==================== design 1
### Metal 2, design 1

Cells faint in the background.
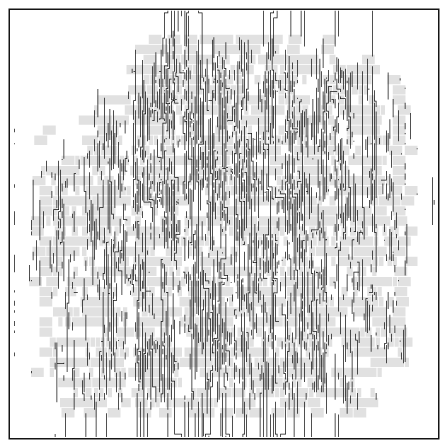

### src/rtl/serial_alu_sequencer.sv
// Bit-serial 32-bit ALU: one result bit per clock, LSB first, with a
// post-pass fix-up cycle that turns the sign information into the SLT result.
module serial_alu_sequencer (
  input  logic        clk,
  input  logic        rst,
  input  logic        start,
  input  logic [3:0]  alu_ctrl,
  input  logic [31:0] src_a,
  input  logic [31:0] src_b,
  output logic        ready,
  output logic        done,
  output logic [31:0] result,
  output logic        zero,
  output logic        overflow
);

  typedef enum logic [1:0] {
    IDLE = 2'b00,
    RUN  = 2'b01,
    FIX  = 2'b10,
    DONE = 2'b11
  } state_t;

  state_t      state;
  state_t      state_next;

  logic [31:0] a_q;
  logic [31:0] b_q;
  logic [3:0]  ctrl_q;
  logic [4:0]  idx;
  logic        cin;
  logic        set_q;
  logic        ovf_q;
  logic [31:0] res_q;

  logic        a_bit;
  logic        b_bit;
  logic        ai;
  logic        bi;
  logic        sum;
  logic        cout;
  logic        bit_res;
  logic        set_val;
  logic        last_bit;

  assign a_bit    = a_q[idx];
  assign b_bit    = b_q[idx];
  assign ai       = a_bit ^ ctrl_q[3];
  assign bi       = b_bit ^ ctrl_q[2];
  assign sum      = ai ^ bi ^ cin;
  assign cout     = (ai & bi) | (ai & cin) | (bi & cin);
  assign last_bit = (idx == 5'd31);

  always_comb begin
    bit_res = 1'b0;
    case (ctrl_q[1:0])
      2'b00:   bit_res = ai & bi;
      2'b01:   bit_res = ai | bi;
      2'b10:   bit_res = sum;
      default: bit_res = 1'b0;
    endcase
  end

  // Differing sign bits decide SLT directly; equal signs defer to the difference sign.
  always_comb begin
    set_val = sum;
    if (a_bit && !b_bit)
      set_val = 1'b1;
    else if (!a_bit && b_bit)
      set_val = 1'b0;
  end

  always_ff @(posedge clk or posedge rst) begin
    if (rst)
      state <= IDLE;
    else
      state <= state_next;
  end

  always_comb begin
    state_next = state;
    ready      = 1'b0;
    done       = 1'b0;
    case (state)
      IDLE: begin
        ready = 1'b1;
        if (start)
          state_next = RUN;
      end
      RUN: begin
        if (last_bit)
          state_next = (ctrl_q[1:0] == 2'b11) ? FIX : DONE;
      end
      FIX: state_next = DONE;
      DONE: begin
        done       = 1'b1;
        state_next = IDLE;
      end
      default: state_next = IDLE;
    endcase
  end

  always_ff @(posedge clk or posedge rst) begin
    if (rst) begin
      a_q    <= '0;
      b_q    <= '0;
      ctrl_q <= '0;
      idx    <= '0;
      cin    <= 1'b0;
      set_q  <= 1'b0;
      ovf_q  <= 1'b0;
      res_q  <= '0;
    end else begin
      case (state)
        IDLE: begin
          if (start) begin
            a_q    <= src_a;
            b_q    <= src_b;
            ctrl_q <= alu_ctrl;
            idx    <= '0;
            cin    <= alu_ctrl[2];
            set_q  <= 1'b0;
            ovf_q  <= 1'b0;
            res_q  <= '0;
          end
        end
        RUN: begin
          res_q[idx] <= bit_res;
          cin        <= cout;
          idx        <= idx + 5'd1;
          if (last_bit) begin
            set_q <= set_val;
            ovf_q <= (ctrl_q[1:0] == 2'b10) ? (cin ^ cout) : 1'b0;
          end
        end
        FIX: res_q <= {31'b0, set_q};
        default: ;
      endcase
    end
  end

  assign result   = res_q;
  assign zero     = (res_q == 32'b0);
  assign overflow = ovf_q;

endmodule

### config.mk
export PLATFORM = sky130hd
export DESIGN_NAME = serial_alu_sequencer
export DESIGN_NICKNAME = d
export VERILOG_FILES = /design/src/rtl/serial_alu_sequencer.sv
export SDC_FILE = /design/constraint.sdc
export NUM_CORES = 1
export LEC_CHECK = 0
export ABC_AREA = 1
export CORE_MARGIN = 5
export CORE_UTILIZATION = 53
export DETAILED_ROUTE_END_ITERATION = 6
export GPL_ROUTABILITY_DRIVEN = 0
export PLACE_DENSITY = 0.81
export SLEW_MARGIN = 20
export SYNTH_ARGS = -nofsm -noshare
export SYNTH_HDL_FRONTEND = slang
export SYNTH_SLANG_ARGS = --single-unit
### constraint.sdc
create_clock -name clk -period 4.4 [get_ports clk]
set_input_delay 0.88 -clock clk [delete_from_list [all_inputs] [get_ports clk]]
set_output_delay 0.88 -clock clk [all_outputs]
set_load 0.05 [all_outputs]
==================== design 2
### config.mk
export PLATFORM = sky130hd
export DESIGN_NAME = div_unit
export DESIGN_NICKNAME = d
export VERILOG_FILES = /design/src/rtl/div_unit_pkg.sv /design/src/rtl/div_unit.sv
export SDC_FILE = /design/constraint.sdc
export NUM_CORES = 1
export LEC_CHECK = 0
export CORE_AREA = 2 2 154 306
export CTS_BUF_LIST = sky130_fd_sc_hd__clkbuf_2
export CTS_CLUSTER_DIAMETER = 150
export DETAILED_ROUTE_END_ITERATION = 6
export DIE_AREA = 0 0 156 308
export PLACE_DENSITY_LB_ADDON = 0.08
export SYNTH_ARGS = -nofsm -noshare
export SYNTH_HDL_FRONTEND = slang
export SYNTH_SLANG_ARGS = --single-unit
### constraint.sdc
create_clock -name clk -period 14.82 [get_ports clk]
set_input_delay 1.482 -clock clk [delete_from_list [all_inputs] [get_ports clk]]
set_output_delay 1.482 -clock clk [all_outputs]
set_load 0.05 [all_outputs]
### src/rtl/div_unit_pkg.sv
// rtl/div_unit_pkg.sv - shared definitions: ALU opcodes, divider FSM states and constants
package div_unit_pkg;

  // ALU operation codes decoded by EX
  localparam logic [4:0] ALUOP_ADD  = 5'd0;
  localparam logic [4:0] ALUOP_SUB  = 5'd1;
  localparam logic [4:0] ALUOP_AND  = 5'd2;
  localparam logic [4:0] ALUOP_OR   = 5'd3;
  localparam logic [4:0] ALUOP_XOR  = 5'd4;
  localparam logic [4:0] ALUOP_SLL  = 5'd5;
  localparam logic [4:0] ALUOP_SRL  = 5'd6;
  localparam logic [4:0] ALUOP_SRA  = 5'd7;
  localparam logic [4:0] ALUOP_SLT  = 5'd8;
  localparam logic [4:0] ALUOP_SLTU = 5'd9;
  // Divide family: EX maps these onto start_i / signed_i / rem_i
  localparam logic [4:0] ALUOP_DIV  = 5'd16;
  localparam logic [4:0] ALUOP_DIVU = 5'd17;
  localparam logic [4:0] ALUOP_REM  = 5'd18;
  localparam logic [4:0] ALUOP_REMU = 5'd19;

  typedef enum logic [1:0] {
    DIV_IDLE = 2'd0,
    DIV_CALC = 2'd1,
    DIV_DONE = 2'd2
  } div_state_e;

  localparam int          DIV_ITERS     = 32;
  localparam logic [31:0] DIV_BY_ZERO_Q = 32'hFFFF_FFFF;

  // Two's-complement negate when neg is set
  function automatic logic [31:0] cond_neg(input logic [31:0] v, input logic neg);
    return neg ? (32'd0 - v) : v;
  endfunction

endpackage

### src/rtl/div_unit.sv
// rtl/div_unit.sv - iterative radix-2 restoring divider for DIV/DIVU/REM/REMU
module div_unit
  import div_unit_pkg::*;
(
  input  logic        clk,
  input  logic        rst,
  input  logic        start_i,
  input  logic        signed_i,
  input  logic        rem_i,
  input  logic [31:0] op1_i,
  input  logic [31:0] op2_i,
  input  logic        annul_i,
  output logic [31:0] result_o,
  output logic        ready_o,
  output logic        stallreq_o
);

  localparam logic [4:0] LAST_ITER = 5'(DIV_ITERS - 1);

  div_state_e  r_state;
  logic [4:0]  r_cnt;
  logic [31:0] r_quo;      // dividend shifts out the top, quotient bits shift in
  logic [31:0] r_rem;      // partial remainder, always below the divisor
  logic [31:0] r_divisor;
  logic        r_neg_q;
  logic        r_neg_r;
  logic        r_rem_sel;
  logic [31:0] r_result;
  logic        r_ready;

  logic [32:0] w_shift;
  logic [32:0] w_diff;
  logic        w_ge;
  logic [31:0] w_quo_next;
  logic [31:0] w_rem_next;
  logic [31:0] w_q_final;
  logic [31:0] w_r_final;
  logic        w_op1_neg;
  logic        w_op2_neg;

  // One restoring step: when the shifted remainder has bit 32 set it must exceed the divisor
  always_comb begin
    w_shift    = {r_rem, r_quo[31]};
    w_diff     = w_shift - {1'b0, r_divisor};
    w_ge       = w_shift[32] | ~w_diff[32];
    w_quo_next = {r_quo[30:0], w_ge};
    w_rem_next = w_ge ? w_diff[31:0] : w_shift[31:0];
    w_q_final  = cond_neg(w_quo_next, r_neg_q);
    w_r_final  = cond_neg(w_rem_next, r_neg_r);
    w_op1_neg  = signed_i & op1_i[31];
    w_op2_neg  = signed_i & op2_i[31];
  end

  // Control FSM and datapath registers; annul and reset both drop back to IDLE
  always_ff @(posedge clk) begin
    if (rst) begin
      r_state   <= DIV_IDLE;
      r_cnt     <= '0;
      r_quo     <= '0;
      r_rem     <= '0;
      r_divisor <= '0;
      r_neg_q   <= 1'b0;
      r_neg_r   <= 1'b0;
      r_rem_sel <= 1'b0;
      r_result  <= '0;
      r_ready   <= 1'b0;
    end else if (annul_i) begin
      r_state <= DIV_IDLE;
      r_ready <= 1'b0;
    end else begin
      case (r_state)
        DIV_IDLE: begin
          r_ready <= 1'b0;
          if (start_i) begin
            r_quo     <= cond_neg(op1_i, w_op1_neg);
            r_divisor <= cond_neg(op2_i, w_op2_neg);
            r_rem     <= '0;
            r_cnt     <= '0;
            r_neg_q   <= w_op1_neg ^ w_op2_neg;
            r_neg_r   <= w_op1_neg;
            r_rem_sel <= rem_i;
            if (op2_i == 32'd0) begin
              r_result <= rem_i ? op1_i : DIV_BY_ZERO_Q;
              r_ready  <= 1'b1;
              r_state  <= DIV_DONE;
            end else begin
              r_state <= DIV_CALC;
            end
          end
        end
        DIV_CALC: begin
          r_quo <= w_quo_next;
          r_rem <= w_rem_next;
          r_cnt <= r_cnt + 5'd1;
          if (r_cnt == LAST_ITER) begin
            r_result <= r_rem_sel ? w_r_final : w_q_final;
            r_ready  <= 1'b1;
            r_state  <= DIV_DONE;
          end
        end
        DIV_DONE: begin
          r_ready <= 1'b0;
          r_state <= DIV_IDLE;
        end
        default: begin
          r_ready <= 1'b0;
          r_state <= DIV_IDLE;
        end
      endcase
    end
  end

  assign result_o   = r_result;
  assign ready_o    = r_ready & ~annul_i;
  assign stallreq_o = ~annul_i & (((r_state == DIV_IDLE) & start_i) | (r_state == DIV_CALC));

endmodule

==================== design 3
[src/rtl/csw_recorder.sv]
`default_nettype none
// ============================================================================
// Module   : csw_recorder
// Purpose  : Samples the machine's cassette-out level on ce ticks, measures
//            edge-to-edge pulse lengths and writes each length to tape RAM
//            as a CSW-style byte stream through a ready/strobe handshake.
//            Lengths 1..255 are one byte; longer lengths are a 0x00 marker
//            followed by the 32-bit length, little-endian.
// Ports    : clock/reset  - clock, asynchronous active-low reset
//            ce, tape     - sample strobe and cassette-out level
//            rec, stop    - one-clock start / end of recording pulses
//            busy         - armed or recording
//            a, q, we     - write address, data and request (held until
//            ready          accepted on an edge with we=1 and ready=1)
//            size         - bytes written in this recording (saturating)
//            full,overrun - sticky buffer-full and lost-pulse flags
// Revision : 1.0 - initial release
// ============================================================================
module csw_recorder #(
    parameter int AW = 16
) (
    input  logic          clock,
    input  logic          reset,
    input  logic          ce,
    input  logic          tape,
    input  logic          rec,
    input  logic          stop,
    output logic          busy,
    output logic [AW-1:0] a,
    output logic [7:0]    q,
    output logic          we,
    input  logic          ready,
    output logic [AW-1:0] size,
    output logic          full,
    output logic          overrun
);

    typedef enum logic [2:0] {
        S_IDLE = 3'd0,
        S_ARM  = 3'd1,
        S_RUN  = 3'd2,
        S_WR0  = 3'd3,
        S_WR1  = 3'd4,
        S_WR2  = 3'd5,
        S_WR3  = 3'd6,
        S_WR4  = 3'd7
    } state_t;

    localparam logic [AW-1:0] C_ADDR_ONE = AW'(1);
    localparam logic [AW-1:0] C_ADDR_MAX = '1;
    localparam logic [31:0]   C_CNT_MAX  = 32'hFFFF_FFFF;

    state_t      state_q, state_d;
    logic [AW-1:0] a_q, a_d;
    logic [AW-1:0] size_q, size_d;
    logic [7:0]  q_q, q_d;
    logic        we_q, we_d;
    logic        full_q, full_d;
    logic        overrun_q, overrun_d;
    logic [31:0] cnt_q, cnt_d;
    logic        pending_q, pending_d;
    logic [31:0] plen_q, plen_d;      // measured length waiting to be written
    logic [31:0] wlen_q, wlen_d;      // length currently being written
    logic        last_q, last_d;

    logic [31:0] w_cnt_inc;
    logic        w_edge;
    logic        w_timing;
    logic        w_xfer;

    // cnt+1 saturating doubles as the length of the pulse ending on this tick
    assign w_cnt_inc = (cnt_q == C_CNT_MAX) ? cnt_q : cnt_q + 32'd1;
    assign w_edge    = ce && (tape != last_q);
    assign w_timing  = (state_q != S_IDLE) && (state_q != S_ARM);
    assign w_xfer    = we_q && ready;

    always_comb begin
        state_d   = state_q;
        a_d       = a_q;
        size_d    = size_q;
        q_d       = q_q;
        we_d      = we_q;
        full_d    = full_q;
        overrun_d = overrun_q;
        cnt_d     = cnt_q;
        pending_d = pending_q;
        plen_d    = plen_q;
        wlen_d    = wlen_q;
        last_d    = last_q;

        if (stop) begin
            state_d = S_IDLE;
            we_d    = 1'b0;
        end else if (rec) begin
            state_d   = S_ARM;
            a_d       = '0;
            size_d    = '0;
            we_d      = 1'b0;
            full_d    = 1'b0;
            overrun_d = 1'b0;
            cnt_d     = '0;
            pending_d = 1'b0;
            last_d    = tape;
        end else begin
            // Pulse measurement runs alongside the writer in RUN and WRx.
            if (state_q == S_ARM && w_edge) begin
                last_d  = tape;
                cnt_d   = '0;
                state_d = S_RUN;
            end else if (w_timing && ce) begin
                if (w_edge) begin
                    last_d = tape;
                    cnt_d  = '0;
                    // A full one-entry slot at the tick loses the new length.
                    if (pending_q) begin
                        overrun_d = 1'b1;
                    end else begin
                        pending_d = 1'b1;
                        plen_d    = w_cnt_inc;
                    end
                end else begin
                    cnt_d = w_cnt_inc;
                end
            end

            case (state_q)
                S_RUN: begin
                    if (pending_q) begin
                        pending_d = 1'b0;
                        wlen_d    = plen_q;
                        q_d       = (plen_q > 32'd255) ? 8'h00 : plen_q[7:0];
                        we_d      = 1'b1;
                        state_d   = S_WR0;
                    end
                end
                S_WR0, S_WR1, S_WR2, S_WR3, S_WR4: begin
                    if (w_xfer) begin
                        a_d    = a_q + C_ADDR_ONE;
                        size_d = (size_q == C_ADDR_MAX) ? size_q : size_q + C_ADDR_ONE;
                        if (a_q == C_ADDR_MAX) begin
                            // Last cell written: the rest of a long entry is dropped.
                            full_d  = 1'b1;
                            we_d    = 1'b0;
                            state_d = S_IDLE;
                        end else begin
                            case (state_q)
                                S_WR0: begin
                                    if (wlen_q > 32'd255) begin
                                        q_d     = wlen_q[7:0];
                                        state_d = S_WR1;
                                    end else begin
                                        we_d    = 1'b0;
                                        state_d = S_RUN;
                                    end
                                end
                                S_WR1: begin
                                    q_d     = wlen_q[15:8];
                                    state_d = S_WR2;
                                end
                                S_WR2: begin
                                    q_d     = wlen_q[23:16];
                                    state_d = S_WR3;
                                end
                                S_WR3: begin
                                    q_d     = wlen_q[31:24];
                                    state_d = S_WR4;
                                end
                                default: begin
                                    we_d    = 1'b0;
                                    state_d = S_RUN;
                                end
                            endcase
                        end
                    end
                end
                default: ;
            endcase
        end
    end

    always_ff @(posedge clock or negedge reset) begin
        if (!reset) begin
            state_q   <= S_IDLE;
            a_q       <= '0;
            size_q    <= '0;
            q_q       <= '0;
            we_q      <= 1'b0;
            full_q    <= 1'b0;
            overrun_q <= 1'b0;
            cnt_q     <= '0;
            pending_q <= 1'b0;
            plen_q    <= '0;
            wlen_q    <= '0;
            last_q    <= 1'b0;
        end else begin
            state_q   <= state_d;
            a_q       <= a_d;
            size_q    <= size_d;
            q_q       <= q_d;
            we_q      <= we_d;
            full_q    <= full_d;
            overrun_q <= overrun_d;
            cnt_q     <= cnt_d;
            pending_q <= pending_d;
            plen_q    <= plen_d;
            wlen_q    <= wlen_d;
            last_q    <= last_d;
        end
    end

    assign busy    = (state_q != S_IDLE);
    assign a       = a_q;
    assign q       = q_q;
    assign we      = we_q;
    assign size    = size_q;
    assign full    = full_q;
    assign overrun = overrun_q;

endmodule
`default_nettype wire

[config.mk]
export PLATFORM = sky130hd
export DESIGN_NAME = csw_recorder
export DESIGN_NICKNAME = d
export VERILOG_FILES = /design/src/rtl/csw_recorder.sv
export SDC_FILE = /design/constraint.sdc
export NUM_CORES = 1
export LEC_CHECK = 0
export CAP_MARGIN = 10
export CELL_PAD_IN_SITES_DETAIL_PLACEMENT = 1
export CELL_PAD_IN_SITES_GLOBAL_PLACEMENT = 2
export CORE_AREA = 5 5 149 151
export CTS_BUF_LIST = sky130_fd_sc_hd__clkbuf_8
export DETAILED_ROUTE_END_ITERATION = 8
export DIE_AREA = 0 0 154 156
export PLACE_DENSITY = 0.8
export SETUP_SLACK_MARGIN = 0.02
export SLEW_MARGIN = 30
export SYNTH_ARGS = -nofsm -noshare
export SYNTH_HDL_FRONTEND = slang
export SYNTH_SLANG_ARGS = --single-unit
export TNS_END_PERCENT = 5
[constraint.sdc]
create_clock -name clock -period 1.87 [get_ports clock]
set_input_delay 0.374 -clock clock [delete_from_list [all_inputs] [get_ports clock]]
set_output_delay 0.374 -clock clock [all_outputs]
set_load 0.02 [all_outputs]
### Routed metal, one color a layer, design 3

Two of the layers only.
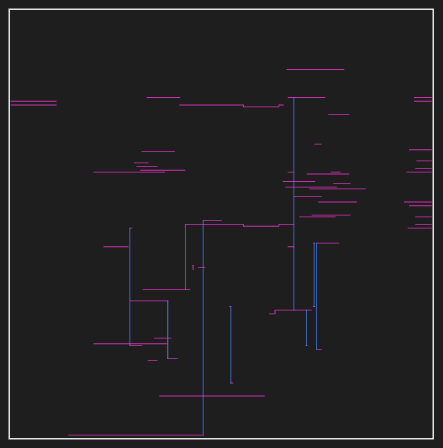
Key: blue = M4 [wire length 346 um]; magenta = M3 [wire length 651 um]

==> notes.md, design 3 <==
yosys + openroad results -> Simple-Gate Area Share 0.195, Worst EP required approximately 2.3 ns, post-synthesis sequential area ratio 0.493, maximum ir drop on the vdd rail between 400 and 500 uV, Final Setup Violations around 45, die outline width between 150 and 200 um, number of global-route vias before repair about 7000, number of antenna violations at the first check in global routing 0, sequential power share 0.476, final-report hold violation count 0, minimum clock period after layout around 2.1 ns, routability-driven placement congestion ratio roughly 0.85, final standard cell area without fillers around 0.010 sq mm, Crit path max-delay family simple AND/OR/NAND/NOR gates, outcome complete, but fails checks, violations in the final reports setup timing, WL/cell 19.1 um, dominant logic cell type in the layout dfrtp_1, cell count after synthesis 747, capture point of the worst path cnt_q[31], met2 usage 0.339, PnR worst setup slack -0.242 ns, instance area at placement between 0.009 and 0.01 sq mm, cell-internal power just over 0.005 W, met2 wire length 11800 um, CTS H-Tree Depth 4, Worst path depth 7, Final Non-Filler Cells around 1200, die area around 0.024 sq mm, Seq cells post-synth between 100 and 150, number of nets at floorplan roughly 760, proportion of register bits with asynchronous set or reset after synthesis 1.00, first-pass GRT wire length between 30000 and 40000 um, number of instances resized during post-cts repair 106, transition at the pin with the smallest max-transition slack ~0.62 ns, Synth area leader dfrtp_1
[design 3: metrics by stage]
| stage | worst slack [ns] | total power [W] | util | TNS [ns] |
|---|---|---|---|---|
| 2_1_floorplan | -0.0624 | 0.00368 | - | -0.396 |
| 3_3_place_gp | -0.525 | 0.00410 | 0.447 | -28.44 |
| 3_5_place_dp | -0.596 | 0.00416 | 0.447 | -39.22 |
| 4_1_cts | -0.178 | 0.00695 | 0.482 | -4.44 |
| 5_1_grt | -0.355 | 0.00721 | 0.492 | -11.02 |
| 6_report | -0.242 | 0.00691 | 0.492 | -5.78 |
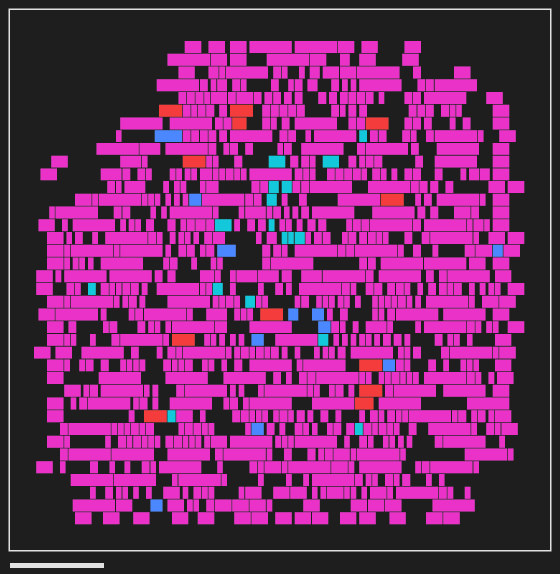
*Drive-strength map, design 1*
The bar under the picture is 20 um long.
Key: cyan = x2 [cells 17, share 2.0%]; blue = x3 and x4 [cells 11, share 1.3%]; red = x6 and larger [cells 12, share 1.4%]; magenta = x1 and smaller [cells 830, share 95%]

### Routed metal, one color a layer, design 1

Two of the layers only.
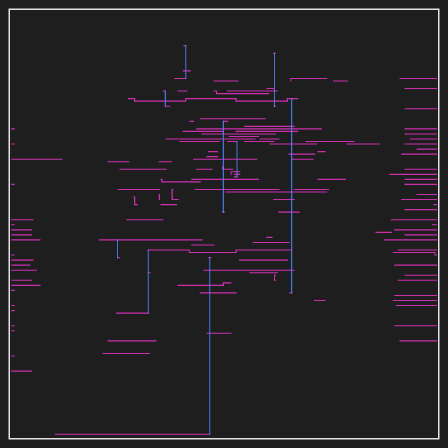
Key: magenta = M3 [wire length 1140 um]; blue = M4 [wire length 183 um]

Notes on 'Metal 2' of design 1 above:
The longest straight run is 36.7 um. 772 nets have wire on it. The wires run mostly vertical.

==> notes.md, design 1 <==
yosys + openroad results -> outcome complete, but fails checks, violations in the final reports DRC, Synth area leader dfrtp_1, YS warnings 0, leading register cell type out of synthesis dfrtp_1, top logic cells by instance count in the layout 205 x nand2_1, 121 x inv_1, 110 x dfrtp_1, maximum fanout along the worst path 32, CTS tree yes, reg-to-reg setup timing slack roughly 0.94 ns, power density normalized to cell area around 660 mW/mm^2, post-synthesis sequential area ratio 0.468, Clk Tree Root Cell clkbuf_8, met1 usage 0.338, total routing resource utilization after global routing 0.242, number of buffers inserted by hold repair at cts 0, clock group share of total power 0.118, # nets final roughly 950, sequential power share 0.330, cell types with the largest area share after synthesis dfrtp_1 47%, nand2_1 13%, o21ai_0 9.4%, Fin Clk Skew 0.0164 ns, total half-perimeter wirelength after legalization and detailed placement approximately 11000 um, number of global-route vias before repair roughly 5500, die outline width approximately 120 um, netlist area before placement 0.00588 sq mm, post-route clock period utilization 0.786, remaining design rule violation count 2, first element of the critical path idx[0]
-- design 1: cell type report --
cell class / instances / area share
Inverter: 128 / 0.0697
Sequential cell: 110 / 0.388
Clock buffer: 10 / 0.0194
Timing Repair Buffer: 113 / 0.157
Tap cell: 140 / 0.0247
Multi-Input combinational cell: 505 / 0.338
Clock inverter: 4 / 0.00335
-- design 1: kinds of logic (layout without fill, tap and decap cells) --
family          Yosys count  count (layout)  synth area share
buf+inv                 166             255             0.126
flops                   110             110             0.468
simple gates            340             340             0.250
compound gates          154             154             0.133
xor+xnor                  1               1           0.00149
fa+ha+maj                10              10            0.0213
### M4 wires, design 2

The bar under the picture is 50 um long. Cells faint in the background.
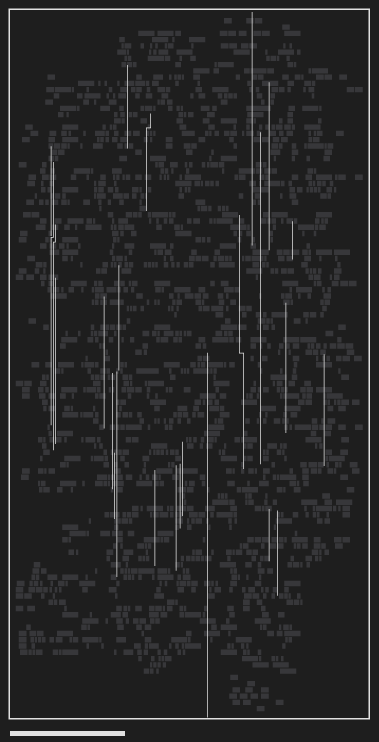
The layer holds 3.5% of the routed length. The wires run mostly vertical.

### Clock wiring as the flow saved it, design 2

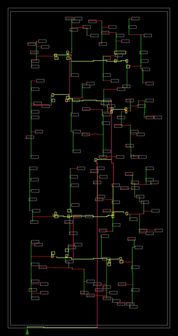
total clock sinks: 139
clock buf count: 17

==> notes.md, design 2 <==
yosys + openroad results -> first element of the critical path r_rem[16], clock group share of total power 0.252, count of standard-cell rows 111, setup repair after global routing missed its margin no, proportion of register bits with asynchronous set or reset after synthesis 0, routing layer with the top usage in global route met2, cell types with the largest area share after synthesis dfxtp_1 25%, nor2_1 7.3%, a21oi_1 6.0%, largest power group sequential cells, Core Area approximately 0.046 sq mm, layout sequential cell count between 100 and 150, count of inverters other than clock inverters in the layout between 50 and 60, relative area of clock buffers and inverters in the final design 0.0171, count of max-cap constraint violations 0, first drt pass iteration count 5, top layer used by detailed routing met4, dominant kind of combinational cell AND-OR/OR-AND gates, parity-gate share of the synthesized area counting xor and xnor cells 0.0993, P_clk 0.000242 W, Worst EP required 15.65 ns, Comb gates 1260, vias after detailed routing ~11000, share of power burned in combinational logic 0.323, area fraction in mux cells 0.0129, number of antenna violations at the first check in global routing 2, tightest slew margin relative to the limit 0.306, post-detailed-route via-to-cell ratio ~5.3, area of all sequential standard cells 0.00278 sq mm, switching power total between 0.0003 and 0.0004 W, transition at the pin with the smallest max-transition slack ~1.0 ns, launch point of the worst reg-to-reg path r_rem[16], number of well-tap cells placed 565, WL/cell 20.8 um, Fin Clk Skew 0.0720 ns, number of inserted filler cells in the final layout roughly 5100, antenna violation net count after detailed routing 0, total routing resource utilization after global routing 0.190, arrival time worst endpoint between 6 and 7 ns, Synth area leader dfxtp_1, outcome finished, final reports clean, routability-driven placement congestion ratio roughly 0.90, proportion of cell area occupied by registers 0.214, dominant logic cell type in the layout nor2_1, number of buffers inserted by hold repair at cts 0, area share of the largest cell type after synthesis 0.246, area share of fa/ha/maj cells after synthesis 0.0439
## design 2: per-stage QoR
| stage | power, W | worst slack [ns] | util | hold WS (ns) | instances |
|---|---|---|---|---|---|
| after floorplan | 0.000615 | 9.88 | - | 0.432 | 1553 |
| after global placement | 0.000727 | 8.67 | 0.279 | 0.446 | 2139 |
| after detailed placement | 0.000727 | 8.51 | 0.279 | 0.450 | 2139 |
| after CTS | 0.000977 | 8.84 | 0.284 | 0.478 | 2171 |
| after global routing | 0.00102 | 8.43 | 0.284 | 0.499 | 2173 |
| final | 0.000960 | 8.93 | 0.284 | 0.475 | 2174 |

==================== design 4
### Met1 routing, design 4

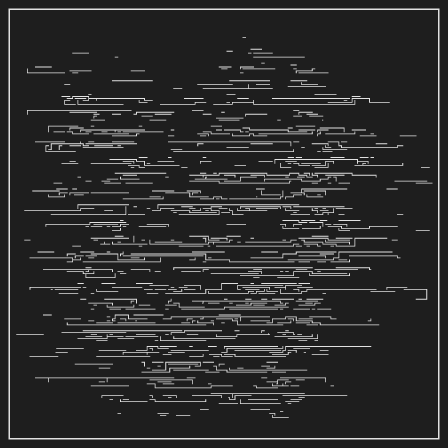

`src/rtl/game_flow_controller.sv`:
```
// Game flow sequencer: start, lives/respawn, level progression, score divider, win/game-over and restart.
// Define GAME_FLOW_BOOST_EN to build the lava speed-boost pulse generator; otherwise speed_boost_pulse is tied low.
module game_flow_controller #(
    parameter int SCORE_DIV   = 6,
    parameter int BOOST_STEP  = 50,
    parameter int START_LIVES = 3,
    parameter int HOLD_TICKS  = 120
) (
    input  logic        clk,
    input  logic        rst,
    input  logic        game_tick,
    input  logic        any_input_level,
    input  logic        restart_btn,
    input  logic        hit_lava_wall,
    input  logic        hit_hazard,
    input  logic        reached_goal,
    output logic        freeze,
    output logic        speed_boost_pulse,
    output logic [1:0]  level,
    output logic [1:0]  lives,
    output logic [11:0] score,
    output logic [2:0]  state
);

    typedef enum logic [2:0] {
        S_IDLE        = 3'd0,
        S_PLAY        = 3'd1,
        S_RESPAWN     = 3'd2,
        S_LEVEL_CLEAR = 3'd3,
        S_WIN         = 3'd4,
        S_GAME_OVER   = 3'd5
    } state_t;

    localparam logic [7:0]  DIV_LAST   = 8'(SCORE_DIV - 1);
    localparam logic [7:0]  HOLD_LAST  = 8'(HOLD_TICKS - 1);
    localparam logic [1:0]  LIVES_INIT = 2'(START_LIVES);
    localparam logic [11:0] SCORE_MAX  = 12'hFFF;

    if (SCORE_DIV < 1 || SCORE_DIV > 255) begin : g_bad_score_div
        $error("SCORE_DIV out of range 1..255");
    end
    if (BOOST_STEP < 1 || BOOST_STEP > 4095) begin : g_bad_boost_step
        $error("BOOST_STEP out of range 1..4095");
    end
    if (START_LIVES < 1 || START_LIVES > 3) begin : g_bad_start_lives
        $error("START_LIVES out of range 1..3");
    end
    if (HOLD_TICKS < 1 || HOLD_TICKS > 255) begin : g_bad_hold_ticks
        $error("HOLD_TICKS out of range 1..255");
    end

    state_t     state_q;
    logic [7:0] div_cnt;
    logic [7:0] hold_cnt;
    logic       hit;
    logic       score_step;
    logic       restart_go;

    assign hit        = hit_lava_wall | hit_hazard;
    assign score_step = (state_q == S_PLAY) && (div_cnt == DIV_LAST) && (score != SCORE_MAX);
    assign restart_go = ((state_q == S_WIN) || (state_q == S_GAME_OVER)) && restart_btn;

    always_ff @(posedge clk or posedge rst) begin
        if (rst) begin
            state_q  <= S_IDLE;
            level    <= 2'd0;
            lives    <= LIVES_INIT;
            score    <= 12'd0;
            div_cnt  <= 8'd0;
            hold_cnt <= 8'd0;
        end else if (game_tick) begin
            // Divider and score run on every PLAY tick, including the tick that leaves PLAY.
            if (state_q == S_PLAY) begin
                div_cnt <= (div_cnt == DIV_LAST) ? 8'd0 : div_cnt + 8'd1;
                if (score_step) begin
                    score <= score + 12'd1;
                end
            end
            case (state_q)
                S_IDLE: begin
                    if (any_input_level) begin
                        state_q <= S_PLAY;
                    end
                end
                S_PLAY: begin
                    if (hit) begin
                        if (lives <= 2'd1) begin
                            lives   <= 2'd0;
                            state_q <= S_GAME_OVER;
                        end else begin
                            lives    <= lives - 2'd1;
                            hold_cnt <= 8'd0;
                            state_q  <= S_RESPAWN;
                        end
                    end else if (reached_goal) begin
                        if (level == 2'd2) begin
                            state_q <= S_WIN;
                        end else begin
                            hold_cnt <= 8'd0;
                            state_q  <= S_LEVEL_CLEAR;
                        end
                    end
                end
                S_RESPAWN, S_LEVEL_CLEAR: begin
                    if (hold_cnt == HOLD_LAST) begin
                        state_q <= S_PLAY;
                        if (state_q == S_LEVEL_CLEAR) begin
                            level <= level + 2'd1;
                        end
                    end else begin
                        hold_cnt <= hold_cnt + 8'd1;
                    end
                end
                S_WIN, S_GAME_OVER: begin
                    if (restart_go) begin
                        state_q <= S_IDLE;
                        score   <= 12'd0;
                        level   <= 2'd0;
                        lives   <= LIVES_INIT;
                        div_cnt <= 8'd0;
                    end
                end
                default: state_q <= S_IDLE;
            endcase
        end
    end

    assign state  = state_q;
    assign freeze = (state_q == S_RESPAWN) || (state_q == S_LEVEL_CLEAR) ||
                    (state_q == S_WIN) || (state_q == S_GAME_OVER);

`ifdef GAME_FLOW_BOOST_EN
    localparam logic [11:0] BOOST_LAST = 12'(BOOST_STEP - 1);

    // boost_cnt tracks score modulo BOOST_STEP, avoiding a divider on the score bus.
    logic [11:0] boost_cnt;
    logic        pulse_q;

    always_ff @(posedge clk or posedge rst) begin
        if (rst) begin
            boost_cnt <= 12'd0;
            pulse_q   <= 1'b0;
        end else if (game_tick) begin
            pulse_q <= 1'b0;
            if (restart_go) begin
                boost_cnt <= 12'd0;
            end else if (score_step) begin
                if (boost_cnt == BOOST_LAST) begin
                    boost_cnt <= 12'd0;
                    pulse_q   <= 1'b1;
                end else begin
                    boost_cnt <= boost_cnt + 12'd1;
                end
            end
        end
    end

    assign speed_boost_pulse = pulse_q;
`else
    assign speed_boost_pulse = 1'b0;
`endif

endmodule
```
`config.mk`:
```
export PLATFORM = sky130hd
export DESIGN_NAME = game_flow_controller
export DESIGN_NICKNAME = d
export VERILOG_FILES = /design/src/rtl/game_flow_controller.sv
export SDC_FILE = /design/constraint.sdc
export NUM_CORES = 1
export LEC_CHECK = 0
export ABC_AREA = 0
export CAP_MARGIN = 30
export CORE_MARGIN = 2
export CORE_UTILIZATION = 45
export DETAILED_ROUTE_END_ITERATION = 7
export PLACE_DENSITY = 0.8
export SYNTH_ARGS = -nofsm -noshare
export SYNTH_HDL_FRONTEND = slang
export SYNTH_SLANG_ARGS = --single-unit
```
`constraint.sdc`:
```
create_clock -name clk -period 2.2 [get_ports clk]
set_input_delay 0.55 -clock clk [delete_from_list [all_inputs] [get_ports clk]]
set_output_delay 0.55 -clock clk [all_outputs]
set_load 0.05 [all_outputs]
```
==================== design 5
### config.mk
export PLATFORM = sky130hd
export DESIGN_NAME = sap1_run_ctrl
export DESIGN_NICKNAME = d
export VERILOG_FILES = /design/src/rtl/sap1_run_ctrl.sv
export SDC_FILE = /design/constraint.sdc
export NUM_CORES = 1
export LEC_CHECK = 0
export ABC_AREA = 1
export CELL_PAD_IN_SITES_DETAIL_PLACEMENT = 0
export CELL_PAD_IN_SITES_GLOBAL_PLACEMENT = 1
export CORE_UTILIZATION = 29
export DETAILED_ROUTE_END_ITERATION = 10
export HOLD_SLACK_MARGIN = 0.15
export PLACE_DENSITY_LB_ADDON = 0.1
export SLEW_MARGIN = 25
export SYNTH_ARGS = -nofsm -noshare
export SYNTH_HDL_FRONTEND = slang
export SYNTH_SLANG_ARGS = --single-unit
### constraint.sdc
create_clock -name clk -period 1.3 [get_ports clk]
set_input_delay 0.195 -clock clk [delete_from_list [all_inputs] [get_ports clk]]
set_output_delay 0.195 -clock clk [all_outputs]
set_load 0.01 [all_outputs]
### src/rtl/sap1_run_ctrl.sv
// SAP-1 run/program sequencer: owns the program-RAM write port during load and
// gates the CPU through cpu_ce / cpu_rst for free run, single step and halt.
module sap1_run_ctrl #(
    parameter int ADDR_W      = 4,
    parameter int DATA_W      = 8,
    parameter int STEP_STATES = 6
) (
    input  logic              clk,
    input  logic              rst,
    input  logic              mode_prog,
    input  logic              start,
    input  logic              step,
    input  logic              halt_in,
    input  logic              load_valid,
    input  logic [DATA_W-1:0] load_data,
    output logic              load_ready,
    output logic              ram_we,
    output logic [ADDR_W-1:0] ram_addr,
    output logic [DATA_W-1:0] ram_wdata,
    output logic              cpu_rst,
    output logic              cpu_ce,
    output logic              load_done,
    output logic [2:0]        state_out
);

    localparam int SC_W = (STEP_STATES > 1) ? $clog2(STEP_STATES) : 1;

    typedef enum logic [2:0] {
        IDLE   = 3'd0,
        LOAD   = 3'd1,
        RUN    = 3'd2,
        STEP   = 3'd3,
        PAUSE  = 3'd4,
        HALTED = 3'd5
    } state_t;

    state_t            state, state_nx;
    logic [ADDR_W-1:0] addr_cnt;
    logic [SC_W-1:0]   step_cnt;
    logic              take;
    logic              last_word;
    logic              step_last;

    // Dropping mode_prog aborts the load, so a handshake in that cycle is not taken.
    assign take      = (state == LOAD) && mode_prog && load_valid;
    assign last_word = (addr_cnt == {ADDR_W{1'b1}});
    assign step_last = (step_cnt == SC_W'(STEP_STATES - 1));

    // NOTE: every variable in always_comb gets a default first so no latch is inferred.
    always_comb begin
        state_nx   = state;
        load_ready = 1'b0;
        cpu_rst    = 1'b0;
        cpu_ce     = 1'b0;
        unique case (state)
            IDLE: begin
                cpu_rst = 1'b1;
                if (mode_prog)  state_nx = LOAD;
                else if (start) state_nx = RUN;
                else if (step)  state_nx = STEP;
            end
            LOAD: begin
                cpu_rst    = 1'b1;
                load_ready = 1'b1;
                if (!mode_prog)             state_nx = IDLE;
                else if (take && last_word) state_nx = IDLE;
            end
            RUN: begin
                cpu_ce = 1'b1;
                if (halt_in)        state_nx = HALTED;
                else if (mode_prog) state_nx = LOAD;
            end
            STEP: begin
                cpu_ce = 1'b1;
                if (halt_in)        state_nx = HALTED;
                else if (step_last) state_nx = PAUSE;
            end
            PAUSE: begin
                if (mode_prog)  state_nx = LOAD;
                else if (start) state_nx = RUN;
                else if (step)  state_nx = STEP;
            end
            HALTED: begin
                if (mode_prog)  state_nx = LOAD;
                else if (start) state_nx = IDLE;
            end
            default: state_nx = IDLE;
        endcase
    end

    // NOTE: sequential state uses non-blocking assignments so all registers update together.
    always_ff @(posedge clk) begin
        if (rst) begin
            state     <= IDLE;
            addr_cnt  <= '0;
            step_cnt  <= '0;
            ram_we    <= 1'b0;
            ram_addr  <= '0;
            ram_wdata <= '0;
            load_done <= 1'b0;
        end else begin
            state     <= state_nx;
            ram_we    <= take;
            load_done <= take && last_word;
            if (take) begin
                ram_addr  <= addr_cnt;
                ram_wdata <= load_data;
            end
            if (state != LOAD && state_nx == LOAD) addr_cnt <= '0;
            else if (take)                          addr_cnt <= addr_cnt + 1'b1;
            if (state != STEP && state_nx == STEP) step_cnt <= '0;
            else if (state == STEP)                 step_cnt <= step_cnt + 1'b1;
        end
    end

    assign state_out = state;

endmodule

==================== design 6
<file path="src/rtl/hex_overlay_renderer.sv">
`default_nettype none
// ============================================================================
// Module   : hex_overlay_renderer
// Function : 3-stage pixel pipeline that draws 13 rows x 4 hex digits of debug
//            state over the VGA stream, using a per-frame snapshot.
// Revision : 1.0  initial release
// ============================================================================
module hex_overlay_renderer #(
    parameter int ORIGIN_X = 16,
    parameter int ORIGIN_Y = 16,
    parameter int H_ACTIVE = 640,
    parameter int V_ACTIVE = 480
) (
    input  logic         clk,
    input  logic         rst,
    input  logic [10:0]  x,
    input  logic [10:0]  y,
    input  logic         hs_in,
    input  logic         vs_in,
    input  logic [175:0] registerVGA,
    input  logic [15:0]  IfPC,
    input  logic [15:0]  IfIR,
    output logic         hs,
    output logic         vs,
    output logic [2:0]   r,
    output logic [2:0]   g,
    output logic [2:0]   b
);

    localparam logic [10:0] c_xLo     = 11'(ORIGIN_X);
    localparam logic [10:0] c_xHi     = 11'(ORIGIN_X + 32);
    localparam logic [10:0] c_yLo     = 11'(ORIGIN_Y);
    localparam logic [10:0] c_yHi     = 11'(ORIGIN_Y + 208);
    localparam logic [10:0] c_hActive = 11'(H_ACTIVE);
    localparam logic [10:0] c_vActive = 11'(V_ACTIVE);

    // Glyph rows 2..13 packed MSB-first; rows 0,1,14,15 and gcol 7 stay blank.
    function automatic logic [7:0] glyphRow(input logic [3:0] nib, input logic [3:0] grow);
        logic [95:0] bmp;
        logic [3:0]  k;
        case (nib)
            4'h0: bmp = 96'h3C_66_66_6E_76_66_66_66_66_3C_00_00;
            4'h1: bmp = 96'h18_38_78_18_18_18_18_18_18_7E_00_00;
            4'h2: bmp = 96'h3C_66_06_0C_18_30_60_60_66_7E_00_00;
            4'h3: bmp = 96'h3C_66_06_06_1C_06_06_06_66_3C_00_00;
            4'h4: bmp = 96'h0C_1C_3C_6C_CC_FE_0C_0C_0C_1E_00_00;
            4'h5: bmp = 96'h7E_60_60_7C_06_06_06_06_66_3C_00_00;
            4'h6: bmp = 96'h3C_66_60_7C_66_66_66_66_66_3C_00_00;
            4'h7: bmp = 96'h7E_66_06_0C_18_18_18_18_18_18_00_00;
            4'h8: bmp = 96'h3C_66_66_66_3C_66_66_66_66_3C_00_00;
            4'h9: bmp = 96'h3C_66_66_66_3E_06_06_06_66_3C_00_00;
            4'hA: bmp = 96'h18_3C_66_66_66_7E_66_66_66_66_00_00;
            4'hB: bmp = 96'h7C_66_66_66_7C_66_66_66_66_7C_00_00;
            4'hC: bmp = 96'h3C_66_60_60_60_60_60_60_66_3C_00_00;
            4'hD: bmp = 96'h78_6C_66_66_66_66_66_66_6C_78_00_00;
            4'hE: bmp = 96'h7E_60_60_60_7C_60_60_60_60_7E_00_00;
            default: bmp = 96'h7E_60_60_60_7C_60_60_60_60_60_00_00;
        endcase
        k = 4'd13 - grow;
        if (grow < 4'd2 || grow > 4'd13) begin
            return 8'h00;
        end
        return bmp[{k, 3'b000} +: 8];
    endfunction

    // ---------------- snapshot ----------------
    logic [207:0] r_snapshot;

    // ---------------- stage 1 ----------------
    logic [4:0] w_dx;
    logic [7:0] w_dy;
    logic       w_blank;
    logic       w_inRegion;

    logic       r_s1Hs, r_s1Vs, r_s1Blank, r_s1InRegion;
    logic [3:0] r_s1Row, r_s1Grow;
    logic [1:0] r_s1Digit;
    logic [2:0] r_s1Gcol;

    // Only the low offset bits are consumed; they equal the low bits of the
    // full 11-bit subtraction, so narrowing changes nothing.
    assign w_dx       = x[4:0] - c_xLo[4:0];
    assign w_dy       = y[7:0] - c_yLo[7:0];
    assign w_blank    = (x >= c_hActive) || (y >= c_vActive);
    assign w_inRegion = (x >= c_xLo) && (x < c_xHi) && (y >= c_yLo) && (y < c_yHi);

    always_ff @(posedge clk) begin
        if (rst) begin
            r_s1Hs       <= 1'b1;
            r_s1Vs       <= 1'b1;
            r_s1Blank    <= 1'b0;
            r_s1InRegion <= 1'b0;
            r_s1Row      <= 4'd0;
            r_s1Grow     <= 4'd0;
            r_s1Digit    <= 2'd0;
            r_s1Gcol     <= 3'd0;
            r_snapshot   <= '0;
        end else begin
            r_s1Hs       <= hs_in;
            r_s1Vs       <= vs_in;
            r_s1Blank    <= w_blank;
            r_s1InRegion <= w_inRegion;
            r_s1Row      <= w_dy[7:4];
            r_s1Grow     <= w_dy[3:0];
            r_s1Digit    <= w_dx[4:3];
            r_s1Gcol     <= w_dx[2:0];
            // r_s1Vs doubles as the previous-vs sample for edge detection.
            if (r_s1Vs && !vs_in) begin
                r_snapshot <= {IfIR, IfPC, registerVGA};
            end
        end
    end

    // ---------------- stage 2 ----------------
    logic [15:0] w_word;
    logic [3:0]  w_nib;

    always_comb begin
        w_word = 16'h0000;
        for (int k = 0; k < 13; k++) begin
            if (r_s1Row == 4'(k)) begin
                w_word = r_snapshot[16*k +: 16];
            end
        end
        case (r_s1Digit)
            2'd0:    w_nib = w_word[15:12];
            2'd1:    w_nib = w_word[11:8];
            2'd2:    w_nib = w_word[7:4];
            default: w_nib = w_word[3:0];
        endcase
    end

    logic       r_s2Hs, r_s2Vs, r_s2Blank, r_s2InRegion, r_s2Yellow;
    logic [7:0] r_s2Glyph;
    logic [2:0] r_s2Gcol;

    always_ff @(posedge clk) begin
        if (rst) begin
            r_s2Hs       <= 1'b1;
            r_s2Vs       <= 1'b1;
            r_s2Blank    <= 1'b0;
            r_s2InRegion <= 1'b0;
            r_s2Yellow   <= 1'b0;
            r_s2Glyph    <= 8'h00;
            r_s2Gcol     <= 3'd0;
        end else begin
            r_s2Hs       <= r_s1Hs;
            r_s2Vs       <= r_s1Vs;
            r_s2Blank    <= r_s1Blank;
            r_s2InRegion <= r_s1InRegion;
            r_s2Yellow   <= (r_s1Row >= 4'd11);
            r_s2Glyph    <= glyphRow(w_nib, r_s1Grow);
            r_s2Gcol     <= r_s1Gcol;
        end
    end

    // ---------------- stage 3 ----------------
    logic       w_bit;
    logic       r_hs, r_vs;
    logic [2:0] r_r, r_g, r_b;

    assign w_bit = r_s2Glyph[3'd7 - r_s2Gcol];

    always_ff @(posedge clk) begin
        if (rst) begin
            r_hs <= 1'b1;
            r_vs <= 1'b1;
            r_r  <= 3'd0;
            r_g  <= 3'd0;
            r_b  <= 3'd0;
        end else begin
            r_hs <= r_s2Hs;
            r_vs <= r_s2Vs;
            if (r_s2Blank) begin
                r_r <= 3'd0;
                r_g <= 3'd0;
                r_b <= 3'd0;
            end else if (r_s2InRegion && w_bit) begin
                r_r <= 3'd7;
                r_g <= 3'd7;
                r_b <= r_s2Yellow ? 3'd0 : 3'd7;
            end else begin
                r_r <= 3'd0;
                r_g <= 3'd0;
                r_b <= 3'd2;
            end
        end
    end

    assign hs = r_hs;
    assign vs = r_vs;
    assign r  = r_r;
    assign g  = r_g;
    assign b  = r_b;

endmodule
`default_nettype wire
</file>
<file path="config.mk">
export PLATFORM = sky130hd
export DESIGN_NAME = hex_overlay_renderer
export DESIGN_NICKNAME = d
export VERILOG_FILES = /design/src/rtl/hex_overlay_renderer.sv
export SDC_FILE = /design/constraint.sdc
export NUM_CORES = 1
export LEC_CHECK = 0
export ABC_AREA = 0
export CAP_MARGIN = 20
export CORE_MARGIN = 2
export CORE_UTILIZATION = 56
export CTS_CLUSTER_SIZE = 10
export DETAILED_ROUTE_END_ITERATION = 10
export PLACE_DENSITY = 0.88
export SLEW_MARGIN = 20
export SYNTH_ARGS = -nofsm -noshare
export SYNTH_HDL_FRONTEND = slang
export SYNTH_SLANG_ARGS = --single-unit
</file>
<file path="constraint.sdc">
create_clock -name clk -period 9.3 [get_ports clk]
set_clock_uncertainty 0.2 [all_clocks]
set_input_delay 2.325 -clock clk [delete_from_list [all_inputs] [get_ports clk]]
set_output_delay 2.325 -clock clk [all_outputs]
set_load 0.01 [all_outputs]
</file>

==> gallery <==
Clock wiring as the flow saved it.
Plate I
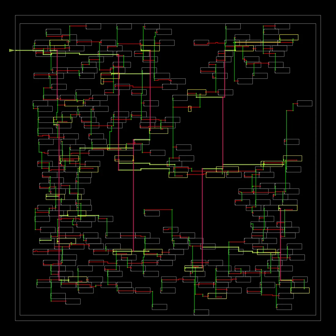
Plate II
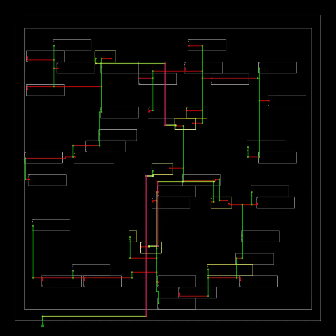
Plate III
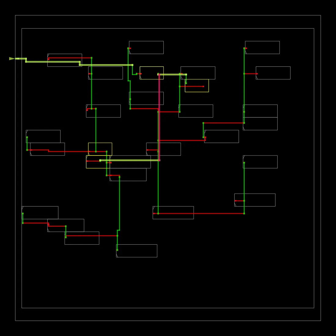
- fewest sequential cells: Plate III
- most clock buffers: Plate I
Plate II comes from design 4.
Plate I comes from design 6.
Plate III comes from design 5.

### Routed metal, one color a layer, design 4

Two of the layers only.
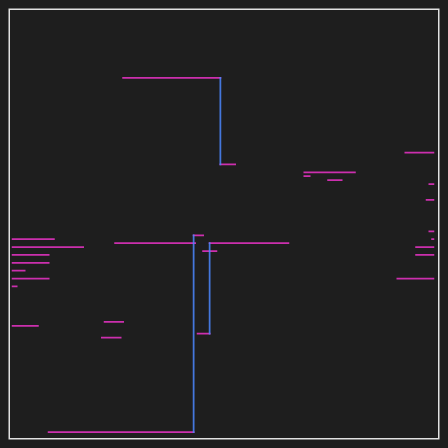
Key: magenta = M3 [wire length 161 um]; blue = M4 [wire length 64.6 um]

Notes on 'Met1 routing' of design 4 above:
The layer holds 46% of the routed length. 267 nets have wire on it. The longest straight run is 24.4 um. The wires run mostly horizontal.

==> notes.md, design 4 <==
yosys + openroad results -> CP max stage cell or4_4, number of instances resized during post-cts repair 0, Top Ports 29, number of warnings the tools reported 29, count of standard-cell rows 25, Crit Reg-Reg Endpoint score[3], Worst EP required about 2.4 ns, R2R cell count 6, total clock sinks 35, first element of the critical path div_cnt[1], non-clock buffer count in the final layout about 52, area share of the largest cell type after synthesis 0.375, vertical die size 73.9 um, type of element capturing the critical path register, P_clk roughly 0.00061 W, parity-gate share of the synthesized area counting xor and xnor cells 0.0279, area of all sequential standard cells between 800 and 900 sq um, outcome finished, final reports clean, total routing resource utilization after global routing 0.204, # port buffers 27
## design 4: per-stage QoR
stage               std cells  instance area [sq um]  setup slack (ns)  TNS, ns  hold WS (ns)
finish                    355                   2920            0.0363        0         0.514
global route              355                   2920           -0.0772   -0.132         0.541
CTS                       354                   2830           0.00890        0         0.514
detailed placement        345                   2700            -0.276    -4.30         0.507
global placement          345                   2700            -0.215    -3.16         0.496
floorplan                 233                   2210            0.0105        0         0.497
## design 4: layer usage
layer,vias up,wire [um],global-route usage
li1,1001,-,-
met1,945,2430,0.266
met2,37,2590,0.340
met3,6,161,0.0393
met4,0,64,0.0727
met5,-,0,0
### Met1 routing, design 5

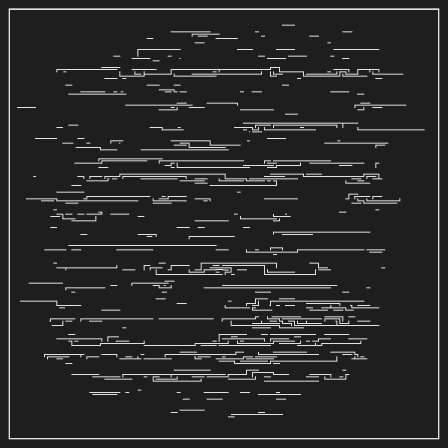
The wires run mostly horizontal. 217 nets have wire on it. The longest straight run is 22.5 um. The layer carries 1440 um of wire. The layer holds 47% of the routed length.

==> notes.md, design 5 <==
yosys + openroad results -> initial core utilization 0.311, dominant kind of combinational cell simple AND/OR/NAND/NOR gates, post-detailed-route via-to-cell ratio between 4 and 5, distinct cell type count after synthesis 23, cell types with the largest area share after synthesis dfxtp_1 41%, nand2_1 14%, a21oi_1 7.3%, proportion of register bits with asynchronous set or reset after synthesis 0, PnR worst setup slack -0.0268 ns, arrival time worst endpoint about 1.5 ns, number of nets at floorplan approximately 180, worst min-delay path class register to register, Num CTS Buffers 3, post-synthesis sequential area ratio 0.412, outcome complete, but fails checks, area of all sequential standard cells between 400 and 500 sq um, # nets final between 200 and 250, number of well-tap cells placed roughly 48, number of warnings the tools reported 29, maximum cell stage delay along the critical path about 0.38 ns, CP Cell Sequence nor2_4 > buf_6 > nand3_4 > inv_4 > nand2_8 > buf_4 > xor2_1 > nor2_1, Final Routed Wirelength 3070 um, Final Setup Violations 4, DRC marker count from the first detailed-route iteration 21, violations in the final reports setup timing, Post-Syn Area per Cell between 7 and 8 sq um, Fin Clk Skew about 0.008 ns, routability-driven placement congestion ratio a little over 0.8, Worst EP required 1.46 ns, dominant logic cell type in the layout nand2_1, fraction of area in multi-input gates 0.362, Crit Reg-Reg Endpoint addr_cnt[0], count of inverters other than clock inverters in the layout 18, Core Area around 0.0037 sq mm, cell count after synthesis 160, Comb gates about 110, P_clk just over 0.0005 W, minimum clock period after layout 1.33 ns, maximum number of pins on one net before global-route repair 17, die area ~0.0043 sq mm, cell total in the yosys stat output ~160, net switching fraction of the power 0.284
[design 5: state kept, by name (all words and copies together), names as in the netlist]
signal     count
addr_cnt       4
load_done      1
ram_addr       4
ram_wdata      8
ram_we         1
state_out      3
step_cnt       3
[design 5: timing repair]
item,4_1_cts,5_1_grt
gates resized,51,42
buffers inserted,1,2
endpoints found under the setup margin,40,22
pin swaps,10,16
[design 5: per-layer routing]
layer  vias to the layer above  track usage  part of all wire
li1                        627            -                 -
met5                         -            0                 0
met3                         2       0.0399             0.052
met2                        24        0.246              0.47
met1                       546        0.193              0.47
met4                         0       0.0326            0.0059
### M4 wires, design 6

The bar under the picture is 50 um long. Cells faint in the background.
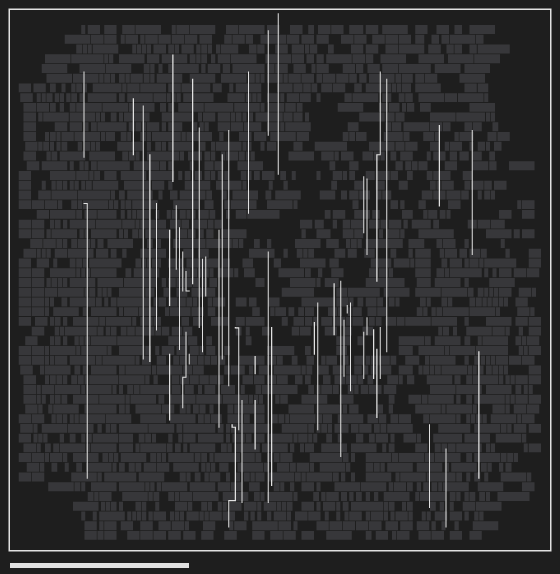
The wires run mostly vertical. The layer holds 4.2% of the routed length. 47 nets have wire on it. The longest straight run is 76.8 um. The layer carries 1640 um of wire.

==> notes.md, design 6 <==
yosys + openroad results -> final standard cell area without fillers 0.0150 sq mm, maximum number of buffers from clock root to sink 3, total half-perimeter wirelength after legalization and detailed placement between 20000 and 30000 um, outcome finished, final reports clean, met2 usage 0.547, count of standard-cell rows 53, post-detailed-route via-to-cell ratio slightly above 6, Post-Syn Area per Cell 7.96 sq um, number of inserted filler cells in the final layout around 1600, number of warnings the tools reported just over 40, dominant logic cell type in the layout nand2_1, first element of the critical path r_s1Row[0], setup repair after global routing missed its margin no, area of all sequential standard cells a little under 0.005 sq mm, Clk Tree Root Cell clkbuf_16, net switching fraction of the power 0.286, number of global-route vias before repair 11500, Crit path max-delay family AND-OR/OR-AND gates, post-synth tally of flip-flops with integrated enable 0, number of nets at floorplan around 1800, setup repair bufs after CTS 0, area figure in the yosys stat output 0.0121 sq mm, number of antenna violations at the first check in global routing 0, transition at the pin with the smallest max-transition slack roughly 1 ns, worst min-delay path class register to register, # nets final 1915, first-pass GRT wire length about 60000 um, final-report hold violation count 0, top logic cells by instance count in the layout 441 x nand2_1, 247 x a21oi_1, 243 x dfxtp_1, 243 x clkdlybuf4s50_1, 35 x nor2_1, layout cells sized above 1 0.0646, count of inverters other than clock inverters in the layout 21, power density normalized to cell area 175 mW/mm^2, proportion of cell area occupied by registers 0.327, largest power group sequential cells, WS Path Type register to register, Final Routed Wirelength roughly 40000 um, total power approximately 0.0026 W, number of placed instances, taps included ~1900, number of well-tap cells placed around 280, clock group share of total power 0.362
[design 6: kinds of logic after synthesis]
kind of cell,count (synthesis),share of synthesized area
XOR/XNOR,5,0.00362
AND/OR/NAND/NOR,599,0.217
flip-flops,245,0.405
adder cells (fa/ha/maj),12,0.0124
multiplexers,62,0.0665
AND-OR/OR-AND,441,0.229
buffers and inverters,155,0.0658
[design 6: flip-flops by register name, indices dropped and copies added (netlist names), 2 cells and up]
name        cells
r_s1Row         4
r_s1Digit       2
r_s1Gcol        3
r_s2Glyph       7
r_snapshot    208
b               2
r_s1Grow        4
r_s2Gcol        3

==================== design 7
### Drive-strength map, design 7

The bar under the picture is 20 um long.
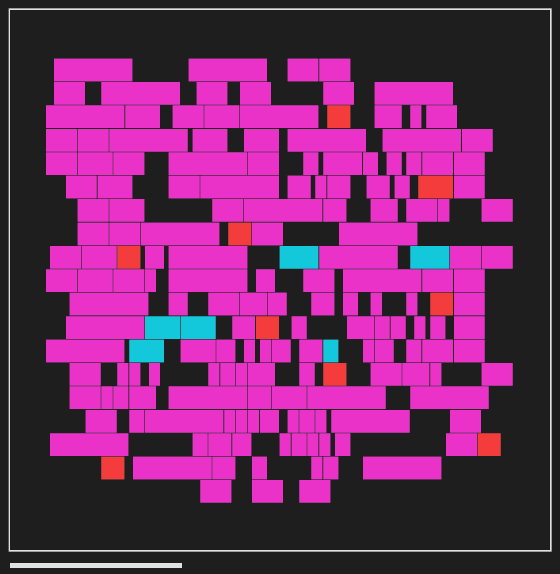

## config.mk

```make
export PLATFORM = sky130hd
export DESIGN_NAME = secuenciador_registros
export DESIGN_NICKNAME = d
export VERILOG_FILES = /design/src/rtl/secuenciador_pkg.sv /design/src/rtl/contador_pc.sv /design/src/rtl/secuenciador_registros.sv
export SDC_FILE = /design/constraint.sdc
export NUM_CORES = 1
export LEC_CHECK = 0
export CORE_MARGIN = 4
export CORE_UTILIZATION = 48
export DETAILED_ROUTE_END_ITERATION = 10
export PLACE_DENSITY = 0.82
export SLEW_MARGIN = 0
export SYNTH_ARGS = -nofsm -noshare
export SYNTH_HDL_FRONTEND = slang
export SYNTH_SLANG_ARGS = --single-unit
```

## constraint.sdc

```tcl
create_clock -name i_Clk -period 2.2 [get_ports i_Clk]
set_input_delay 0.22 -clock i_Clk [delete_from_list [all_inputs] [get_ports i_Clk]]
set_output_delay 0.22 -clock i_Clk [all_outputs]
set_load 0.02 [all_outputs]
```

## src/rtl/secuenciador_pkg.sv

```systemverilog
// Shared types for the register-bank sequencer:
// FSM states, opcode encoding and opcode field position.
package secuenciador_pkg;

  typedef enum logic [2:0] {
    S_IDLE,
    S_FETCH,
    S_DECODE,
    S_EXECUTE,
    S_WRITEBACK,
    S_HALT
  } estado_t;

  typedef enum logic [2:0] {
    OP_NOP   = 3'b000,
    OP_ALU   = 3'b001,
    OP_LOAD  = 3'b010,
    OP_STORE = 3'b011,
    OP_JMP   = 3'b100,
    OP_JZ    = 3'b101,
    OP_RSV   = 3'b110,
    OP_HALT  = 3'b111
  } opcode_t;

  localparam int OP_MSB = 8;
  localparam int OP_LSB = 6;

  function automatic logic usa_alu(opcode_t op);
    return op inside {OP_ALU, OP_STORE, OP_JZ};
  endfunction

  function automatic logic escribe_reg(opcode_t op);
    return op inside {OP_ALU, OP_LOAD};
  endfunction

endpackage

```

## src/rtl/contador_pc.sv

```systemverilog
// Program counter: parallel load has priority over
// increment; 8-bit wraparound on increment.
module contador_pc #(
  parameter logic [7:0] PC_RESET = 8'h00
) (
  input  logic       clk,
  input  logic       rst_n,
  input  logic       load,
  input  logic       inc,
  input  logic [7:0] valor,
  output logic [7:0] pc
);

  always_ff @(posedge clk or negedge rst_n) begin
    if (!rst_n) begin
      pc <= PC_RESET;
    end else if (load) begin
      pc <= valor;
    end else if (inc) begin
      pc <= pc + 8'd1;
    end
  end

endmodule

```

## src/rtl/secuenciador_registros.sv

```systemverilog
// Instruction sequencer: fetch/decode/execute/writeback
// control FSM driving a register bank and ALU.
module secuenciador_registros
  import secuenciador_pkg::*;
#(
  parameter logic [7:0] PC_RESET    = 8'h00,
  parameter int         ANCHO_INSTR = 9
) (
  input  logic                   i_Clk,
  input  logic                   i_Rst,
  input  logic                   i_Start,
  input  logic                   i_Mem_Ack,
  input  logic [ANCHO_INSTR-1:0] i_Instruccion,
  input  logic [7:0]             i_Direccion_Salto,
  input  logic                   i_Cero,
  output logic                   o_Mem_Req,
  output logic [7:0]             o_Direccion_PC,
  output logic [ANCHO_INSTR-1:0] o_Instrucciones,
  output logic                   o_Control_Registros,
  output logic                   o_Reg_WE,
  output logic                   o_Alu_Start,
  output logic                   o_Halt
);

  estado_t estado;
  opcode_t op;
  opcode_t op_lat;
  logic    vio_bajo;
  logic    pc_load;
  logic    pc_inc;
  logic    salta;

  assign op_lat = opcode_t'(o_Instrucciones[OP_MSB:OP_LSB]);

  assign salta = (op == OP_JMP) ||
                 ((op == OP_JZ) && i_Cero);

  assign pc_load = (estado == S_WRITEBACK) && salta;

  // Leaving HALT resumes at the next address.
  assign pc_inc = ((estado == S_WRITEBACK) && !salta) ||
                  ((estado == S_HALT) && vio_bajo && i_Start);

  contador_pc #(
    .PC_RESET(PC_RESET)
  ) u_pc (
    .clk  (i_Clk),
    .rst_n(i_Rst),
    .load (pc_load),
    .inc  (pc_inc),
    .valor(i_Direccion_Salto),
    .pc   (o_Direccion_PC)
  );

  always_ff @(posedge i_Clk or negedge i_Rst) begin
    if (!i_Rst) begin
      estado              <= S_IDLE;
      op                  <= OP_NOP;
      vio_bajo            <= 1'b0;
      o_Instrucciones     <= '0;
      o_Mem_Req           <= 1'b0;
      o_Reg_WE            <= 1'b0;
      o_Alu_Start         <= 1'b0;
      o_Control_Registros <= 1'b0;
      o_Halt              <= 1'b0;
    end else begin
      o_Reg_WE    <= 1'b0;
      o_Alu_Start <= 1'b0;
      unique case (estado)
        S_IDLE: begin
          if (i_Start) begin
            estado    <= S_FETCH;
            o_Mem_Req <= 1'b1;
          end
        end
        S_FETCH: begin
          if (i_Mem_Ack) begin
            o_Instrucciones <= i_Instruccion;
            o_Mem_Req       <= 1'b0;
            estado          <= S_DECODE;
          end
        end
        S_DECODE: begin
          op          <= op_lat;
          o_Alu_Start <= usa_alu(op_lat);
          estado      <= S_EXECUTE;
        end
        S_EXECUTE: begin
          if (op == OP_HALT) begin
            o_Halt   <= 1'b1;
            vio_bajo <= 1'b0;
            estado   <= S_HALT;
          end else begin
            if (escribe_reg(op)) begin
              o_Reg_WE            <= 1'b1;
              o_Control_Registros <= (op == OP_ALU);
            end
            estado <= S_WRITEBACK;
          end
        end
        S_WRITEBACK: begin
          o_Mem_Req <= 1'b1;
          estado    <= S_FETCH;
        end
        S_HALT: begin
          if (!i_Start) begin
            vio_bajo <= 1'b1;
          end else if (vio_bajo) begin
            o_Halt    <= 1'b0;
            o_Mem_Req <= 1'b1;
            estado    <= S_FETCH;
          end
        end
        default: estado <= S_IDLE;
      endcase
    end
  end

endmodule

```

==================== design 8
==> config.mk <==
export PLATFORM = sky130hd
export DESIGN_NAME = traffic_conflict_monitor
export DESIGN_NICKNAME = d
export VERILOG_FILES = /design/src/rtl/traffic_conflict_monitor.sv
export SDC_FILE = /design/constraint.sdc
export NUM_CORES = 1
export LEC_CHECK = 0
export ABC_AREA = 1
export CORE_MARGIN = 1.5
export CORE_UTILIZATION = 48
export DETAILED_ROUTE_END_ITERATION = 12
export PLACE_DENSITY = 0.85
export SYNTH_ARGS = -nofsm -noshare
export SYNTH_HDL_FRONTEND = slang
export SYNTH_SLANG_ARGS = --single-unit
==> constraint.sdc <==
create_clock -name clk -period 2.17 [get_ports clk]
set_clock_uncertainty 0.05 [all_clocks]
set_input_delay 0.5425 -clock clk [delete_from_list [all_inputs] [get_ports clk]]
set_output_delay 0.5425 -clock clk [all_outputs]
set_load 0.005 [all_outputs]
==> src/rtl/traffic_conflict_monitor.sv <==
// traffic_conflict_monitor: receive-side safety checker for the intersection signal bus
// Ports: clk, rst_n (async, active-low), i_clr (sync clear of record and count),
//        n/s/e/w_car and n/s/e/w_ped 2-bit signal codes, i_cycle phase counter;
//        o_fault/o_fault_code/o_fault_cycle hold the first violation, o_err_cnt counts violating cycles.
module traffic_conflict_monitor #(
  parameter int P_CYCLE_MAX = 68,
  parameter int P_YEL_LEN   = 2,
  parameter int P_CNT_W     = 8
) (
  input  logic               clk,
  input  logic               rst_n,
  input  logic               i_clr,
  input  logic [1:0]         n_car,
  input  logic [1:0]         s_car,
  input  logic [1:0]         e_car,
  input  logic [1:0]         w_car,
  input  logic [1:0]         n_ped,
  input  logic [1:0]         s_ped,
  input  logic [1:0]         e_ped,
  input  logic [1:0]         w_ped,
  input  logic [6:0]         i_cycle,
  output logic               o_fault,
  output logic [2:0]         o_fault_code,
  output logic [6:0]         o_fault_cycle,
  output logic [P_CNT_W-1:0] o_err_cnt
);
  localparam logic [1:0] RED = 2'b00, GRN = 2'b01, YEL = 2'b10, LFT = 2'b11;
  logic [1:0]         r_n_car_p, r_n_ped_p, r_e_car_p, r_e_ped_p;
  logic [6:0]         r_cyc_p;
  logic [2:0]         r_yel_n, r_yel_e;
  logic               r_armed, r_fault;
  logic [2:0]         r_code;
  logic [6:0]         r_fcyc;
  logic [P_CNT_W-1:0] r_cnt;
  logic [7:1]         w_v;
  logic [2:0]         w_code;
  logic [6:0]         w_cyc_exp;
  logic               w_viol;
  function automatic logic car_ok(input logic [1:0] p, input logic [1:0] c);
    return p == GRN ? (c == GRN || c == YEL) :
           p == YEL ? (c != GRN) :
           p == LFT ? (c == LFT || c == YEL) :
                      (c == RED || c == GRN);
  endfunction
  function automatic logic ped_ok(input logic [1:0] p, input logic [1:0] c);
    return p == RED ? (c == RED || c == GRN) :
           p == GRN ? (c == GRN || c == YEL) :
           p == YEL ? (c == YEL || c == RED) : 1'b0;
  endfunction
  function automatic logic [2:0] yel_next(input logic [1:0] c, input logic [2:0] r);
    return c != YEL ? 3'd0 : (r == 3'd7 ? r : r + 3'd1);
  endfunction
  function automatic logic yel_bad(input logic [1:0] p, input logic [1:0] c, input logic [2:0] r);
    return p == YEL && c != YEL && r != 3'(P_YEL_LEN);
  endfunction
  always_comb begin
    w_cyc_exp = (r_cyc_p == 7'(P_CYCLE_MAX)) ? 7'd1 : r_cyc_p + 7'd1;
    w_v[1] = n_car != RED && e_car != RED;
    w_v[2] = (n_ped != RED && n_car != RED) || (s_ped != RED && s_car != RED) ||
             (e_ped != RED && e_car != RED) || (w_ped != RED && w_car != RED);
    w_v[3] = n_car != s_car || n_ped != s_ped || e_car != w_car || e_ped != w_ped;
    w_v[4] = r_armed && (!car_ok(r_n_car_p, n_car) || !car_ok(r_e_car_p, e_car));
    w_v[5] = n_ped == 2'b11 || s_ped == 2'b11 || e_ped == 2'b11 || w_ped == 2'b11 ||
             (r_armed && (!ped_ok(r_n_ped_p, n_ped) || !ped_ok(r_e_ped_p, e_ped)));
    w_v[6] = r_armed && (yel_bad(r_n_car_p, n_car, r_yel_n) || yel_bad(r_e_car_p, e_car, r_yel_e));
    w_v[7] = i_cycle == 7'd0 || i_cycle > 7'(P_CYCLE_MAX) || (r_armed && i_cycle != w_cyc_exp);
    w_viol = |w_v;
    // lowest violated code wins the record
    w_code = w_v[1] ? 3'd1 : w_v[2] ? 3'd2 : w_v[3] ? 3'd3 : w_v[4] ? 3'd4 :
             w_v[5] ? 3'd5 : w_v[6] ? 3'd6 : w_v[7] ? 3'd7 : 3'd0;
  end
  always_ff @(posedge clk or negedge rst_n) begin
    if (!rst_n) begin
      r_n_car_p <= '0;
      r_n_ped_p <= '0;
      r_e_car_p <= '0;
      r_e_ped_p <= '0;
      r_cyc_p   <= '0;
      r_yel_n   <= '0;
      r_yel_e   <= '0;
      r_armed   <= 1'b0;
      r_fault   <= 1'b0;
      r_code    <= '0;
      r_fcyc    <= '0;
      r_cnt     <= '0;
    end else begin
      r_n_car_p <= n_car;
      r_n_ped_p <= n_ped;
      r_e_car_p <= e_car;
      r_e_ped_p <= e_ped;
      r_cyc_p   <= i_cycle;
      r_yel_n   <= yel_next(n_car, r_yel_n);
      r_yel_e   <= yel_next(e_car, r_yel_e);
      r_armed   <= 1'b1;
      // clear takes effect first, so a same-cycle violation lands in a fresh record
      if (i_clr || !r_fault) begin
        r_fault <= w_viol;
        r_code  <= w_viol ? w_code : 3'd0;
        r_fcyc  <= w_viol ? i_cycle : 7'd0;
      end
      r_cnt <= i_clr ? {{(P_CNT_W-1){1'b0}}, w_viol} :
               (w_viol && r_cnt != '1) ? r_cnt + 1'b1 : r_cnt;
    end
  end
  assign o_fault       = r_fault;
  assign o_fault_code  = r_code;
  assign o_fault_cycle = r_fcyc;
  assign o_err_cnt     = r_cnt;
endmodule

### Routed metal, one color a layer, design 7

Two of the layers only.
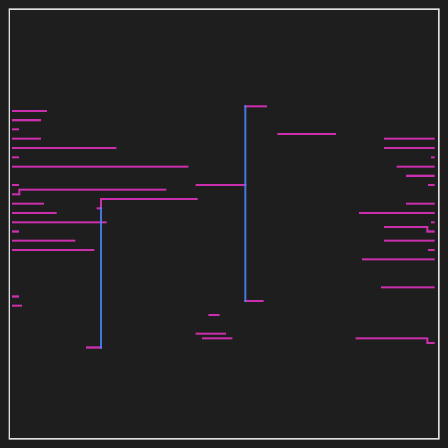
Key: magenta = M3 [wire length 259 um]; blue = M4 [wire length 49.0 um]

Notes on 'Drive-strength map' of design 7 above:
Key: magenta = x1 and smaller [cells 163, share 92%]; red = x3 and x4 [cells 9, share 5.1%]; cyan = x2 [cells 6, share 3.4%]

==> notes.md, design 7 <==
yosys + openroad results -> largest power group combinational cells, largest registers in the final layout o_Instrucciones x9, u_pc.pc x8, top logic cells by instance count in the layout 43 x clkdlybuf4s50_1, 29 x dfrtp_1, 14 x nor2_1, clk slew on worst S/H paths 0.09 ns, met2 usage 0.281, utilization after layout 0.685, share of final layout cell area taken by non-clock buffers 0.236, minimum clock period after layout 1.75 ns, total power 0.00251 W, Post-Synth AOI/OAI Area 0.132, die outline width around 63 um, number of well-tap cells placed 31, proportion of cell area occupied by registers 0.378, ANT cells 0, met2 wire length roughly 1400 um, length of routed met3 wiring about 260 um, outcome finished, final reports clean, final-report hold violation count 0, WS Path Type register to register, switching power total just over 0.001 W, maximum number of buffers from clock root to sink 2, Num CTS Buffers 5, Fin Clk Skew about 0.016 ns, reg-to-reg setup timing slack 0.45 ns, Post-Syn Area per Cell around 11 sq um, clock group share of total power 0.113, leading register cell type out of synthesis dfrtp_1, top layer used by detailed routing met4, # port buffers approximately 43
design 7: worst max-delay path by stage:
stage | startpoint | slack [ns] | to
finish | estado[2] | 0.45 | u_pc.pc[4]
global route | estado[2] | 0.28 | u_pc.pc[4]
CTS | estado[2] | 0.42 | u_pc.pc[4]
detailed placement | i_Cero | 0.40 | u_pc.pc[4]
global placement | i_Start | 0.44 | u_pc.pc[7]
floorplan | u_pc.pc[0] | 0.71 | u_pc.pc[7]
### Met1 routing, design 8

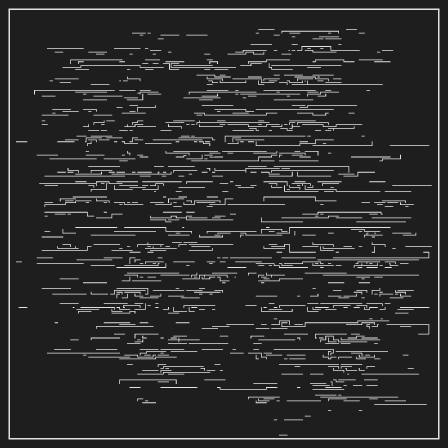
The wires run mostly horizontal. The layer carries 2600 um of wire.

==> notes.md, design 8 <==
yosys + openroad results -> outcome complete, but fails checks, violations in the final reports setup timing, arrival time worst endpoint around 2.5 ns, area of all sequential standard cells between 0.001 and 0.0015 sq mm, Setup WS pre-CTS -0.696 ns, antenna violation net count after detailed routing 0, post-route clock period utilization 1.06, total clock sinks roughly 41, parity-gate share of the synthesized area counting xor and xnor cells 0.0440, Comb gates around 230, maximum ir drop on the vdd rail between 300 and 400 uV, minimum clock period after layout between 2 and 2.5 ns, share of power burned in combinational logic 0.210, met2 usage 0.447, total routing resource utilization after global routing 0.235, clock group share of total power 0.369, dominant logic cell type in the layout nand2_1, PnR worst setup slack -0.141 ns, proportion of cell area occupied by registers 0.275, post-synth tally of flip-flops with integrated enable 0, number of buffers inserted by hold repair at cts 0, tightest slew margin relative to the limit 0.650, initial core utilization 0.503, CP max stage cell dfrtp_1, leading register cell type out of synthesis dfrtp_1, post-detailed-route via-to-cell ratio between 5 and 6, insertion delay of the later-clocked pin in the worst-skew pair 0.30 ns, Final Non-Filler Cells a little under 500, combinational power ~0.00042 W, area figure in the yosys stat output 0.00258 sq mm, reg-to-reg setup timing slack -0.14 ns, Crit Reg-Reg Endpoint o_err_cnt[5], net switching fraction of the power 0.261, maximum number of buffers from clock root to sink 2, layout cells sized above 1 0.233, fraction of area in multi-input gates 0.395, Seq cells post-synth just over 40, layout sequential cell count 41, first-pass GRT wire length about 11000 um, clk slew on worst S/H paths ~0.08 ns, Core Area ~0.0051 sq mm, Final Setup Violations 16, Top Ports between 40 and 50
==> design 8: timing repair <==
item | CTS | global route
gates resized | 18 | 15
endpoints found under the hold margin | 0 | 0
buffers inserted | 8 | 2
setup endpoints to repair | 17 | 19
pin swaps | 15 | 14
==> design 8: sequential cells by signal, indices dropped and copies added (netlist names) <==
name,count
o_err_cnt,8
o_fault_cycle,7
r_cyc_p,7
o_fault_code,3
r_yel_e,3
r_yel_n,3
r_e_car_p,2
r_e_ped_p,2
r_n_car_p,2
r_n_ped_p,2
o_fault,1
r_armed,1

==> gallery <==
Clock wiring as the flow saved it.
panel A
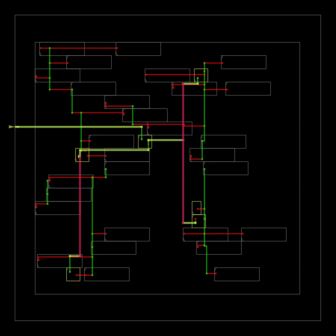
panel B
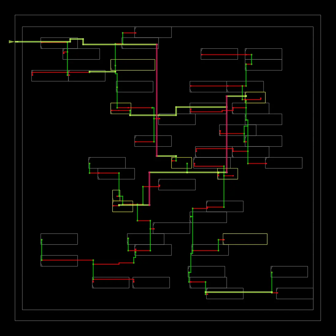
design 7: panel A
design 8: panel B


==================== design 9
### Met1 routing, design 9

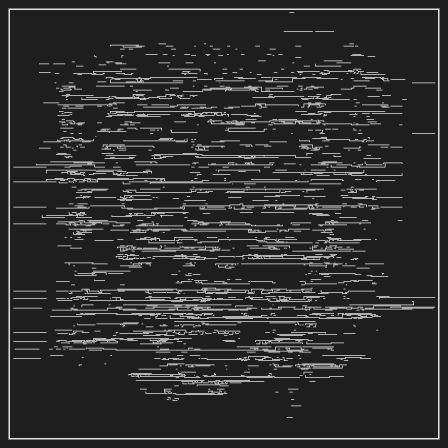

<file path="src/rtl/seq_arith_pkg.sv">
// Shared types and constants for the sequential arithmetic units
// (divider and multiplier).
package seq_arith_pkg;

  localparam int WIDTH_DEF = 16;

  typedef enum logic [1:0] {
    IDLE,
    RUN,
    FINISH
  } state_t;

endpackage

</file>
<file path="src/rtl/seq_divider_div_step.sv">
// One restoring-division iteration: shift {A,Q} left, trial-subtract D,
// and keep the difference only when it does not go negative.
module div_step
  import seq_arith_pkg::*;
#(
  parameter int WIDTH = WIDTH_DEF
) (
  input  logic [WIDTH:0]   a,
  input  logic [WIDTH-1:0] q,
  input  logic [WIDTH-1:0] d,
  output logic [WIDTH:0]   a_next,
  output logic [WIDTH-1:0] q_next
);

  logic [WIDTH+1:0] a_sh;
  logic [WIDTH+1:0] trial;

  // One extra bit so the MSB of the trial is a true sign bit.
  assign a_sh  = {a, q[WIDTH-1]};
  assign trial = a_sh - {2'b00, d};

  always_comb begin
    if (!trial[WIDTH+1]) begin
      a_next = trial[WIDTH:0];
      q_next = {q[WIDTH-2:0], 1'b1};
    end else begin
      a_next = a_sh[WIDTH:0];
      q_next = {q[WIDTH-2:0], 1'b0};
    end
  end

endmodule

</file>
<file path="src/rtl/seq_divider.sv">
// Multi-cycle unsigned restoring divider: WIDTH iterations per division,
// results registered and announced with a one-cycle done pulse.
module seq_divider
  import seq_arith_pkg::*;
#(
  parameter int WIDTH = WIDTH_DEF
) (
  input  logic             clk,
  input  logic             rst,
  input  logic             start,
  input  logic [WIDTH-1:0] dividend,
  input  logic [WIDTH-1:0] divisor,
  output logic             busy,
  output logic             done,
  output logic [WIDTH-1:0] quotient,
  output logic [WIDTH-1:0] remainder,
  output logic             div_by_zero
);

  localparam int CW = $clog2(WIDTH + 1);

  state_t           state, state_n;
  logic [WIDTH:0]   a_q, a_n, step_a;
  logic [WIDTH-1:0] q_q, q_n, step_q;
  logic [WIDTH-1:0] d_q, d_n;
  logic [CW-1:0]    cnt, cnt_n;
  logic [WIDTH-1:0] quo_n, rem_n;
  logic             dbz_n, done_n;

  div_step #(.WIDTH(WIDTH)) u_step (
    .a      (a_q),
    .q      (q_q),
    .d      (d_q),
    .a_next (step_a),
    .q_next (step_q)
  );

  assign busy = (state != IDLE);

  always_ff @(posedge clk or posedge rst) begin
    if (rst) state <= IDLE;
    else     state <= state_n;
  end

  always_ff @(posedge clk or posedge rst) begin
    if (rst) begin
      a_q         <= '0;
      q_q         <= '0;
      d_q         <= '0;
      cnt         <= '0;
      quotient    <= '0;
      remainder   <= '0;
      div_by_zero <= 1'b0;
      done        <= 1'b0;
    end else begin
      a_q         <= a_n;
      q_q         <= q_n;
      d_q         <= d_n;
      cnt         <= cnt_n;
      quotient    <= quo_n;
      remainder   <= rem_n;
      div_by_zero <= dbz_n;
      done        <= done_n;
    end
  end

  always_comb begin
    state_n = state;
    a_n     = a_q;
    q_n     = q_q;
    d_n     = d_q;
    cnt_n   = cnt;
    quo_n   = quotient;
    rem_n   = remainder;
    dbz_n   = div_by_zero;
    done_n  = 1'b0;
    case (state)
      IDLE: begin
        if (start) begin
          q_n     = dividend;
          d_n     = divisor;
          a_n     = '0;
          cnt_n   = '0;
          state_n = (divisor == '0) ? FINISH : RUN;
        end
      end
      RUN: begin
        a_n   = step_a;
        q_n   = step_q;
        cnt_n = cnt + 1'b1;
        if (cnt == CW'(WIDTH - 1)) state_n = FINISH;
      end
      FINISH: begin
        // A zero divisor idles one cycle here so its result lands two
        // edges after the accepting edge.
        if (d_q == '0 && cnt == '0) begin
          cnt_n = CW'(1);
        end else begin
          done_n  = 1'b1;
          state_n = IDLE;
          if (d_q == '0) begin
            quo_n = '1;
            rem_n = q_q;
            dbz_n = 1'b1;
          end else begin
            quo_n = q_q;
            rem_n = a_q[WIDTH-1:0];
            dbz_n = 1'b0;
          end
        end
      end
      default: state_n = IDLE;
    endcase
  end

endmodule

</file>
<file path="config.mk">
export PLATFORM = sky130hd
export DESIGN_NAME = seq_divider
export DESIGN_NICKNAME = d
export VERILOG_FILES = /design/src/rtl/seq_arith_pkg.sv /design/src/rtl/seq_divider_div_step.sv /design/src/rtl/seq_divider.sv
export SDC_FILE = /design/constraint.sdc
export NUM_CORES = 1
export LEC_CHECK = 0
export ABC_AREA = 1
export ABC_CLOCK_PERIOD_IN_PS = 6880
export CAP_MARGIN = 5
export CORE_MARGIN = 8
export CORE_UTILIZATION = 35
export CTS_CLUSTER_DIAMETER = 60
export DETAILED_ROUTE_END_ITERATION = 6
export PLACE_DENSITY = 0.52
export SKIP_LAST_GASP = 1
export SLEW_MARGIN = 20
export SYNTH_ARGS = -nofsm -noshare
export SYNTH_HDL_FRONTEND = slang
export SYNTH_SLANG_ARGS = --single-unit
export TNS_END_PERCENT = 20
</file>
<file path="constraint.sdc">
create_clock -name clk -period 6.88 [get_ports clk]
set_input_delay 1.376 -clock clk [delete_from_list [all_inputs] [get_ports clk]]
set_output_delay 1.376 -clock clk [all_outputs]
set_load 0.01 [all_outputs]
</file>
==================== design 10
[src/rtl/traffic_ctrl.sv]
// Two-road intersection controller: main road, side road and a pedestrian crossing.
// Requests are latched, each phase has its own dwell time, and all-red separates conflicts.
module traffic_ctrl #(
   parameter int CNT_W      = 8,
   parameter int MIN_GREEN  = 4,
   parameter int GREEN_CYC  = 8,
   parameter int YELLOW_CYC = 3,
   parameter int ALLRED_CYC = 2,
   parameter int PED_CYC    = 6
) (
   input  logic       clk,
   input  logic       reset,
   input  logic       side_req,
   input  logic       ped_req,
   output logic [1:0] main_light,
   output logic [1:0] side_light,
   output logic       walk,
   output logic [2:0] phase
);

   typedef enum logic [2:0] {
      ST_MAIN_G   = 3'd0,
      ST_MAIN_Y   = 3'd1,
      ST_ALLRED_A = 3'd2,
      ST_SIDE_G   = 3'd3,
      ST_SIDE_Y   = 3'd4,
      ST_ALLRED_B = 3'd5,
      ST_WALK     = 3'd6
   } state_t;

   localparam logic [1:0] LAMP_G = 2'b00;
   localparam logic [1:0] LAMP_Y = 2'b01;
   localparam logic [1:0] LAMP_R = 2'b10;

   // Terminal counts: a phase of duration D exits on the edge where the counter reads D-1.
   localparam logic [CNT_W-1:0] MIN_LAST = CNT_W'(MIN_GREEN - 1);
   localparam logic [CNT_W-1:0] GRN_LAST = CNT_W'(GREEN_CYC - 1);
   localparam logic [CNT_W-1:0] YEL_LAST = CNT_W'(YELLOW_CYC - 1);
   localparam logic [CNT_W-1:0] AR_LAST  = CNT_W'(ALLRED_CYC - 1);
   localparam logic [CNT_W-1:0] PED_LAST = CNT_W'(PED_CYC - 1);

   state_t           r_state;
   state_t           w_state_next;
   logic [CNT_W-1:0] r_cnt;
   logic [CNT_W-1:0] w_cnt_next;
   logic             r_side_pend;
   logic             r_ped_pend;
   logic             w_side_pend_next;
   logic             w_ped_pend_next;
   logic             w_state_chg;

   always_ff @(posedge clk) begin
      if (reset) begin
         r_state     <= ST_MAIN_G;
         r_cnt       <= '0;
         r_side_pend <= 1'b0;
         r_ped_pend  <= 1'b0;
      end else begin
         r_state     <= w_state_next;
         r_cnt       <= w_cnt_next;
         r_side_pend <= w_side_pend_next;
         r_ped_pend  <= w_ped_pend_next;
      end
   end

   always_comb begin
      w_state_next = r_state;
      case (r_state)
         ST_MAIN_G: begin
            if (r_cnt == MIN_LAST && (r_side_pend || r_ped_pend))
               w_state_next = ST_MAIN_Y;
         end
         ST_MAIN_Y: begin
            if (r_cnt == YEL_LAST)
               w_state_next = ST_ALLRED_A;
         end
         ST_ALLRED_A: begin
            if (r_cnt == AR_LAST) begin
               if (r_side_pend)
                  w_state_next = ST_SIDE_G;
               else if (r_ped_pend)
                  w_state_next = ST_WALK;
               else
                  w_state_next = ST_MAIN_G;
            end
         end
         ST_SIDE_G: begin
            if (r_cnt == GRN_LAST)
               w_state_next = ST_SIDE_Y;
         end
         ST_SIDE_Y: begin
            if (r_cnt == YEL_LAST)
               w_state_next = ST_ALLRED_B;
         end
         ST_ALLRED_B: begin
            if (r_cnt == AR_LAST)
               w_state_next = r_ped_pend ? ST_WALK : ST_MAIN_G;
         end
         ST_WALK: begin
            if (r_cnt == PED_LAST)
               w_state_next = ST_MAIN_G;
         end
         default: w_state_next = ST_MAIN_G;
      endcase
   end

   assign w_state_chg = (w_state_next != r_state);

   // Main green parks at its terminal count so a late request is served immediately.
   always_comb begin
      w_cnt_next = r_cnt + 1'b1;
      if (w_state_chg)
         w_cnt_next = '0;
      else if (r_state == ST_MAIN_G && r_cnt >= MIN_LAST)
         w_cnt_next = r_cnt;
   end

   // A request arriving on the edge that starts its own service is absorbed by that service.
   always_comb begin
      w_side_pend_next = r_side_pend | (side_req & (r_state != ST_SIDE_G));
      w_ped_pend_next  = r_ped_pend  | (ped_req  & (r_state != ST_WALK));
      if (w_state_next == ST_SIDE_G && r_state != ST_SIDE_G)
         w_side_pend_next = 1'b0;
      if (w_state_next == ST_WALK && r_state != ST_WALK)
         w_ped_pend_next = 1'b0;
   end

   always_comb begin
      main_light = LAMP_R;
      side_light = LAMP_R;
      walk       = 1'b0;
      case (r_state)
         ST_MAIN_G: main_light = LAMP_G;
         ST_MAIN_Y: main_light = LAMP_Y;
         ST_SIDE_G: side_light = LAMP_G;
         ST_SIDE_Y: side_light = LAMP_Y;
         ST_WALK:   walk       = 1'b1;
         default: ;
      endcase
   end

   assign phase = r_state;

   a_roads_exclusive: assert property (@(posedge clk)
      !(main_light != LAMP_R && side_light != LAMP_R));
   a_walk_all_red: assert property (@(posedge clk)
      walk |-> (main_light == LAMP_R && side_light == LAMP_R));

endmodule

[config.mk]
export PLATFORM = sky130hd
export DESIGN_NAME = traffic_ctrl
export DESIGN_NICKNAME = d
export VERILOG_FILES = /design/src/rtl/traffic_ctrl.sv
export SDC_FILE = /design/constraint.sdc
export NUM_CORES = 1
export LEC_CHECK = 0
export CAP_MARGIN = 20
export CORE_MARGIN = 4
export CORE_UTILIZATION = 35
export DETAILED_ROUTE_END_ITERATION = 10
export DONT_BUFFER_PORTS = 1
export PLACE_DENSITY = 0.58
export SLEW_MARGIN = 25
export SYNTH_ARGS = -nofsm -noshare
export SYNTH_HDL_FRONTEND = slang
export SYNTH_SLANG_ARGS = --single-unit
[constraint.sdc]
create_clock -name clk -period 2.3 [get_ports clk]
set_input_delay 0.345 -clock clk [delete_from_list [all_inputs] [get_ports clk]]
set_output_delay 0.345 -clock clk [all_outputs]
set_load 0.005 [all_outputs]
==================== design 11
### src/rtl/mem_arbiter_pkg.sv
// Shared types for mem_arbiter: arbiter state encoding, owner codes and line-size default.
// MEM_ARB_ROUND_ROBIN_EN (see mem_arbiter) does not change anything in this package.
package mem_arbiter_pkg;

    localparam int unsigned LineWordsDef = 4;

    typedef enum logic [2:0] {
        ArbIdle = 3'd0,
        ArbIRd  = 3'd1,
        ArbDRd  = 3'd2,
        ArbDWr  = 3'd3,
        ArbDone = 3'd4
    } arb_state_e;

    typedef enum logic {
        OwnI = 1'b0,
        OwnD = 1'b1
    } owner_e;

    function automatic logic is_burst(input arb_state_e s);
        return (s == ArbIRd) || (s == ArbDRd) || (s == ArbDWr);
    endfunction

endpackage

### src/rtl/mem_arb_line_buf.sv
// One cache line of LINE_WORDS words: indexed single-word write, whole-line load, line read.
// Load takes precedence over the word write.
module mem_arb_line_buf #(
    parameter int unsigned WORD_W     = 16,
    parameter int unsigned LINE_WORDS = 4
) (
    input  logic                         clk_i,
    input  logic                         rst_ni,
    input  logic                         wr_en_i,
    input  logic [$clog2(LINE_WORDS)-1:0] wr_idx_i,
    input  logic [WORD_W-1:0]            wr_word_i,
    input  logic                         load_en_i,
    input  logic [WORD_W*LINE_WORDS-1:0] load_line_i,
    output logic [WORD_W*LINE_WORDS-1:0] line_o
);

    logic [LINE_WORDS-1:0][WORD_W-1:0] line_q, line_d;

    always_comb begin
        line_d = line_q;
        if (load_en_i) begin
            line_d = load_line_i;
        end else if (wr_en_i) begin
            line_d[wr_idx_i] = wr_word_i;
        end
    end

    always_ff @(posedge clk_i or negedge rst_ni) begin
        if (!rst_ni) begin
            line_q <= '0;
        end else begin
            line_q <= line_d;
        end
    end

    assign line_o = line_q;

endmodule

### src/rtl/mem_arbiter.sv
// Serialises I-cache and D-cache line traffic onto one word-wide memory port.
// Define MEM_ARB_ROUND_ROBIN_EN to arbitrate simultaneous requests round-robin instead of D > I.
module mem_arbiter
    import mem_arbiter_pkg::*;
#(
    parameter int unsigned WORD_W     = 16,
    parameter int unsigned ADDR_W     = 16,
    parameter int unsigned LINE_WORDS = LineWordsDef
) (
    input  logic                         clk,
    input  logic                         reset_n,
    input  logic                         i_req,
    input  logic [ADDR_W-1:0]            i_addr,
    output logic                         i_ready,
    output logic [WORD_W*LINE_WORDS-1:0] i_rdata,
    input  logic                         d_req,
    input  logic                         d_we,
    input  logic [ADDR_W-1:0]            d_addr,
    input  logic [WORD_W*LINE_WORDS-1:0] d_wdata,
    output logic                         d_ready,
    output logic [WORD_W*LINE_WORDS-1:0] d_rdata,
    output logic                         mem_read,
    output logic                         mem_write,
    output logic [ADDR_W-1:0]            mem_addr,
    output logic [WORD_W-1:0]            mem_wdata,
    input  logic [WORD_W-1:0]            mem_rdata,
    input  logic                         mem_rvalid,
    input  logic                         mem_wack,
    output logic                         busy_i,
    output logic                         busy_d
);

    localparam int unsigned IdxW = $clog2(LINE_WORDS);
    localparam logic [ADDR_W-1:0] OffMask = ADDR_W'(LINE_WORDS - 1);
    localparam logic [IdxW-1:0] LastIdx = IdxW'(LINE_WORDS - 1);

    arb_state_e        state_q, state_d;
    owner_e            owner_q, owner_d;
    logic [ADDR_W-1:0] base_q, base_d;
    logic [IdxW-1:0]   cnt_q, cnt_d;

    logic pick_d;
    logic i_wr_en, d_wr_en, d_load_en;
    logic [WORD_W*LINE_WORDS-1:0] d_line;
    logic [LINE_WORDS-1:0][WORD_W-1:0] d_words;

`ifdef MEM_ARB_ROUND_ROBIN_EN
    logic rr_fav_d_q, rr_fav_d_d;
    assign pick_d = d_req & (rr_fav_d_q | ~i_req);
`else
    assign pick_d = d_req;
`endif

    always_comb begin
        state_d   = state_q;
        owner_d   = owner_q;
        base_d    = base_q;
        cnt_d     = cnt_q;
        i_wr_en   = 1'b0;
        d_wr_en   = 1'b0;
        d_load_en = 1'b0;
`ifdef MEM_ARB_ROUND_ROBIN_EN
        rr_fav_d_d = rr_fav_d_q;
`endif
        unique case (state_q)
            ArbIdle: begin
                if (i_req || d_req) begin
                    owner_d   = pick_d ? OwnD : OwnI;
                    base_d    = (pick_d ? d_addr : i_addr) & ~OffMask;
                    cnt_d     = '0;
                    // The D buffer doubles as the latched writeback copy.
                    d_load_en = pick_d & d_we;
                    if (!pick_d) begin
                        state_d = ArbIRd;
                    end else if (d_we) begin
                        state_d = ArbDWr;
                    end else begin
                        state_d = ArbDRd;
                    end
`ifdef MEM_ARB_ROUND_ROBIN_EN
                    rr_fav_d_d = ~pick_d;
`endif
                end
            end
            ArbIRd, ArbDRd: begin
                if (mem_rvalid) begin
                    i_wr_en = (state_q == ArbIRd);
                    d_wr_en = (state_q == ArbDRd);
                    cnt_d   = cnt_q + 1'b1;
                    if (cnt_q == LastIdx) begin
                        state_d = ArbDone;
                    end
                end
            end
            ArbDWr: begin
                if (mem_wack) begin
                    cnt_d = cnt_q + 1'b1;
                    if (cnt_q == LastIdx) begin
                        state_d = ArbDone;
                    end
                end
            end
            ArbDone: state_d = ArbIdle;
            default: state_d = ArbIdle;
        endcase
    end

    always_ff @(posedge clk or negedge reset_n) begin
        if (!reset_n) begin
            state_q <= ArbIdle;
            owner_q <= OwnI;
            base_q  <= '0;
            cnt_q   <= '0;
        end else begin
            state_q <= state_d;
            owner_q <= owner_d;
            base_q  <= base_d;
            cnt_q   <= cnt_d;
        end
    end

`ifdef MEM_ARB_ROUND_ROBIN_EN
    always_ff @(posedge clk or negedge reset_n) begin
        if (!reset_n) begin
            rr_fav_d_q <= 1'b1;
        end else begin
            rr_fav_d_q <= rr_fav_d_d;
        end
    end
`endif

    mem_arb_line_buf #(
        .WORD_W     (WORD_W),
        .LINE_WORDS (LINE_WORDS)
    ) u_i_buf (
        .clk_i       (clk),
        .rst_ni      (reset_n),
        .wr_en_i     (i_wr_en),
        .wr_idx_i    (cnt_q),
        .wr_word_i   (mem_rdata),
        .load_en_i   (1'b0),
        .load_line_i ('0),
        .line_o      (i_rdata)
    );

    mem_arb_line_buf #(
        .WORD_W     (WORD_W),
        .LINE_WORDS (LINE_WORDS)
    ) u_d_buf (
        .clk_i       (clk),
        .rst_ni      (reset_n),
        .wr_en_i     (d_wr_en),
        .wr_idx_i    (cnt_q),
        .wr_word_i   (mem_rdata),
        .load_en_i   (d_load_en),
        .load_line_i (d_wdata),
        .line_o      (d_line)
    );

    assign d_words = d_line;
    assign d_rdata = d_line;

    // The response cycle doubles as the one-cycle gap between word handshakes.
    assign mem_read  = ((state_q == ArbIRd) || (state_q == ArbDRd)) && !mem_rvalid;
    assign mem_write = (state_q == ArbDWr) && !mem_wack;
    assign mem_addr  = is_burst(state_q) ? base_q + ADDR_W'(cnt_q) : '0;
    assign mem_wdata = (state_q == ArbDWr) ? d_words[cnt_q] : '0;

    assign i_ready = (state_q == ArbDone) && (owner_q == OwnI);
    assign d_ready = (state_q == ArbDone) && (owner_q == OwnD);
    assign busy_i  = (state_q != ArbIdle) && (owner_q == OwnI);
    assign busy_d  = (state_q != ArbIdle) && (owner_q == OwnD);

endmodule
### config.mk
export PLATFORM = sky130hd
export DESIGN_NAME = mem_arbiter
export DESIGN_NICKNAME = d
export VERILOG_FILES = /design/src/rtl/mem_arbiter_pkg.sv /design/src/rtl/mem_arb_line_buf.sv /design/src/rtl/mem_arbiter.sv
export SDC_FILE = /design/constraint.sdc
export NUM_CORES = 1
export LEC_CHECK = 0
export CORE_ASPECT_RATIO = 0.8
export CORE_MARGIN = 2
export CORE_UTILIZATION = 40
export CTS_CLUSTER_SIZE = 8
export DETAILED_ROUTE_END_ITERATION = 6
export GPL_TIMING_DRIVEN = 0
export PLACE_DENSITY = 0.85
export SYNTH_ARGS = -nofsm -noshare
export SYNTH_HDL_FRONTEND = slang
export SYNTH_SLANG_ARGS = --single-unit
### constraint.sdc
create_clock -name clk -period 2.2 [get_ports clk]
set_clock_uncertainty 0.05 [all_clocks]
set_input_delay 0.22 -clock clk [delete_from_list [all_inputs] [get_ports clk]]
set_output_delay 0.22 -clock clk [all_outputs]
set_load 0.05 [all_outputs]
==================== design 12
`config.mk`:
```
export PLATFORM = sky130hd
export DESIGN_NAME = regfile_wb_arbiter
export DESIGN_NICKNAME = d
export VERILOG_FILES = /design/src/rtl/oryx_pkg.sv /design/src/rtl/wb_fifo.sv /design/src/rtl/regfile_wb_arbiter.sv
export SDC_FILE = /design/constraint.sdc
export NUM_CORES = 1
export LEC_CHECK = 0
export ABC_CLOCK_PERIOD_IN_PS = 9000
export CORE_MARGIN = 2
export CORE_UTILIZATION = 39
export DETAILED_ROUTE_END_ITERATION = 10
export HOLD_SLACK_MARGIN = 0.06
export PLACE_DENSITY_LB_ADDON = 0.1
export SETUP_SLACK_MARGIN = 0.1
export SLEW_MARGIN = 20
export SYNTH_ARGS = -nofsm -noshare
export SYNTH_HDL_FRONTEND = slang
export SYNTH_SLANG_ARGS = --single-unit
```
`constraint.sdc`:
```
create_clock -name clk -period 9 [get_ports clk]
set_clock_uncertainty 0.1 [all_clocks]
set_input_delay 1.35 -clock clk [delete_from_list [all_inputs] [get_ports clk]]
set_output_delay 1.35 -clock clk [all_outputs]
set_load 0.05 [all_outputs]
```
`src/rtl/oryx_pkg.sv`:
```
// Shared register-file definitions: widths, the writeback entry type and the
// destination-to-mask decode used by the pending scoreboard.
package oryx_pkg;

    localparam int DATA_W     = 32;
    localparam int REG_ADDR_W = 5;

    typedef struct packed {
        logic [REG_ADDR_W-1:0] rd;
        logic [DATA_W-1:0]     data;
    } wb_entry_t;

    // Register 0 is hardwired, so it never shows up as pending.
    function automatic logic [31:0] rd_to_mask(input logic [REG_ADDR_W-1:0] rd);
        logic [31:0] mask;
        mask    = 32'd1 << rd;
        mask[0] = 1'b0;
        return mask;
    endfunction

endpackage

```
`src/rtl/wb_fifo.sv`:
```
// Small circular queue of writeback entries; also reports the OR of the
// decoded destinations of every occupied slot.
module wb_fifo
    import oryx_pkg::*;
#(
    parameter int DEPTH = 2
) (
    input  logic        clk,
    input  logic        rst,
    input  logic        push,
    input  wb_entry_t   push_entry,
    input  logic        pop,
    output wb_entry_t   head,
    output logic        full,
    output logic        empty,
    output logic [31:0] rd_mask
);

    localparam int PTR_W = $clog2(DEPTH);

    logic [PTR_W:0]   wr_ptr;
    logic [PTR_W:0]   rd_ptr;
    logic [PTR_W:0]   count;
    logic [PTR_W-1:0] offset;
    wb_entry_t        mem [DEPTH];

    // The extra pointer MSB tells a full queue apart from an empty one.
    assign count = wr_ptr - rd_ptr;
    assign empty = (wr_ptr == rd_ptr);
    assign full  = (wr_ptr[PTR_W] != rd_ptr[PTR_W]) &&
                   (wr_ptr[PTR_W-1:0] == rd_ptr[PTR_W-1:0]);
    assign head  = mem[rd_ptr[PTR_W-1:0]];

    // NOTE: sequential state uses <= so every flop samples pre-edge values.
    always_ff @(posedge clk or posedge rst) begin
        if (rst) begin
            wr_ptr <= '0;
            rd_ptr <= '0;
        end else begin
            if (push) wr_ptr <= wr_ptr + 1'b1;
            if (pop)  rd_ptr <= rd_ptr + 1'b1;
        end
    end

    // NOTE: storage has no reset; occupancy comes only from the pointers.
    always_ff @(posedge clk) begin
        if (push) mem[wr_ptr[PTR_W-1:0]] <= push_entry;
    end

    // NOTE: defaults first so no path through always_comb infers a latch.
    always_comb begin
        rd_mask = '0;
        offset  = '0;
        for (int i = 0; i < DEPTH; i++) begin
            offset = PTR_W'(i) - rd_ptr[PTR_W-1:0];
            if ({1'b0, offset} < count) rd_mask = rd_mask | rd_to_mask(mem[i].rd);
        end
    end

endmodule

```
`src/rtl/regfile_wb_arbiter.sv`:
```
// Arbitrates ALU and load writebacks onto the single register-file write port
// and exports the pending-destination mask used by decode for hazard stalls.
module regfile_wb_arbiter
    import oryx_pkg::*;
#(
    parameter int DATA_W   = 32,
    parameter int ADDR_W   = 5,
    parameter int DEPTH    = 2,
    parameter int MAX_WAIT = 3
) (
    input  logic              clk,
    input  logic              rst,
    input  logic              alu_valid,
    output logic              alu_ready,
    input  logic [ADDR_W-1:0] alu_rd,
    input  logic [DATA_W-1:0] alu_data,
    input  logic              ld_valid,
    output logic              ld_ready,
    input  logic [ADDR_W-1:0] ld_rd,
    input  logic [DATA_W-1:0] ld_data,
    output logic              wr_en,
    output logic [ADDR_W-1:0] w1,
    output logic [DATA_W-1:0] data,
    output logic [31:0]       pending
);

    localparam int WAIT_W = $clog2(MAX_WAIT + 1);

    logic        ld_full, ld_empty, alu_full, alu_empty;
    logic [31:0] ld_mask, alu_mask;
    wb_entry_t   ld_head, alu_head;
    logic        ld_fire, alu_fire, alu_conflict;
    logic        force_alu, grant_ld, grant_alu;
    logic [WAIT_W-1:0] alu_wait;

    // An ALU result may not queue behind a load to the same register; this
    // keeps per-register write order equal to acceptance order.
    assign alu_conflict = (alu_rd != '0) &&
                          (ld_mask[alu_rd] || (ld_fire && ld_rd == alu_rd));
    assign ld_ready  = !rst && !ld_full;
    assign alu_ready = !rst && !alu_full && !alu_conflict;
    assign ld_fire   = ld_valid && ld_ready;
    assign alu_fire  = alu_valid && alu_ready;

    assign force_alu = (alu_wait == WAIT_W'(MAX_WAIT)) && !alu_empty;
    assign grant_ld  = !ld_empty && !force_alu;
    assign grant_alu = !alu_empty && (force_alu || ld_empty);

    wb_fifo #(.DEPTH(DEPTH)) u_ld_q (
        .clk        (clk),
        .rst        (rst),
        .push       (ld_fire && ld_rd != '0),
        .push_entry ('{rd: ld_rd, data: ld_data}),
        .pop        (grant_ld),
        .head       (ld_head),
        .full       (ld_full),
        .empty      (ld_empty),
        .rd_mask    (ld_mask)
    );

    wb_fifo #(.DEPTH(DEPTH)) u_alu_q (
        .clk        (clk),
        .rst        (rst),
        .push       (alu_fire && alu_rd != '0),
        .push_entry ('{rd: alu_rd, data: alu_data}),
        .pop        (grant_alu),
        .head       (alu_head),
        .full       (alu_full),
        .empty      (alu_empty),
        .rd_mask    (alu_mask)
    );

    always_ff @(posedge clk or posedge rst) begin
        if (rst) begin
            alu_wait <= '0;
        end else if (alu_empty || grant_alu) begin
            alu_wait <= '0;
        end else if (alu_wait != WAIT_W'(MAX_WAIT)) begin
            alu_wait <= alu_wait + 1'b1;
        end
    end

    always_ff @(posedge clk or posedge rst) begin
        if (rst) begin
            wr_en <= 1'b0;
            w1    <= '0;
            data  <= '0;
        end else begin
            wr_en <= grant_ld || grant_alu;
            if (grant_ld) begin
                w1   <= ld_head.rd;
                data <= ld_head.data;
            end else if (grant_alu) begin
                w1   <= alu_head.rd;
                data <= alu_head.data;
            end
        end
    end

    always_comb begin
        pending = ld_mask | alu_mask;
        if (wr_en) pending = pending | rd_to_mask(w1);
    end

endmodule

```
### Clock wiring as the flow saved it, design 12

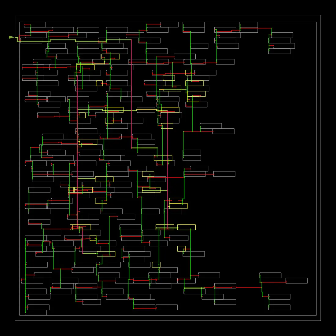
insertion delay of the later-clocked pin in the worst-skew pair: 0.43 ns
P_clk: 0.000762 W
layout sequential cell count: 196

==> notes.md, design 12 <==
yosys + openroad results -> outcome finished, final reports clean, number of antenna violations at the first check in global routing 0, utilization after layout 0.501, vias after detailed routing roughly 6500, cell count after synthesis 672, die outline width roughly 160 um, maximum number of buffers from clock root to sink 2, share of final layout cell area taken by non-clock buffers 0.135, number of placed instances, taps included 1070, clock buf count 18, number of warnings the tools reported 29, Core Area between 0.02 and 0.025 sq mm, vertical die size between 150 and 200 um, CTS H-Tree Depth 4, ANT cells 0, hold path cells 1, met3 Resource Use GR 0.0317, first-pass GRT wire length a little over 40000 um, count of standard-cell rows between 50 and 60, post-route clock period utilization 0.676, clk slew on worst S/H paths roughly 0.070 ns, number of nets at floorplan 757
design 12: cell families (layout without fill, tap and decap cells):
| family | count (synthesis) | after routing |
|---|---|---|
| muxes | 78 | 78 |
| other | 1 | 1 |
| DFF | 196 | 196 |
| adders and majority gates | 7 | 7 |
| AOI/OAI and AO/OA | 163 | 163 |
| buffers and inverters | 54 | 199 |
| and+or+nand+nor | 158 | 158 |
| xor gates and xnor gates | 15 | 15 |
design 12: critical path, cell delays in order:
cell and delay, ns:
clkdlybuf4s50_1 0.94, inv_1 0.33, mux4_2 0.51, a21oi_1 0.20, o211ai_2 0.22, a21oi_1 0.24, clkdlybuf4s50_1 0.85
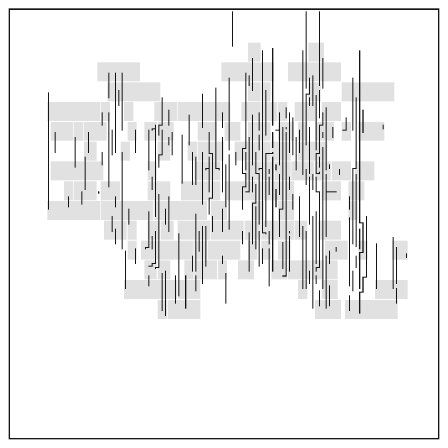
*Metal 2, design 10*
Cells faint in the background.
The layer holds 46% of the routed length. The longest straight run is 25.0 um.

==> notes.md, design 10 <==
yosys + openroad results -> routability-driven placement congestion ratio between 0.8 and 0.9, met1 usage 0.167, max reg flops 8, most numerous cell in the Yosys netlist nor2_1, clock group share of total power 0.251, total gr overflow 0, maximum number of buffers from clock root to sink 2, maximum cell stage delay along the critical path ~0.6 ns, top logic cells by instance count in the layout 14 x nor2_1, 13 x dfxtp_1, 8 x nand3_1, first drt pass iteration count 4, share of power burned in combinational logic 0.290, count of max-cap constraint violations 0, hold_ws approximately 0.11 ns, max-slew violation total from the final report 0, number of instances resized during post-cts repair 0, worst min-delay path class input port to register, Num CTS Buffers 3, area fraction in mux cells 0.0235, ANT cells 0, minimum clock period after layout between 2 and 2.5 ns, P_clk 0.000148 W, cell total in the yosys stat output around 110, outcome finished, final reports clean, dominant logic cell type in the layout nor2_1, met2 usage 0.221, Final Routed Wirelength a little over 2000 um, combinational power ~0.00017 W, non-clock buffer count in the final layout 1, number of placed instances, taps included around 140, relative area of clock buffers and inverters in the final design 0.0289
design 10: metrics by stage:
step / setup slack, ns / area [sq um] / util
2_1_floorplan: 0.426 / 905 / -
3_3_place_gp: 0.314 / 926 / 0.374
3_5_place_dp: 0.241 / 926 / 0.374
4_1_cts: 0.221 / 953 / 0.385
5_1_grt: 0.0313 / 953 / 0.385
6_report: 0.201 / 953 / 0.385
design 10: path summary, 6_finish.rpt:
check	to	slack, ns	cells after the start
min reg2reg	r_side_pend	0.57	2
max reg2reg	r_cnt[0]	0.20	7
max	r_cnt[0]	0.20	7
min	phase[0]	0.11	1
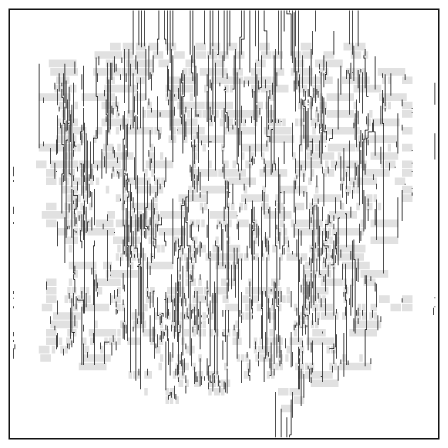
*Metal 2, design 9*
Cells faint in the background.
The longest straight run is 48.4 um. The layer carries 6640 um of wire.

Notes on 'Met1 routing' of design 9 above:
The longest straight run is 51.5 um. The wires run mostly horizontal. The layer holds 46% of the routed length.

==> notes.md, design 9 <==
yosys + openroad results -> number of warnings the tools reported 30, number of placed instances, taps included between 900 and 1000, Simple-Gate Area Share 0.283, outcome finished, final reports clean, type of element capturing the critical path register, hold path cells 2, Synth area leader dfrtp_1, setup repair bufs after CTS 0, clk slew on worst S/H paths ~0.070 ns, top logic cells by instance count in the layout 199 x nand2_1, 101 x inv_1, 90 x dfrtp_1, power density normalized to cell area slightly above 500 mW/mm^2, clock buf count 9, proportion of cell area occupied by registers 0.355, layout sequential cell count 90, number of global-route vias before repair about 4700, sequential power share 0.295, Crit Reg-Reg Endpoint q_q[0], hold endpoint d_q[13]
## design 9: critical path: stages
cell	delay [ns]
clkdlybuf4s50_1	0.47
nand2_1	0.58
o21ai_4	0.58
clkinv_1	0.67
nor2_1	0.23
o21ai_1	0.09
nand2_1	0.07
## design 9: flip-flops by register name, indices dropped and copies added (netlist names)
register and count:
d_q 16, remainder 16, a_q 17, state 2
quotient 16, q_q 16, done 1, cnt 5
div_by_zero 1
## design 9: through the flow
step	instance area [sq um]	hold WS (ns)
global placement	6060	0.471
finish	6350	0.488
CTS	6340	0.490
floorplan	5240	0.453
detailed placement	6060	0.473
global route	6350	0.512
### Drive-strength map, design 11

The bar under the picture is 50 um long.
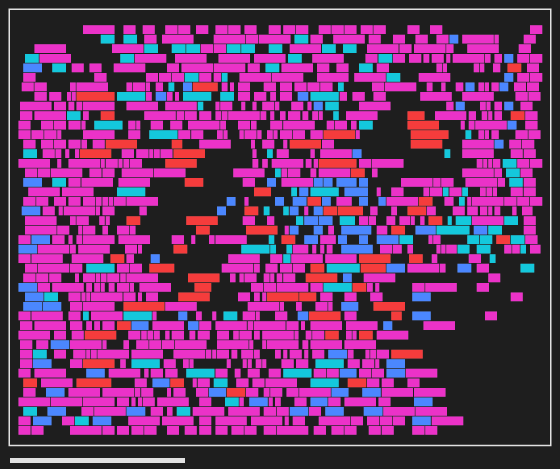
Key: cyan = x2 [cells 90, share 9.6%]; red = x6 and larger [cells 63, share 6.7%]; magenta = x1 and smaller [cells 703, share 75%]; blue = x3 and x4 [cells 86, share 9.1%]

### Clock wiring as the flow saved it, design 11

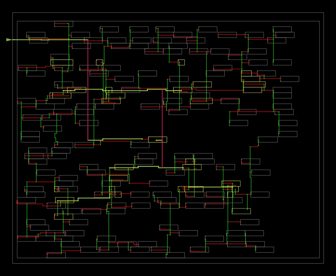
layout sequential cell count: 148
clock buf count: 19
insertion delay of the later-clocked pin in the worst-skew pair: 0.42 ns

==> notes.md, design 11 <==
yosys + openroad results -> die area 0.0191 sq mm, post-detailed-route via-to-cell ratio around 5.3, outcome finished, final reports clean, distinct cell type count after synthesis 39, count of max-cap constraint violations 0, type of origin of the critical path register, instance area at placement 0.0103 sq mm, Top Ports 285, Sequential Power 0.00497 W, worst min-delay path class input port to register, Crit path max-delay family buffers and inverters, Worst EP required about 1.9 ns, Worst path depth 5, hold path cells 3, total clock sinks about 150, share of power burned in combinational logic 0.634, R2R cell count 8, YS warnings 0, CP max stage cell mux4_2, Synth area leader dfrtp_1, vias after detailed routing 6192, number of antenna violations at the first check in global routing 0, Post-Synth AOI/OAI Area 0.0757, # nets final between 1000 and 1500, top layer used by detailed routing met4, final-report hold violation count 0, signed area change from the synthesized netlist to the final layout 58.9%, area figure in the yosys stat output a little over 0.007 sq mm, proportion of register bits with asynchronous set or reset after synthesis 1.00, layout cells sized above 1 0.254, Final Non-Filler Cells roughly 1200, WS Path Type register to primary output, cell total in the yosys stat output just over 600, Final Setup Violations 0, clock group share of total power 0.140, transition at the pin with the smallest max-transition slack about 0.62 ns
[design 11: area by class of cell]
class | instances | area [sq um]
well taps | 225 | 282
clock buffers | 19 | 443
fillers | 1341 | 6060
plain buffers | 38 | 354
flip-flops and latches | 148 | 3710
clock inverters | 13 | 174
multi-input cells | 416 | 3380
repair buffers | 304 | 3070
inverters | 4 | 21.3
[design 11: layer usage]
| metal | track usage | vias up |
|---|---|---|
| li1 | - | 2785 |
| met1 | 0.352 | 3153 |
| met2 | 0.447 | 231 |
| met3 | 0.0807 | 23 |
| met4 | 0.0701 | 0 |
| met5 | 0 | - |

==> gallery <==
Routed metal, one color a layer.
Two of the layers only.
(a)
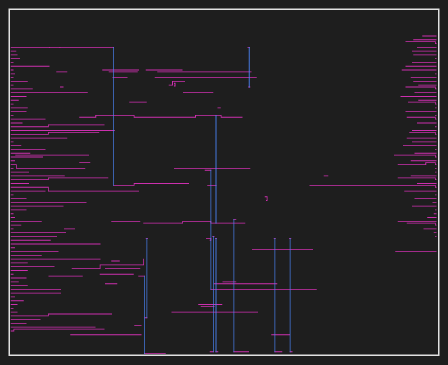
(b)
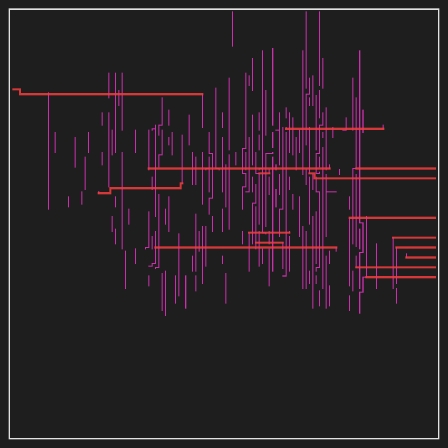
(c)
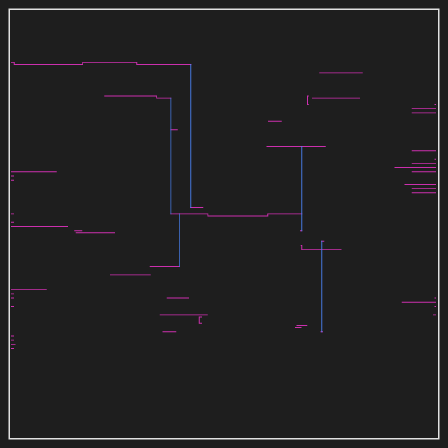
(d)
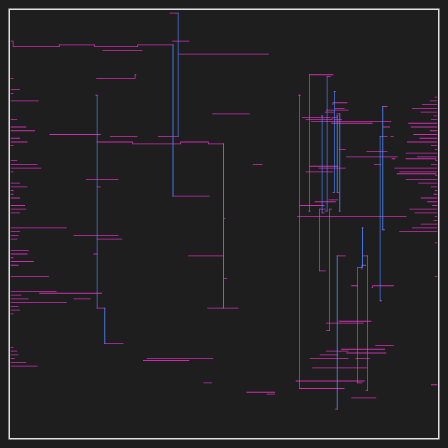
(a): design 11
(d): design 12
(b): design 10
(c): design 9
The one with the least wire is (b).

Key to (d):
Key: magenta = M3 [wire length 1290 um]; blue = M4 [wire length 925 um]


==================== design 13
**config.mk**
```make
export PLATFORM = sky130hd
export DESIGN_NAME = pe_feeder_1st
export DESIGN_NICKNAME = d
export VERILOG_FILES = /design/src/rtl/pe_feeder_1st.sv
export SDC_FILE = /design/constraint.sdc
export NUM_CORES = 1
export LEC_CHECK = 0
export CAP_MARGIN = 20
export CORE_ASPECT_RATIO = 1.75
export CORE_MARGIN = 5
export CORE_UTILIZATION = 40
export CTS_CLUSTER_SIZE = 25
export DETAILED_ROUTE_END_ITERATION = 12
export GPL_ROUTABILITY_DRIVEN = 0
export PLACE_DENSITY_LB_ADDON = 0.15
export SETUP_SLACK_MARGIN = 0.05
export SYNTH_ARGS = -nofsm -noshare
export SYNTH_HDL_FRONTEND = slang
export SYNTH_SLANG_ARGS = --single-unit
```
**constraint.sdc**
```tcl
create_clock -name clk -period 2.8 [get_ports clk]
set_input_delay 0.56 -clock clk [delete_from_list [all_inputs] [get_ports clk]]
set_output_delay 0.56 -clock clk [all_outputs]
set_load 0.05 [all_outputs]
```
**src/rtl/pe_feeder_1st.sv**
```systemverilog
// pe_feeder_1st: window sequencer for the first-layer MAC processing element.
// It holds a KxK signed 8-bit kernel and streams one KxK pixel window into the PE
// in raster order. It then captures the PE sum, flushes the PE, and offers the sum
// on a valid/ready port.
// Optional feature macro: PE_FEEDER_RELU_EN (clamp negative window sums to 0).
module pe_feeder_1st #(
  parameter int K      = 3,
  parameter int ADDR_W = 4
) (
  input  logic              clk,
  input  logic              rst_n,
  input  logic              run_i,
  input  logic              w_we_i,
  input  logic [ADDR_W-1:0] w_addr_i,
  input  logic [7:0]        w_data_i,
  output logic              w_busy_o,
  input  logic              pix_valid_i,
  output logic              pix_ready_o,
  input  logic [7:0]        pix_data_i,
  output logic              pe_en_o,
  output logic              pe_flush_o,
  output logic [7:0]        pe_weight_o,
  output logic [7:0]        pe_pixel_o,
  input  logic [31:0]       pe_result_i,
  output logic              res_valid_o,
  input  logic              res_ready_i,
  output logic [31:0]       res_data_o
);
  localparam int                NW   = K * K;
  localparam logic [ADDR_W-1:0] LAST = ADDR_W'(NW - 1);

  typedef enum logic [1:0] {FLUSH, IDLE, MAC, CAPT} state_e;

  state_e            state_q;
  logic [ADDR_W-1:0] cnt_q;
  logic              pe_flush_q;
  logic              res_valid_q;
  logic [31:0]       res_data_q;
  logic [7:0]        kern_q [NW];

  logic              in_mac;
  logic              w_ok;
  logic              res_load;
  logic [31:0]       capt_val;

  assign in_mac   = (state_q == MAC);
  // Kernel is frozen while a window is in flight; out-of-range addresses are dropped.
  assign w_ok     = w_we_i && (state_q == IDLE || state_q == FLUSH) &&
                    ({1'b0, w_addr_i} < (ADDR_W+1)'(NW));
  // Output slot is free if empty or being drained this cycle.
  assign res_load = (state_q == CAPT) && (!res_valid_q || res_ready_i);

`ifdef PE_FEEDER_RELU_EN
  assign capt_val = pe_result_i[31] ? 32'd0 : pe_result_i;
`else
  assign capt_val = pe_result_i;
`endif

  // Kernel register file, written only between windows.
  always_ff @(posedge clk or negedge rst_n) begin
    if (!rst_n) begin
      for (int i = 0; i < NW; i++) kern_q[i] <= '0;
    end else if (w_ok) begin
      kern_q[w_addr_i] <= w_data_i;
    end
  end

  // Window sequencer: FLUSH -> (IDLE) -> MAC x NW -> CAPT -> FLUSH, with registered
  // flush and result outputs.
  always_ff @(posedge clk or negedge rst_n) begin
    if (!rst_n) begin
      state_q     <= FLUSH;
      cnt_q       <= '0;
      pe_flush_q  <= 1'b0;
      res_valid_q <= 1'b0;
      res_data_q  <= '0;
    end else begin
      // A downstream handshake empties the slot; a load in CAPT below overrides it.
      if (res_valid_q && res_ready_i) res_valid_q <= 1'b0;
      unique case (state_q)
        // pe_flush is registered. After reset the first FLUSH cycle only arms it, so the
        // PE always gets a one-cycle clear before the first window. From CAPT it arrives
        // already armed and FLUSH lasts a single cycle.
        FLUSH: begin
          cnt_q <= '0;
          if (pe_flush_q) begin
            pe_flush_q <= 1'b0;
            state_q    <= run_i ? MAC : IDLE;
          end else begin
            pe_flush_q <= 1'b1;
          end
        end
        IDLE: begin
          if (run_i) state_q <= MAC;
        end
        MAC: begin
          if (pix_valid_i) begin
            if (cnt_q == LAST) begin
              cnt_q   <= '0;
              state_q <= CAPT;
            end else begin
              cnt_q <= cnt_q + 1'b1;
            end
          end
        end
        CAPT: begin
          // Stalling here leaves pe_en low, so the PE keeps its sum until we can take it.
          if (res_load) begin
            res_data_q  <= capt_val;
            res_valid_q <= 1'b1;
            pe_flush_q  <= 1'b1;
            state_q     <= FLUSH;
          end
        end
        default: state_q <= FLUSH;
      endcase
    end
  end

  assign w_busy_o    = (state_q == MAC) || (state_q == CAPT);
  assign pix_ready_o = in_mac;
  assign pe_en_o     = in_mac && pix_valid_i;
  assign pe_flush_o  = pe_flush_q;
  assign pe_weight_o = kern_q[cnt_q];
  assign pe_pixel_o  = pix_data_i;
  assign res_valid_o = res_valid_q;
  assign res_data_o  = res_data_q;

endmodule

```
### Clock wiring as the flow saved it, design 13

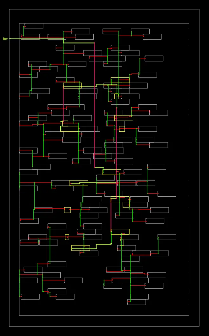
Num CTS Buffers: 9
insertion delay of the later-clocked pin in the worst-skew pair: 0.34 ns
total clock sinks: 112
Fin Clk Skew: 0.00572 ns
layout sequential cell count: 112

### Metal 2, design 13

Cells faint in the background.
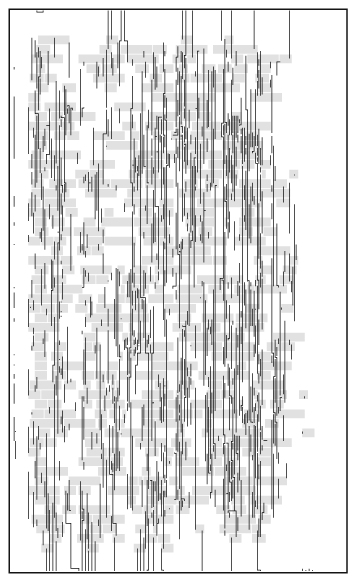
The longest straight run is 63.9 um. The layer carries 6430 um of wire. 478 nets have wire on it. The layer holds 54% of the routed length. The wires run mostly vertical.

==> notes.md <==
yosys + openroad results -> # nets final between 500 and 600, routing layer with the top usage in global route met2, WL/cell 19.1 um, leading register cell type out of synthesis dfrtp_1, post-synth tally of flip-flops with integrated enable 0, Top Ports between 100 and 150, largest power group combinational cells, relative area of clock buffers and inverters in the final design 0.0416, final standard cell area without fillers 0.00655 sq mm, setup repair after global routing missed its margin no, met2 wire length 6430 um, area share of fa/ha/maj cells after synthesis 0.0172, outcome finished, final reports clean, area figure in the yosys stat output ~0.005 sq mm, number of placed instances, taps included roughly 610, Worst EP required 2.24 ns, Crit path max-delay family multiplexers, proportion of register bits with asynchronous set or reset after synthesis 1.00, area fraction in mux cells 0.308, capture point of the worst path pe_weight_o[7], R2R cell count 6, Seq cells post-synth 112, Final Setup Violations 0, vias after detailed routing between 3000 and 4000, number of instances resized during post-cts repair 0, share of final layout cell area taken by non-clock buffers 0.167, met1 usage 0.192, hold_ws ~0.13 ns, maximum fanout along the worst path 25, maximum cell stage delay along the critical path roughly 0.53 ns
### Routed metal, one color a layer, design 13

Two of the layers only.
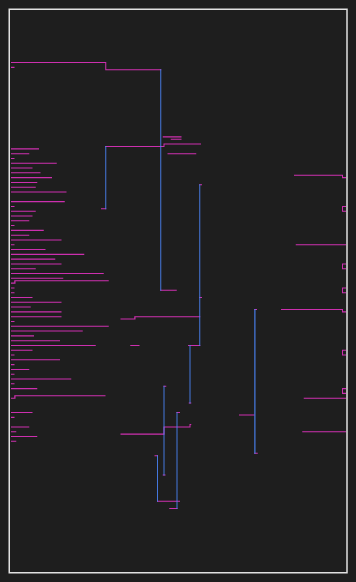
Key: blue = M4 [wire length 248 um]; magenta = M3 [wire length 766 um]

## synthesized netlist by cell type, types with 5 or more instances
master | count | share of area
o221ai_1 | 8 | 0.014
a31oi_1 | 10 | 0.012
mux2_2 | 112 | 0.25
mux2i_1 | 13 | 0.026
dfrtp_1 | 112 | 0.55
nand2_1 | 22 | 0.016
buf_2 | 5 | 0.0049
ha_1 | 7 | 0.017
inv_1 | 8 | 0.0059
buf_4 | 9 | 0.013
mux4_2 | 8 | 0.035
clkbuf_1 | 6 | 0.0044


==> screenshots <==
Routed metal, one color a layer.
Two of the layers only.
shot_01.png
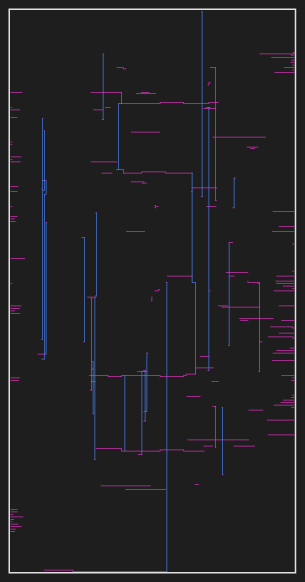
shot_02.png
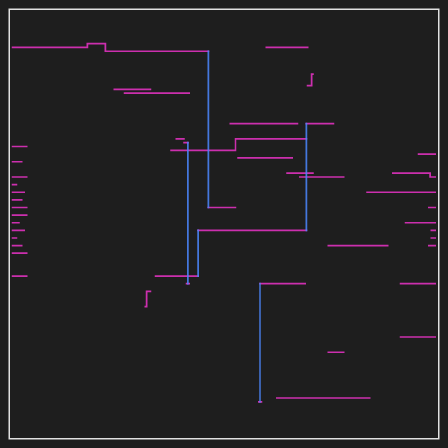
shot_03.png
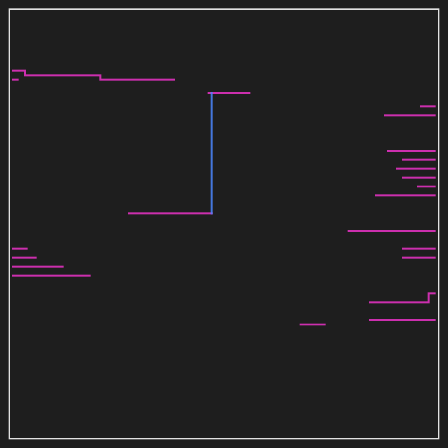
shot_04.png
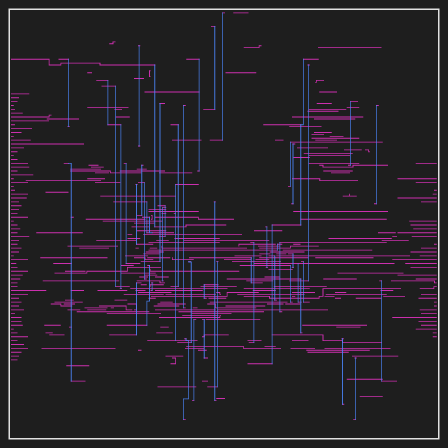
Of these, least wire: shot_03.png
design 2: shot_01.png
design 5: shot_03.png
design 6: shot_04.png
design 8: shot_02.png

Key to shot_04.png:
Key: magenta = M3 [wire length 3630 um]; blue = M4 [wire length 1640 um]


==> layout pictures side by side <==
Metal 2.
Cells faint in the background.
image #1
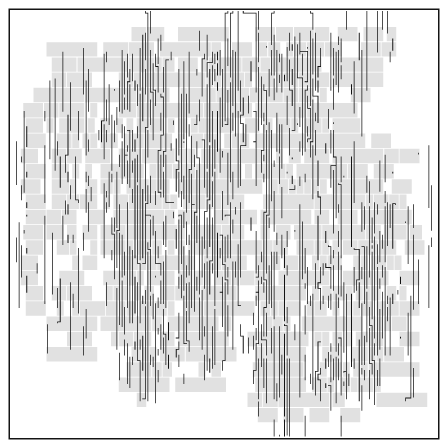
image #2
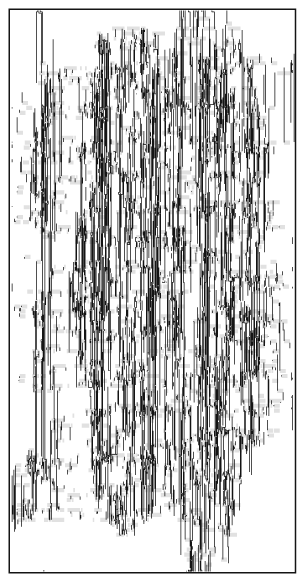
image #3
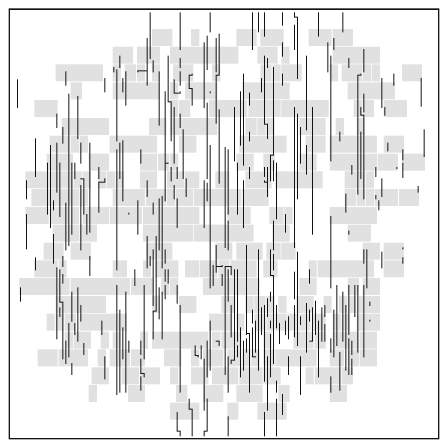
image #4
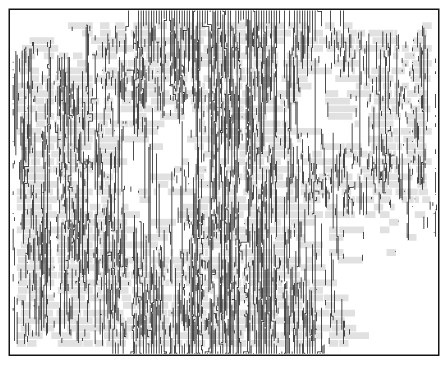
image #5
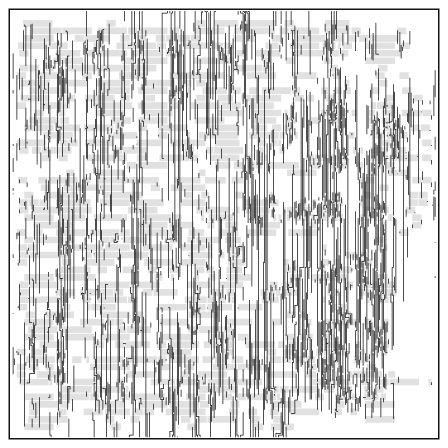
image #6
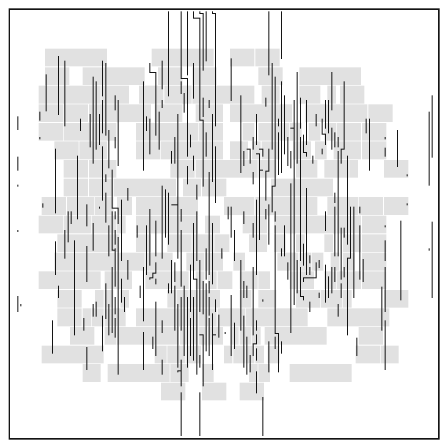
For design 8, see image #1.
For design 5, see image #3.
For design 7, see image #6.
For design 12, see image #5.
For design 2, see image #2.
For design 11, see image #4.

Power is estimated from default activity; no workload was simulated.
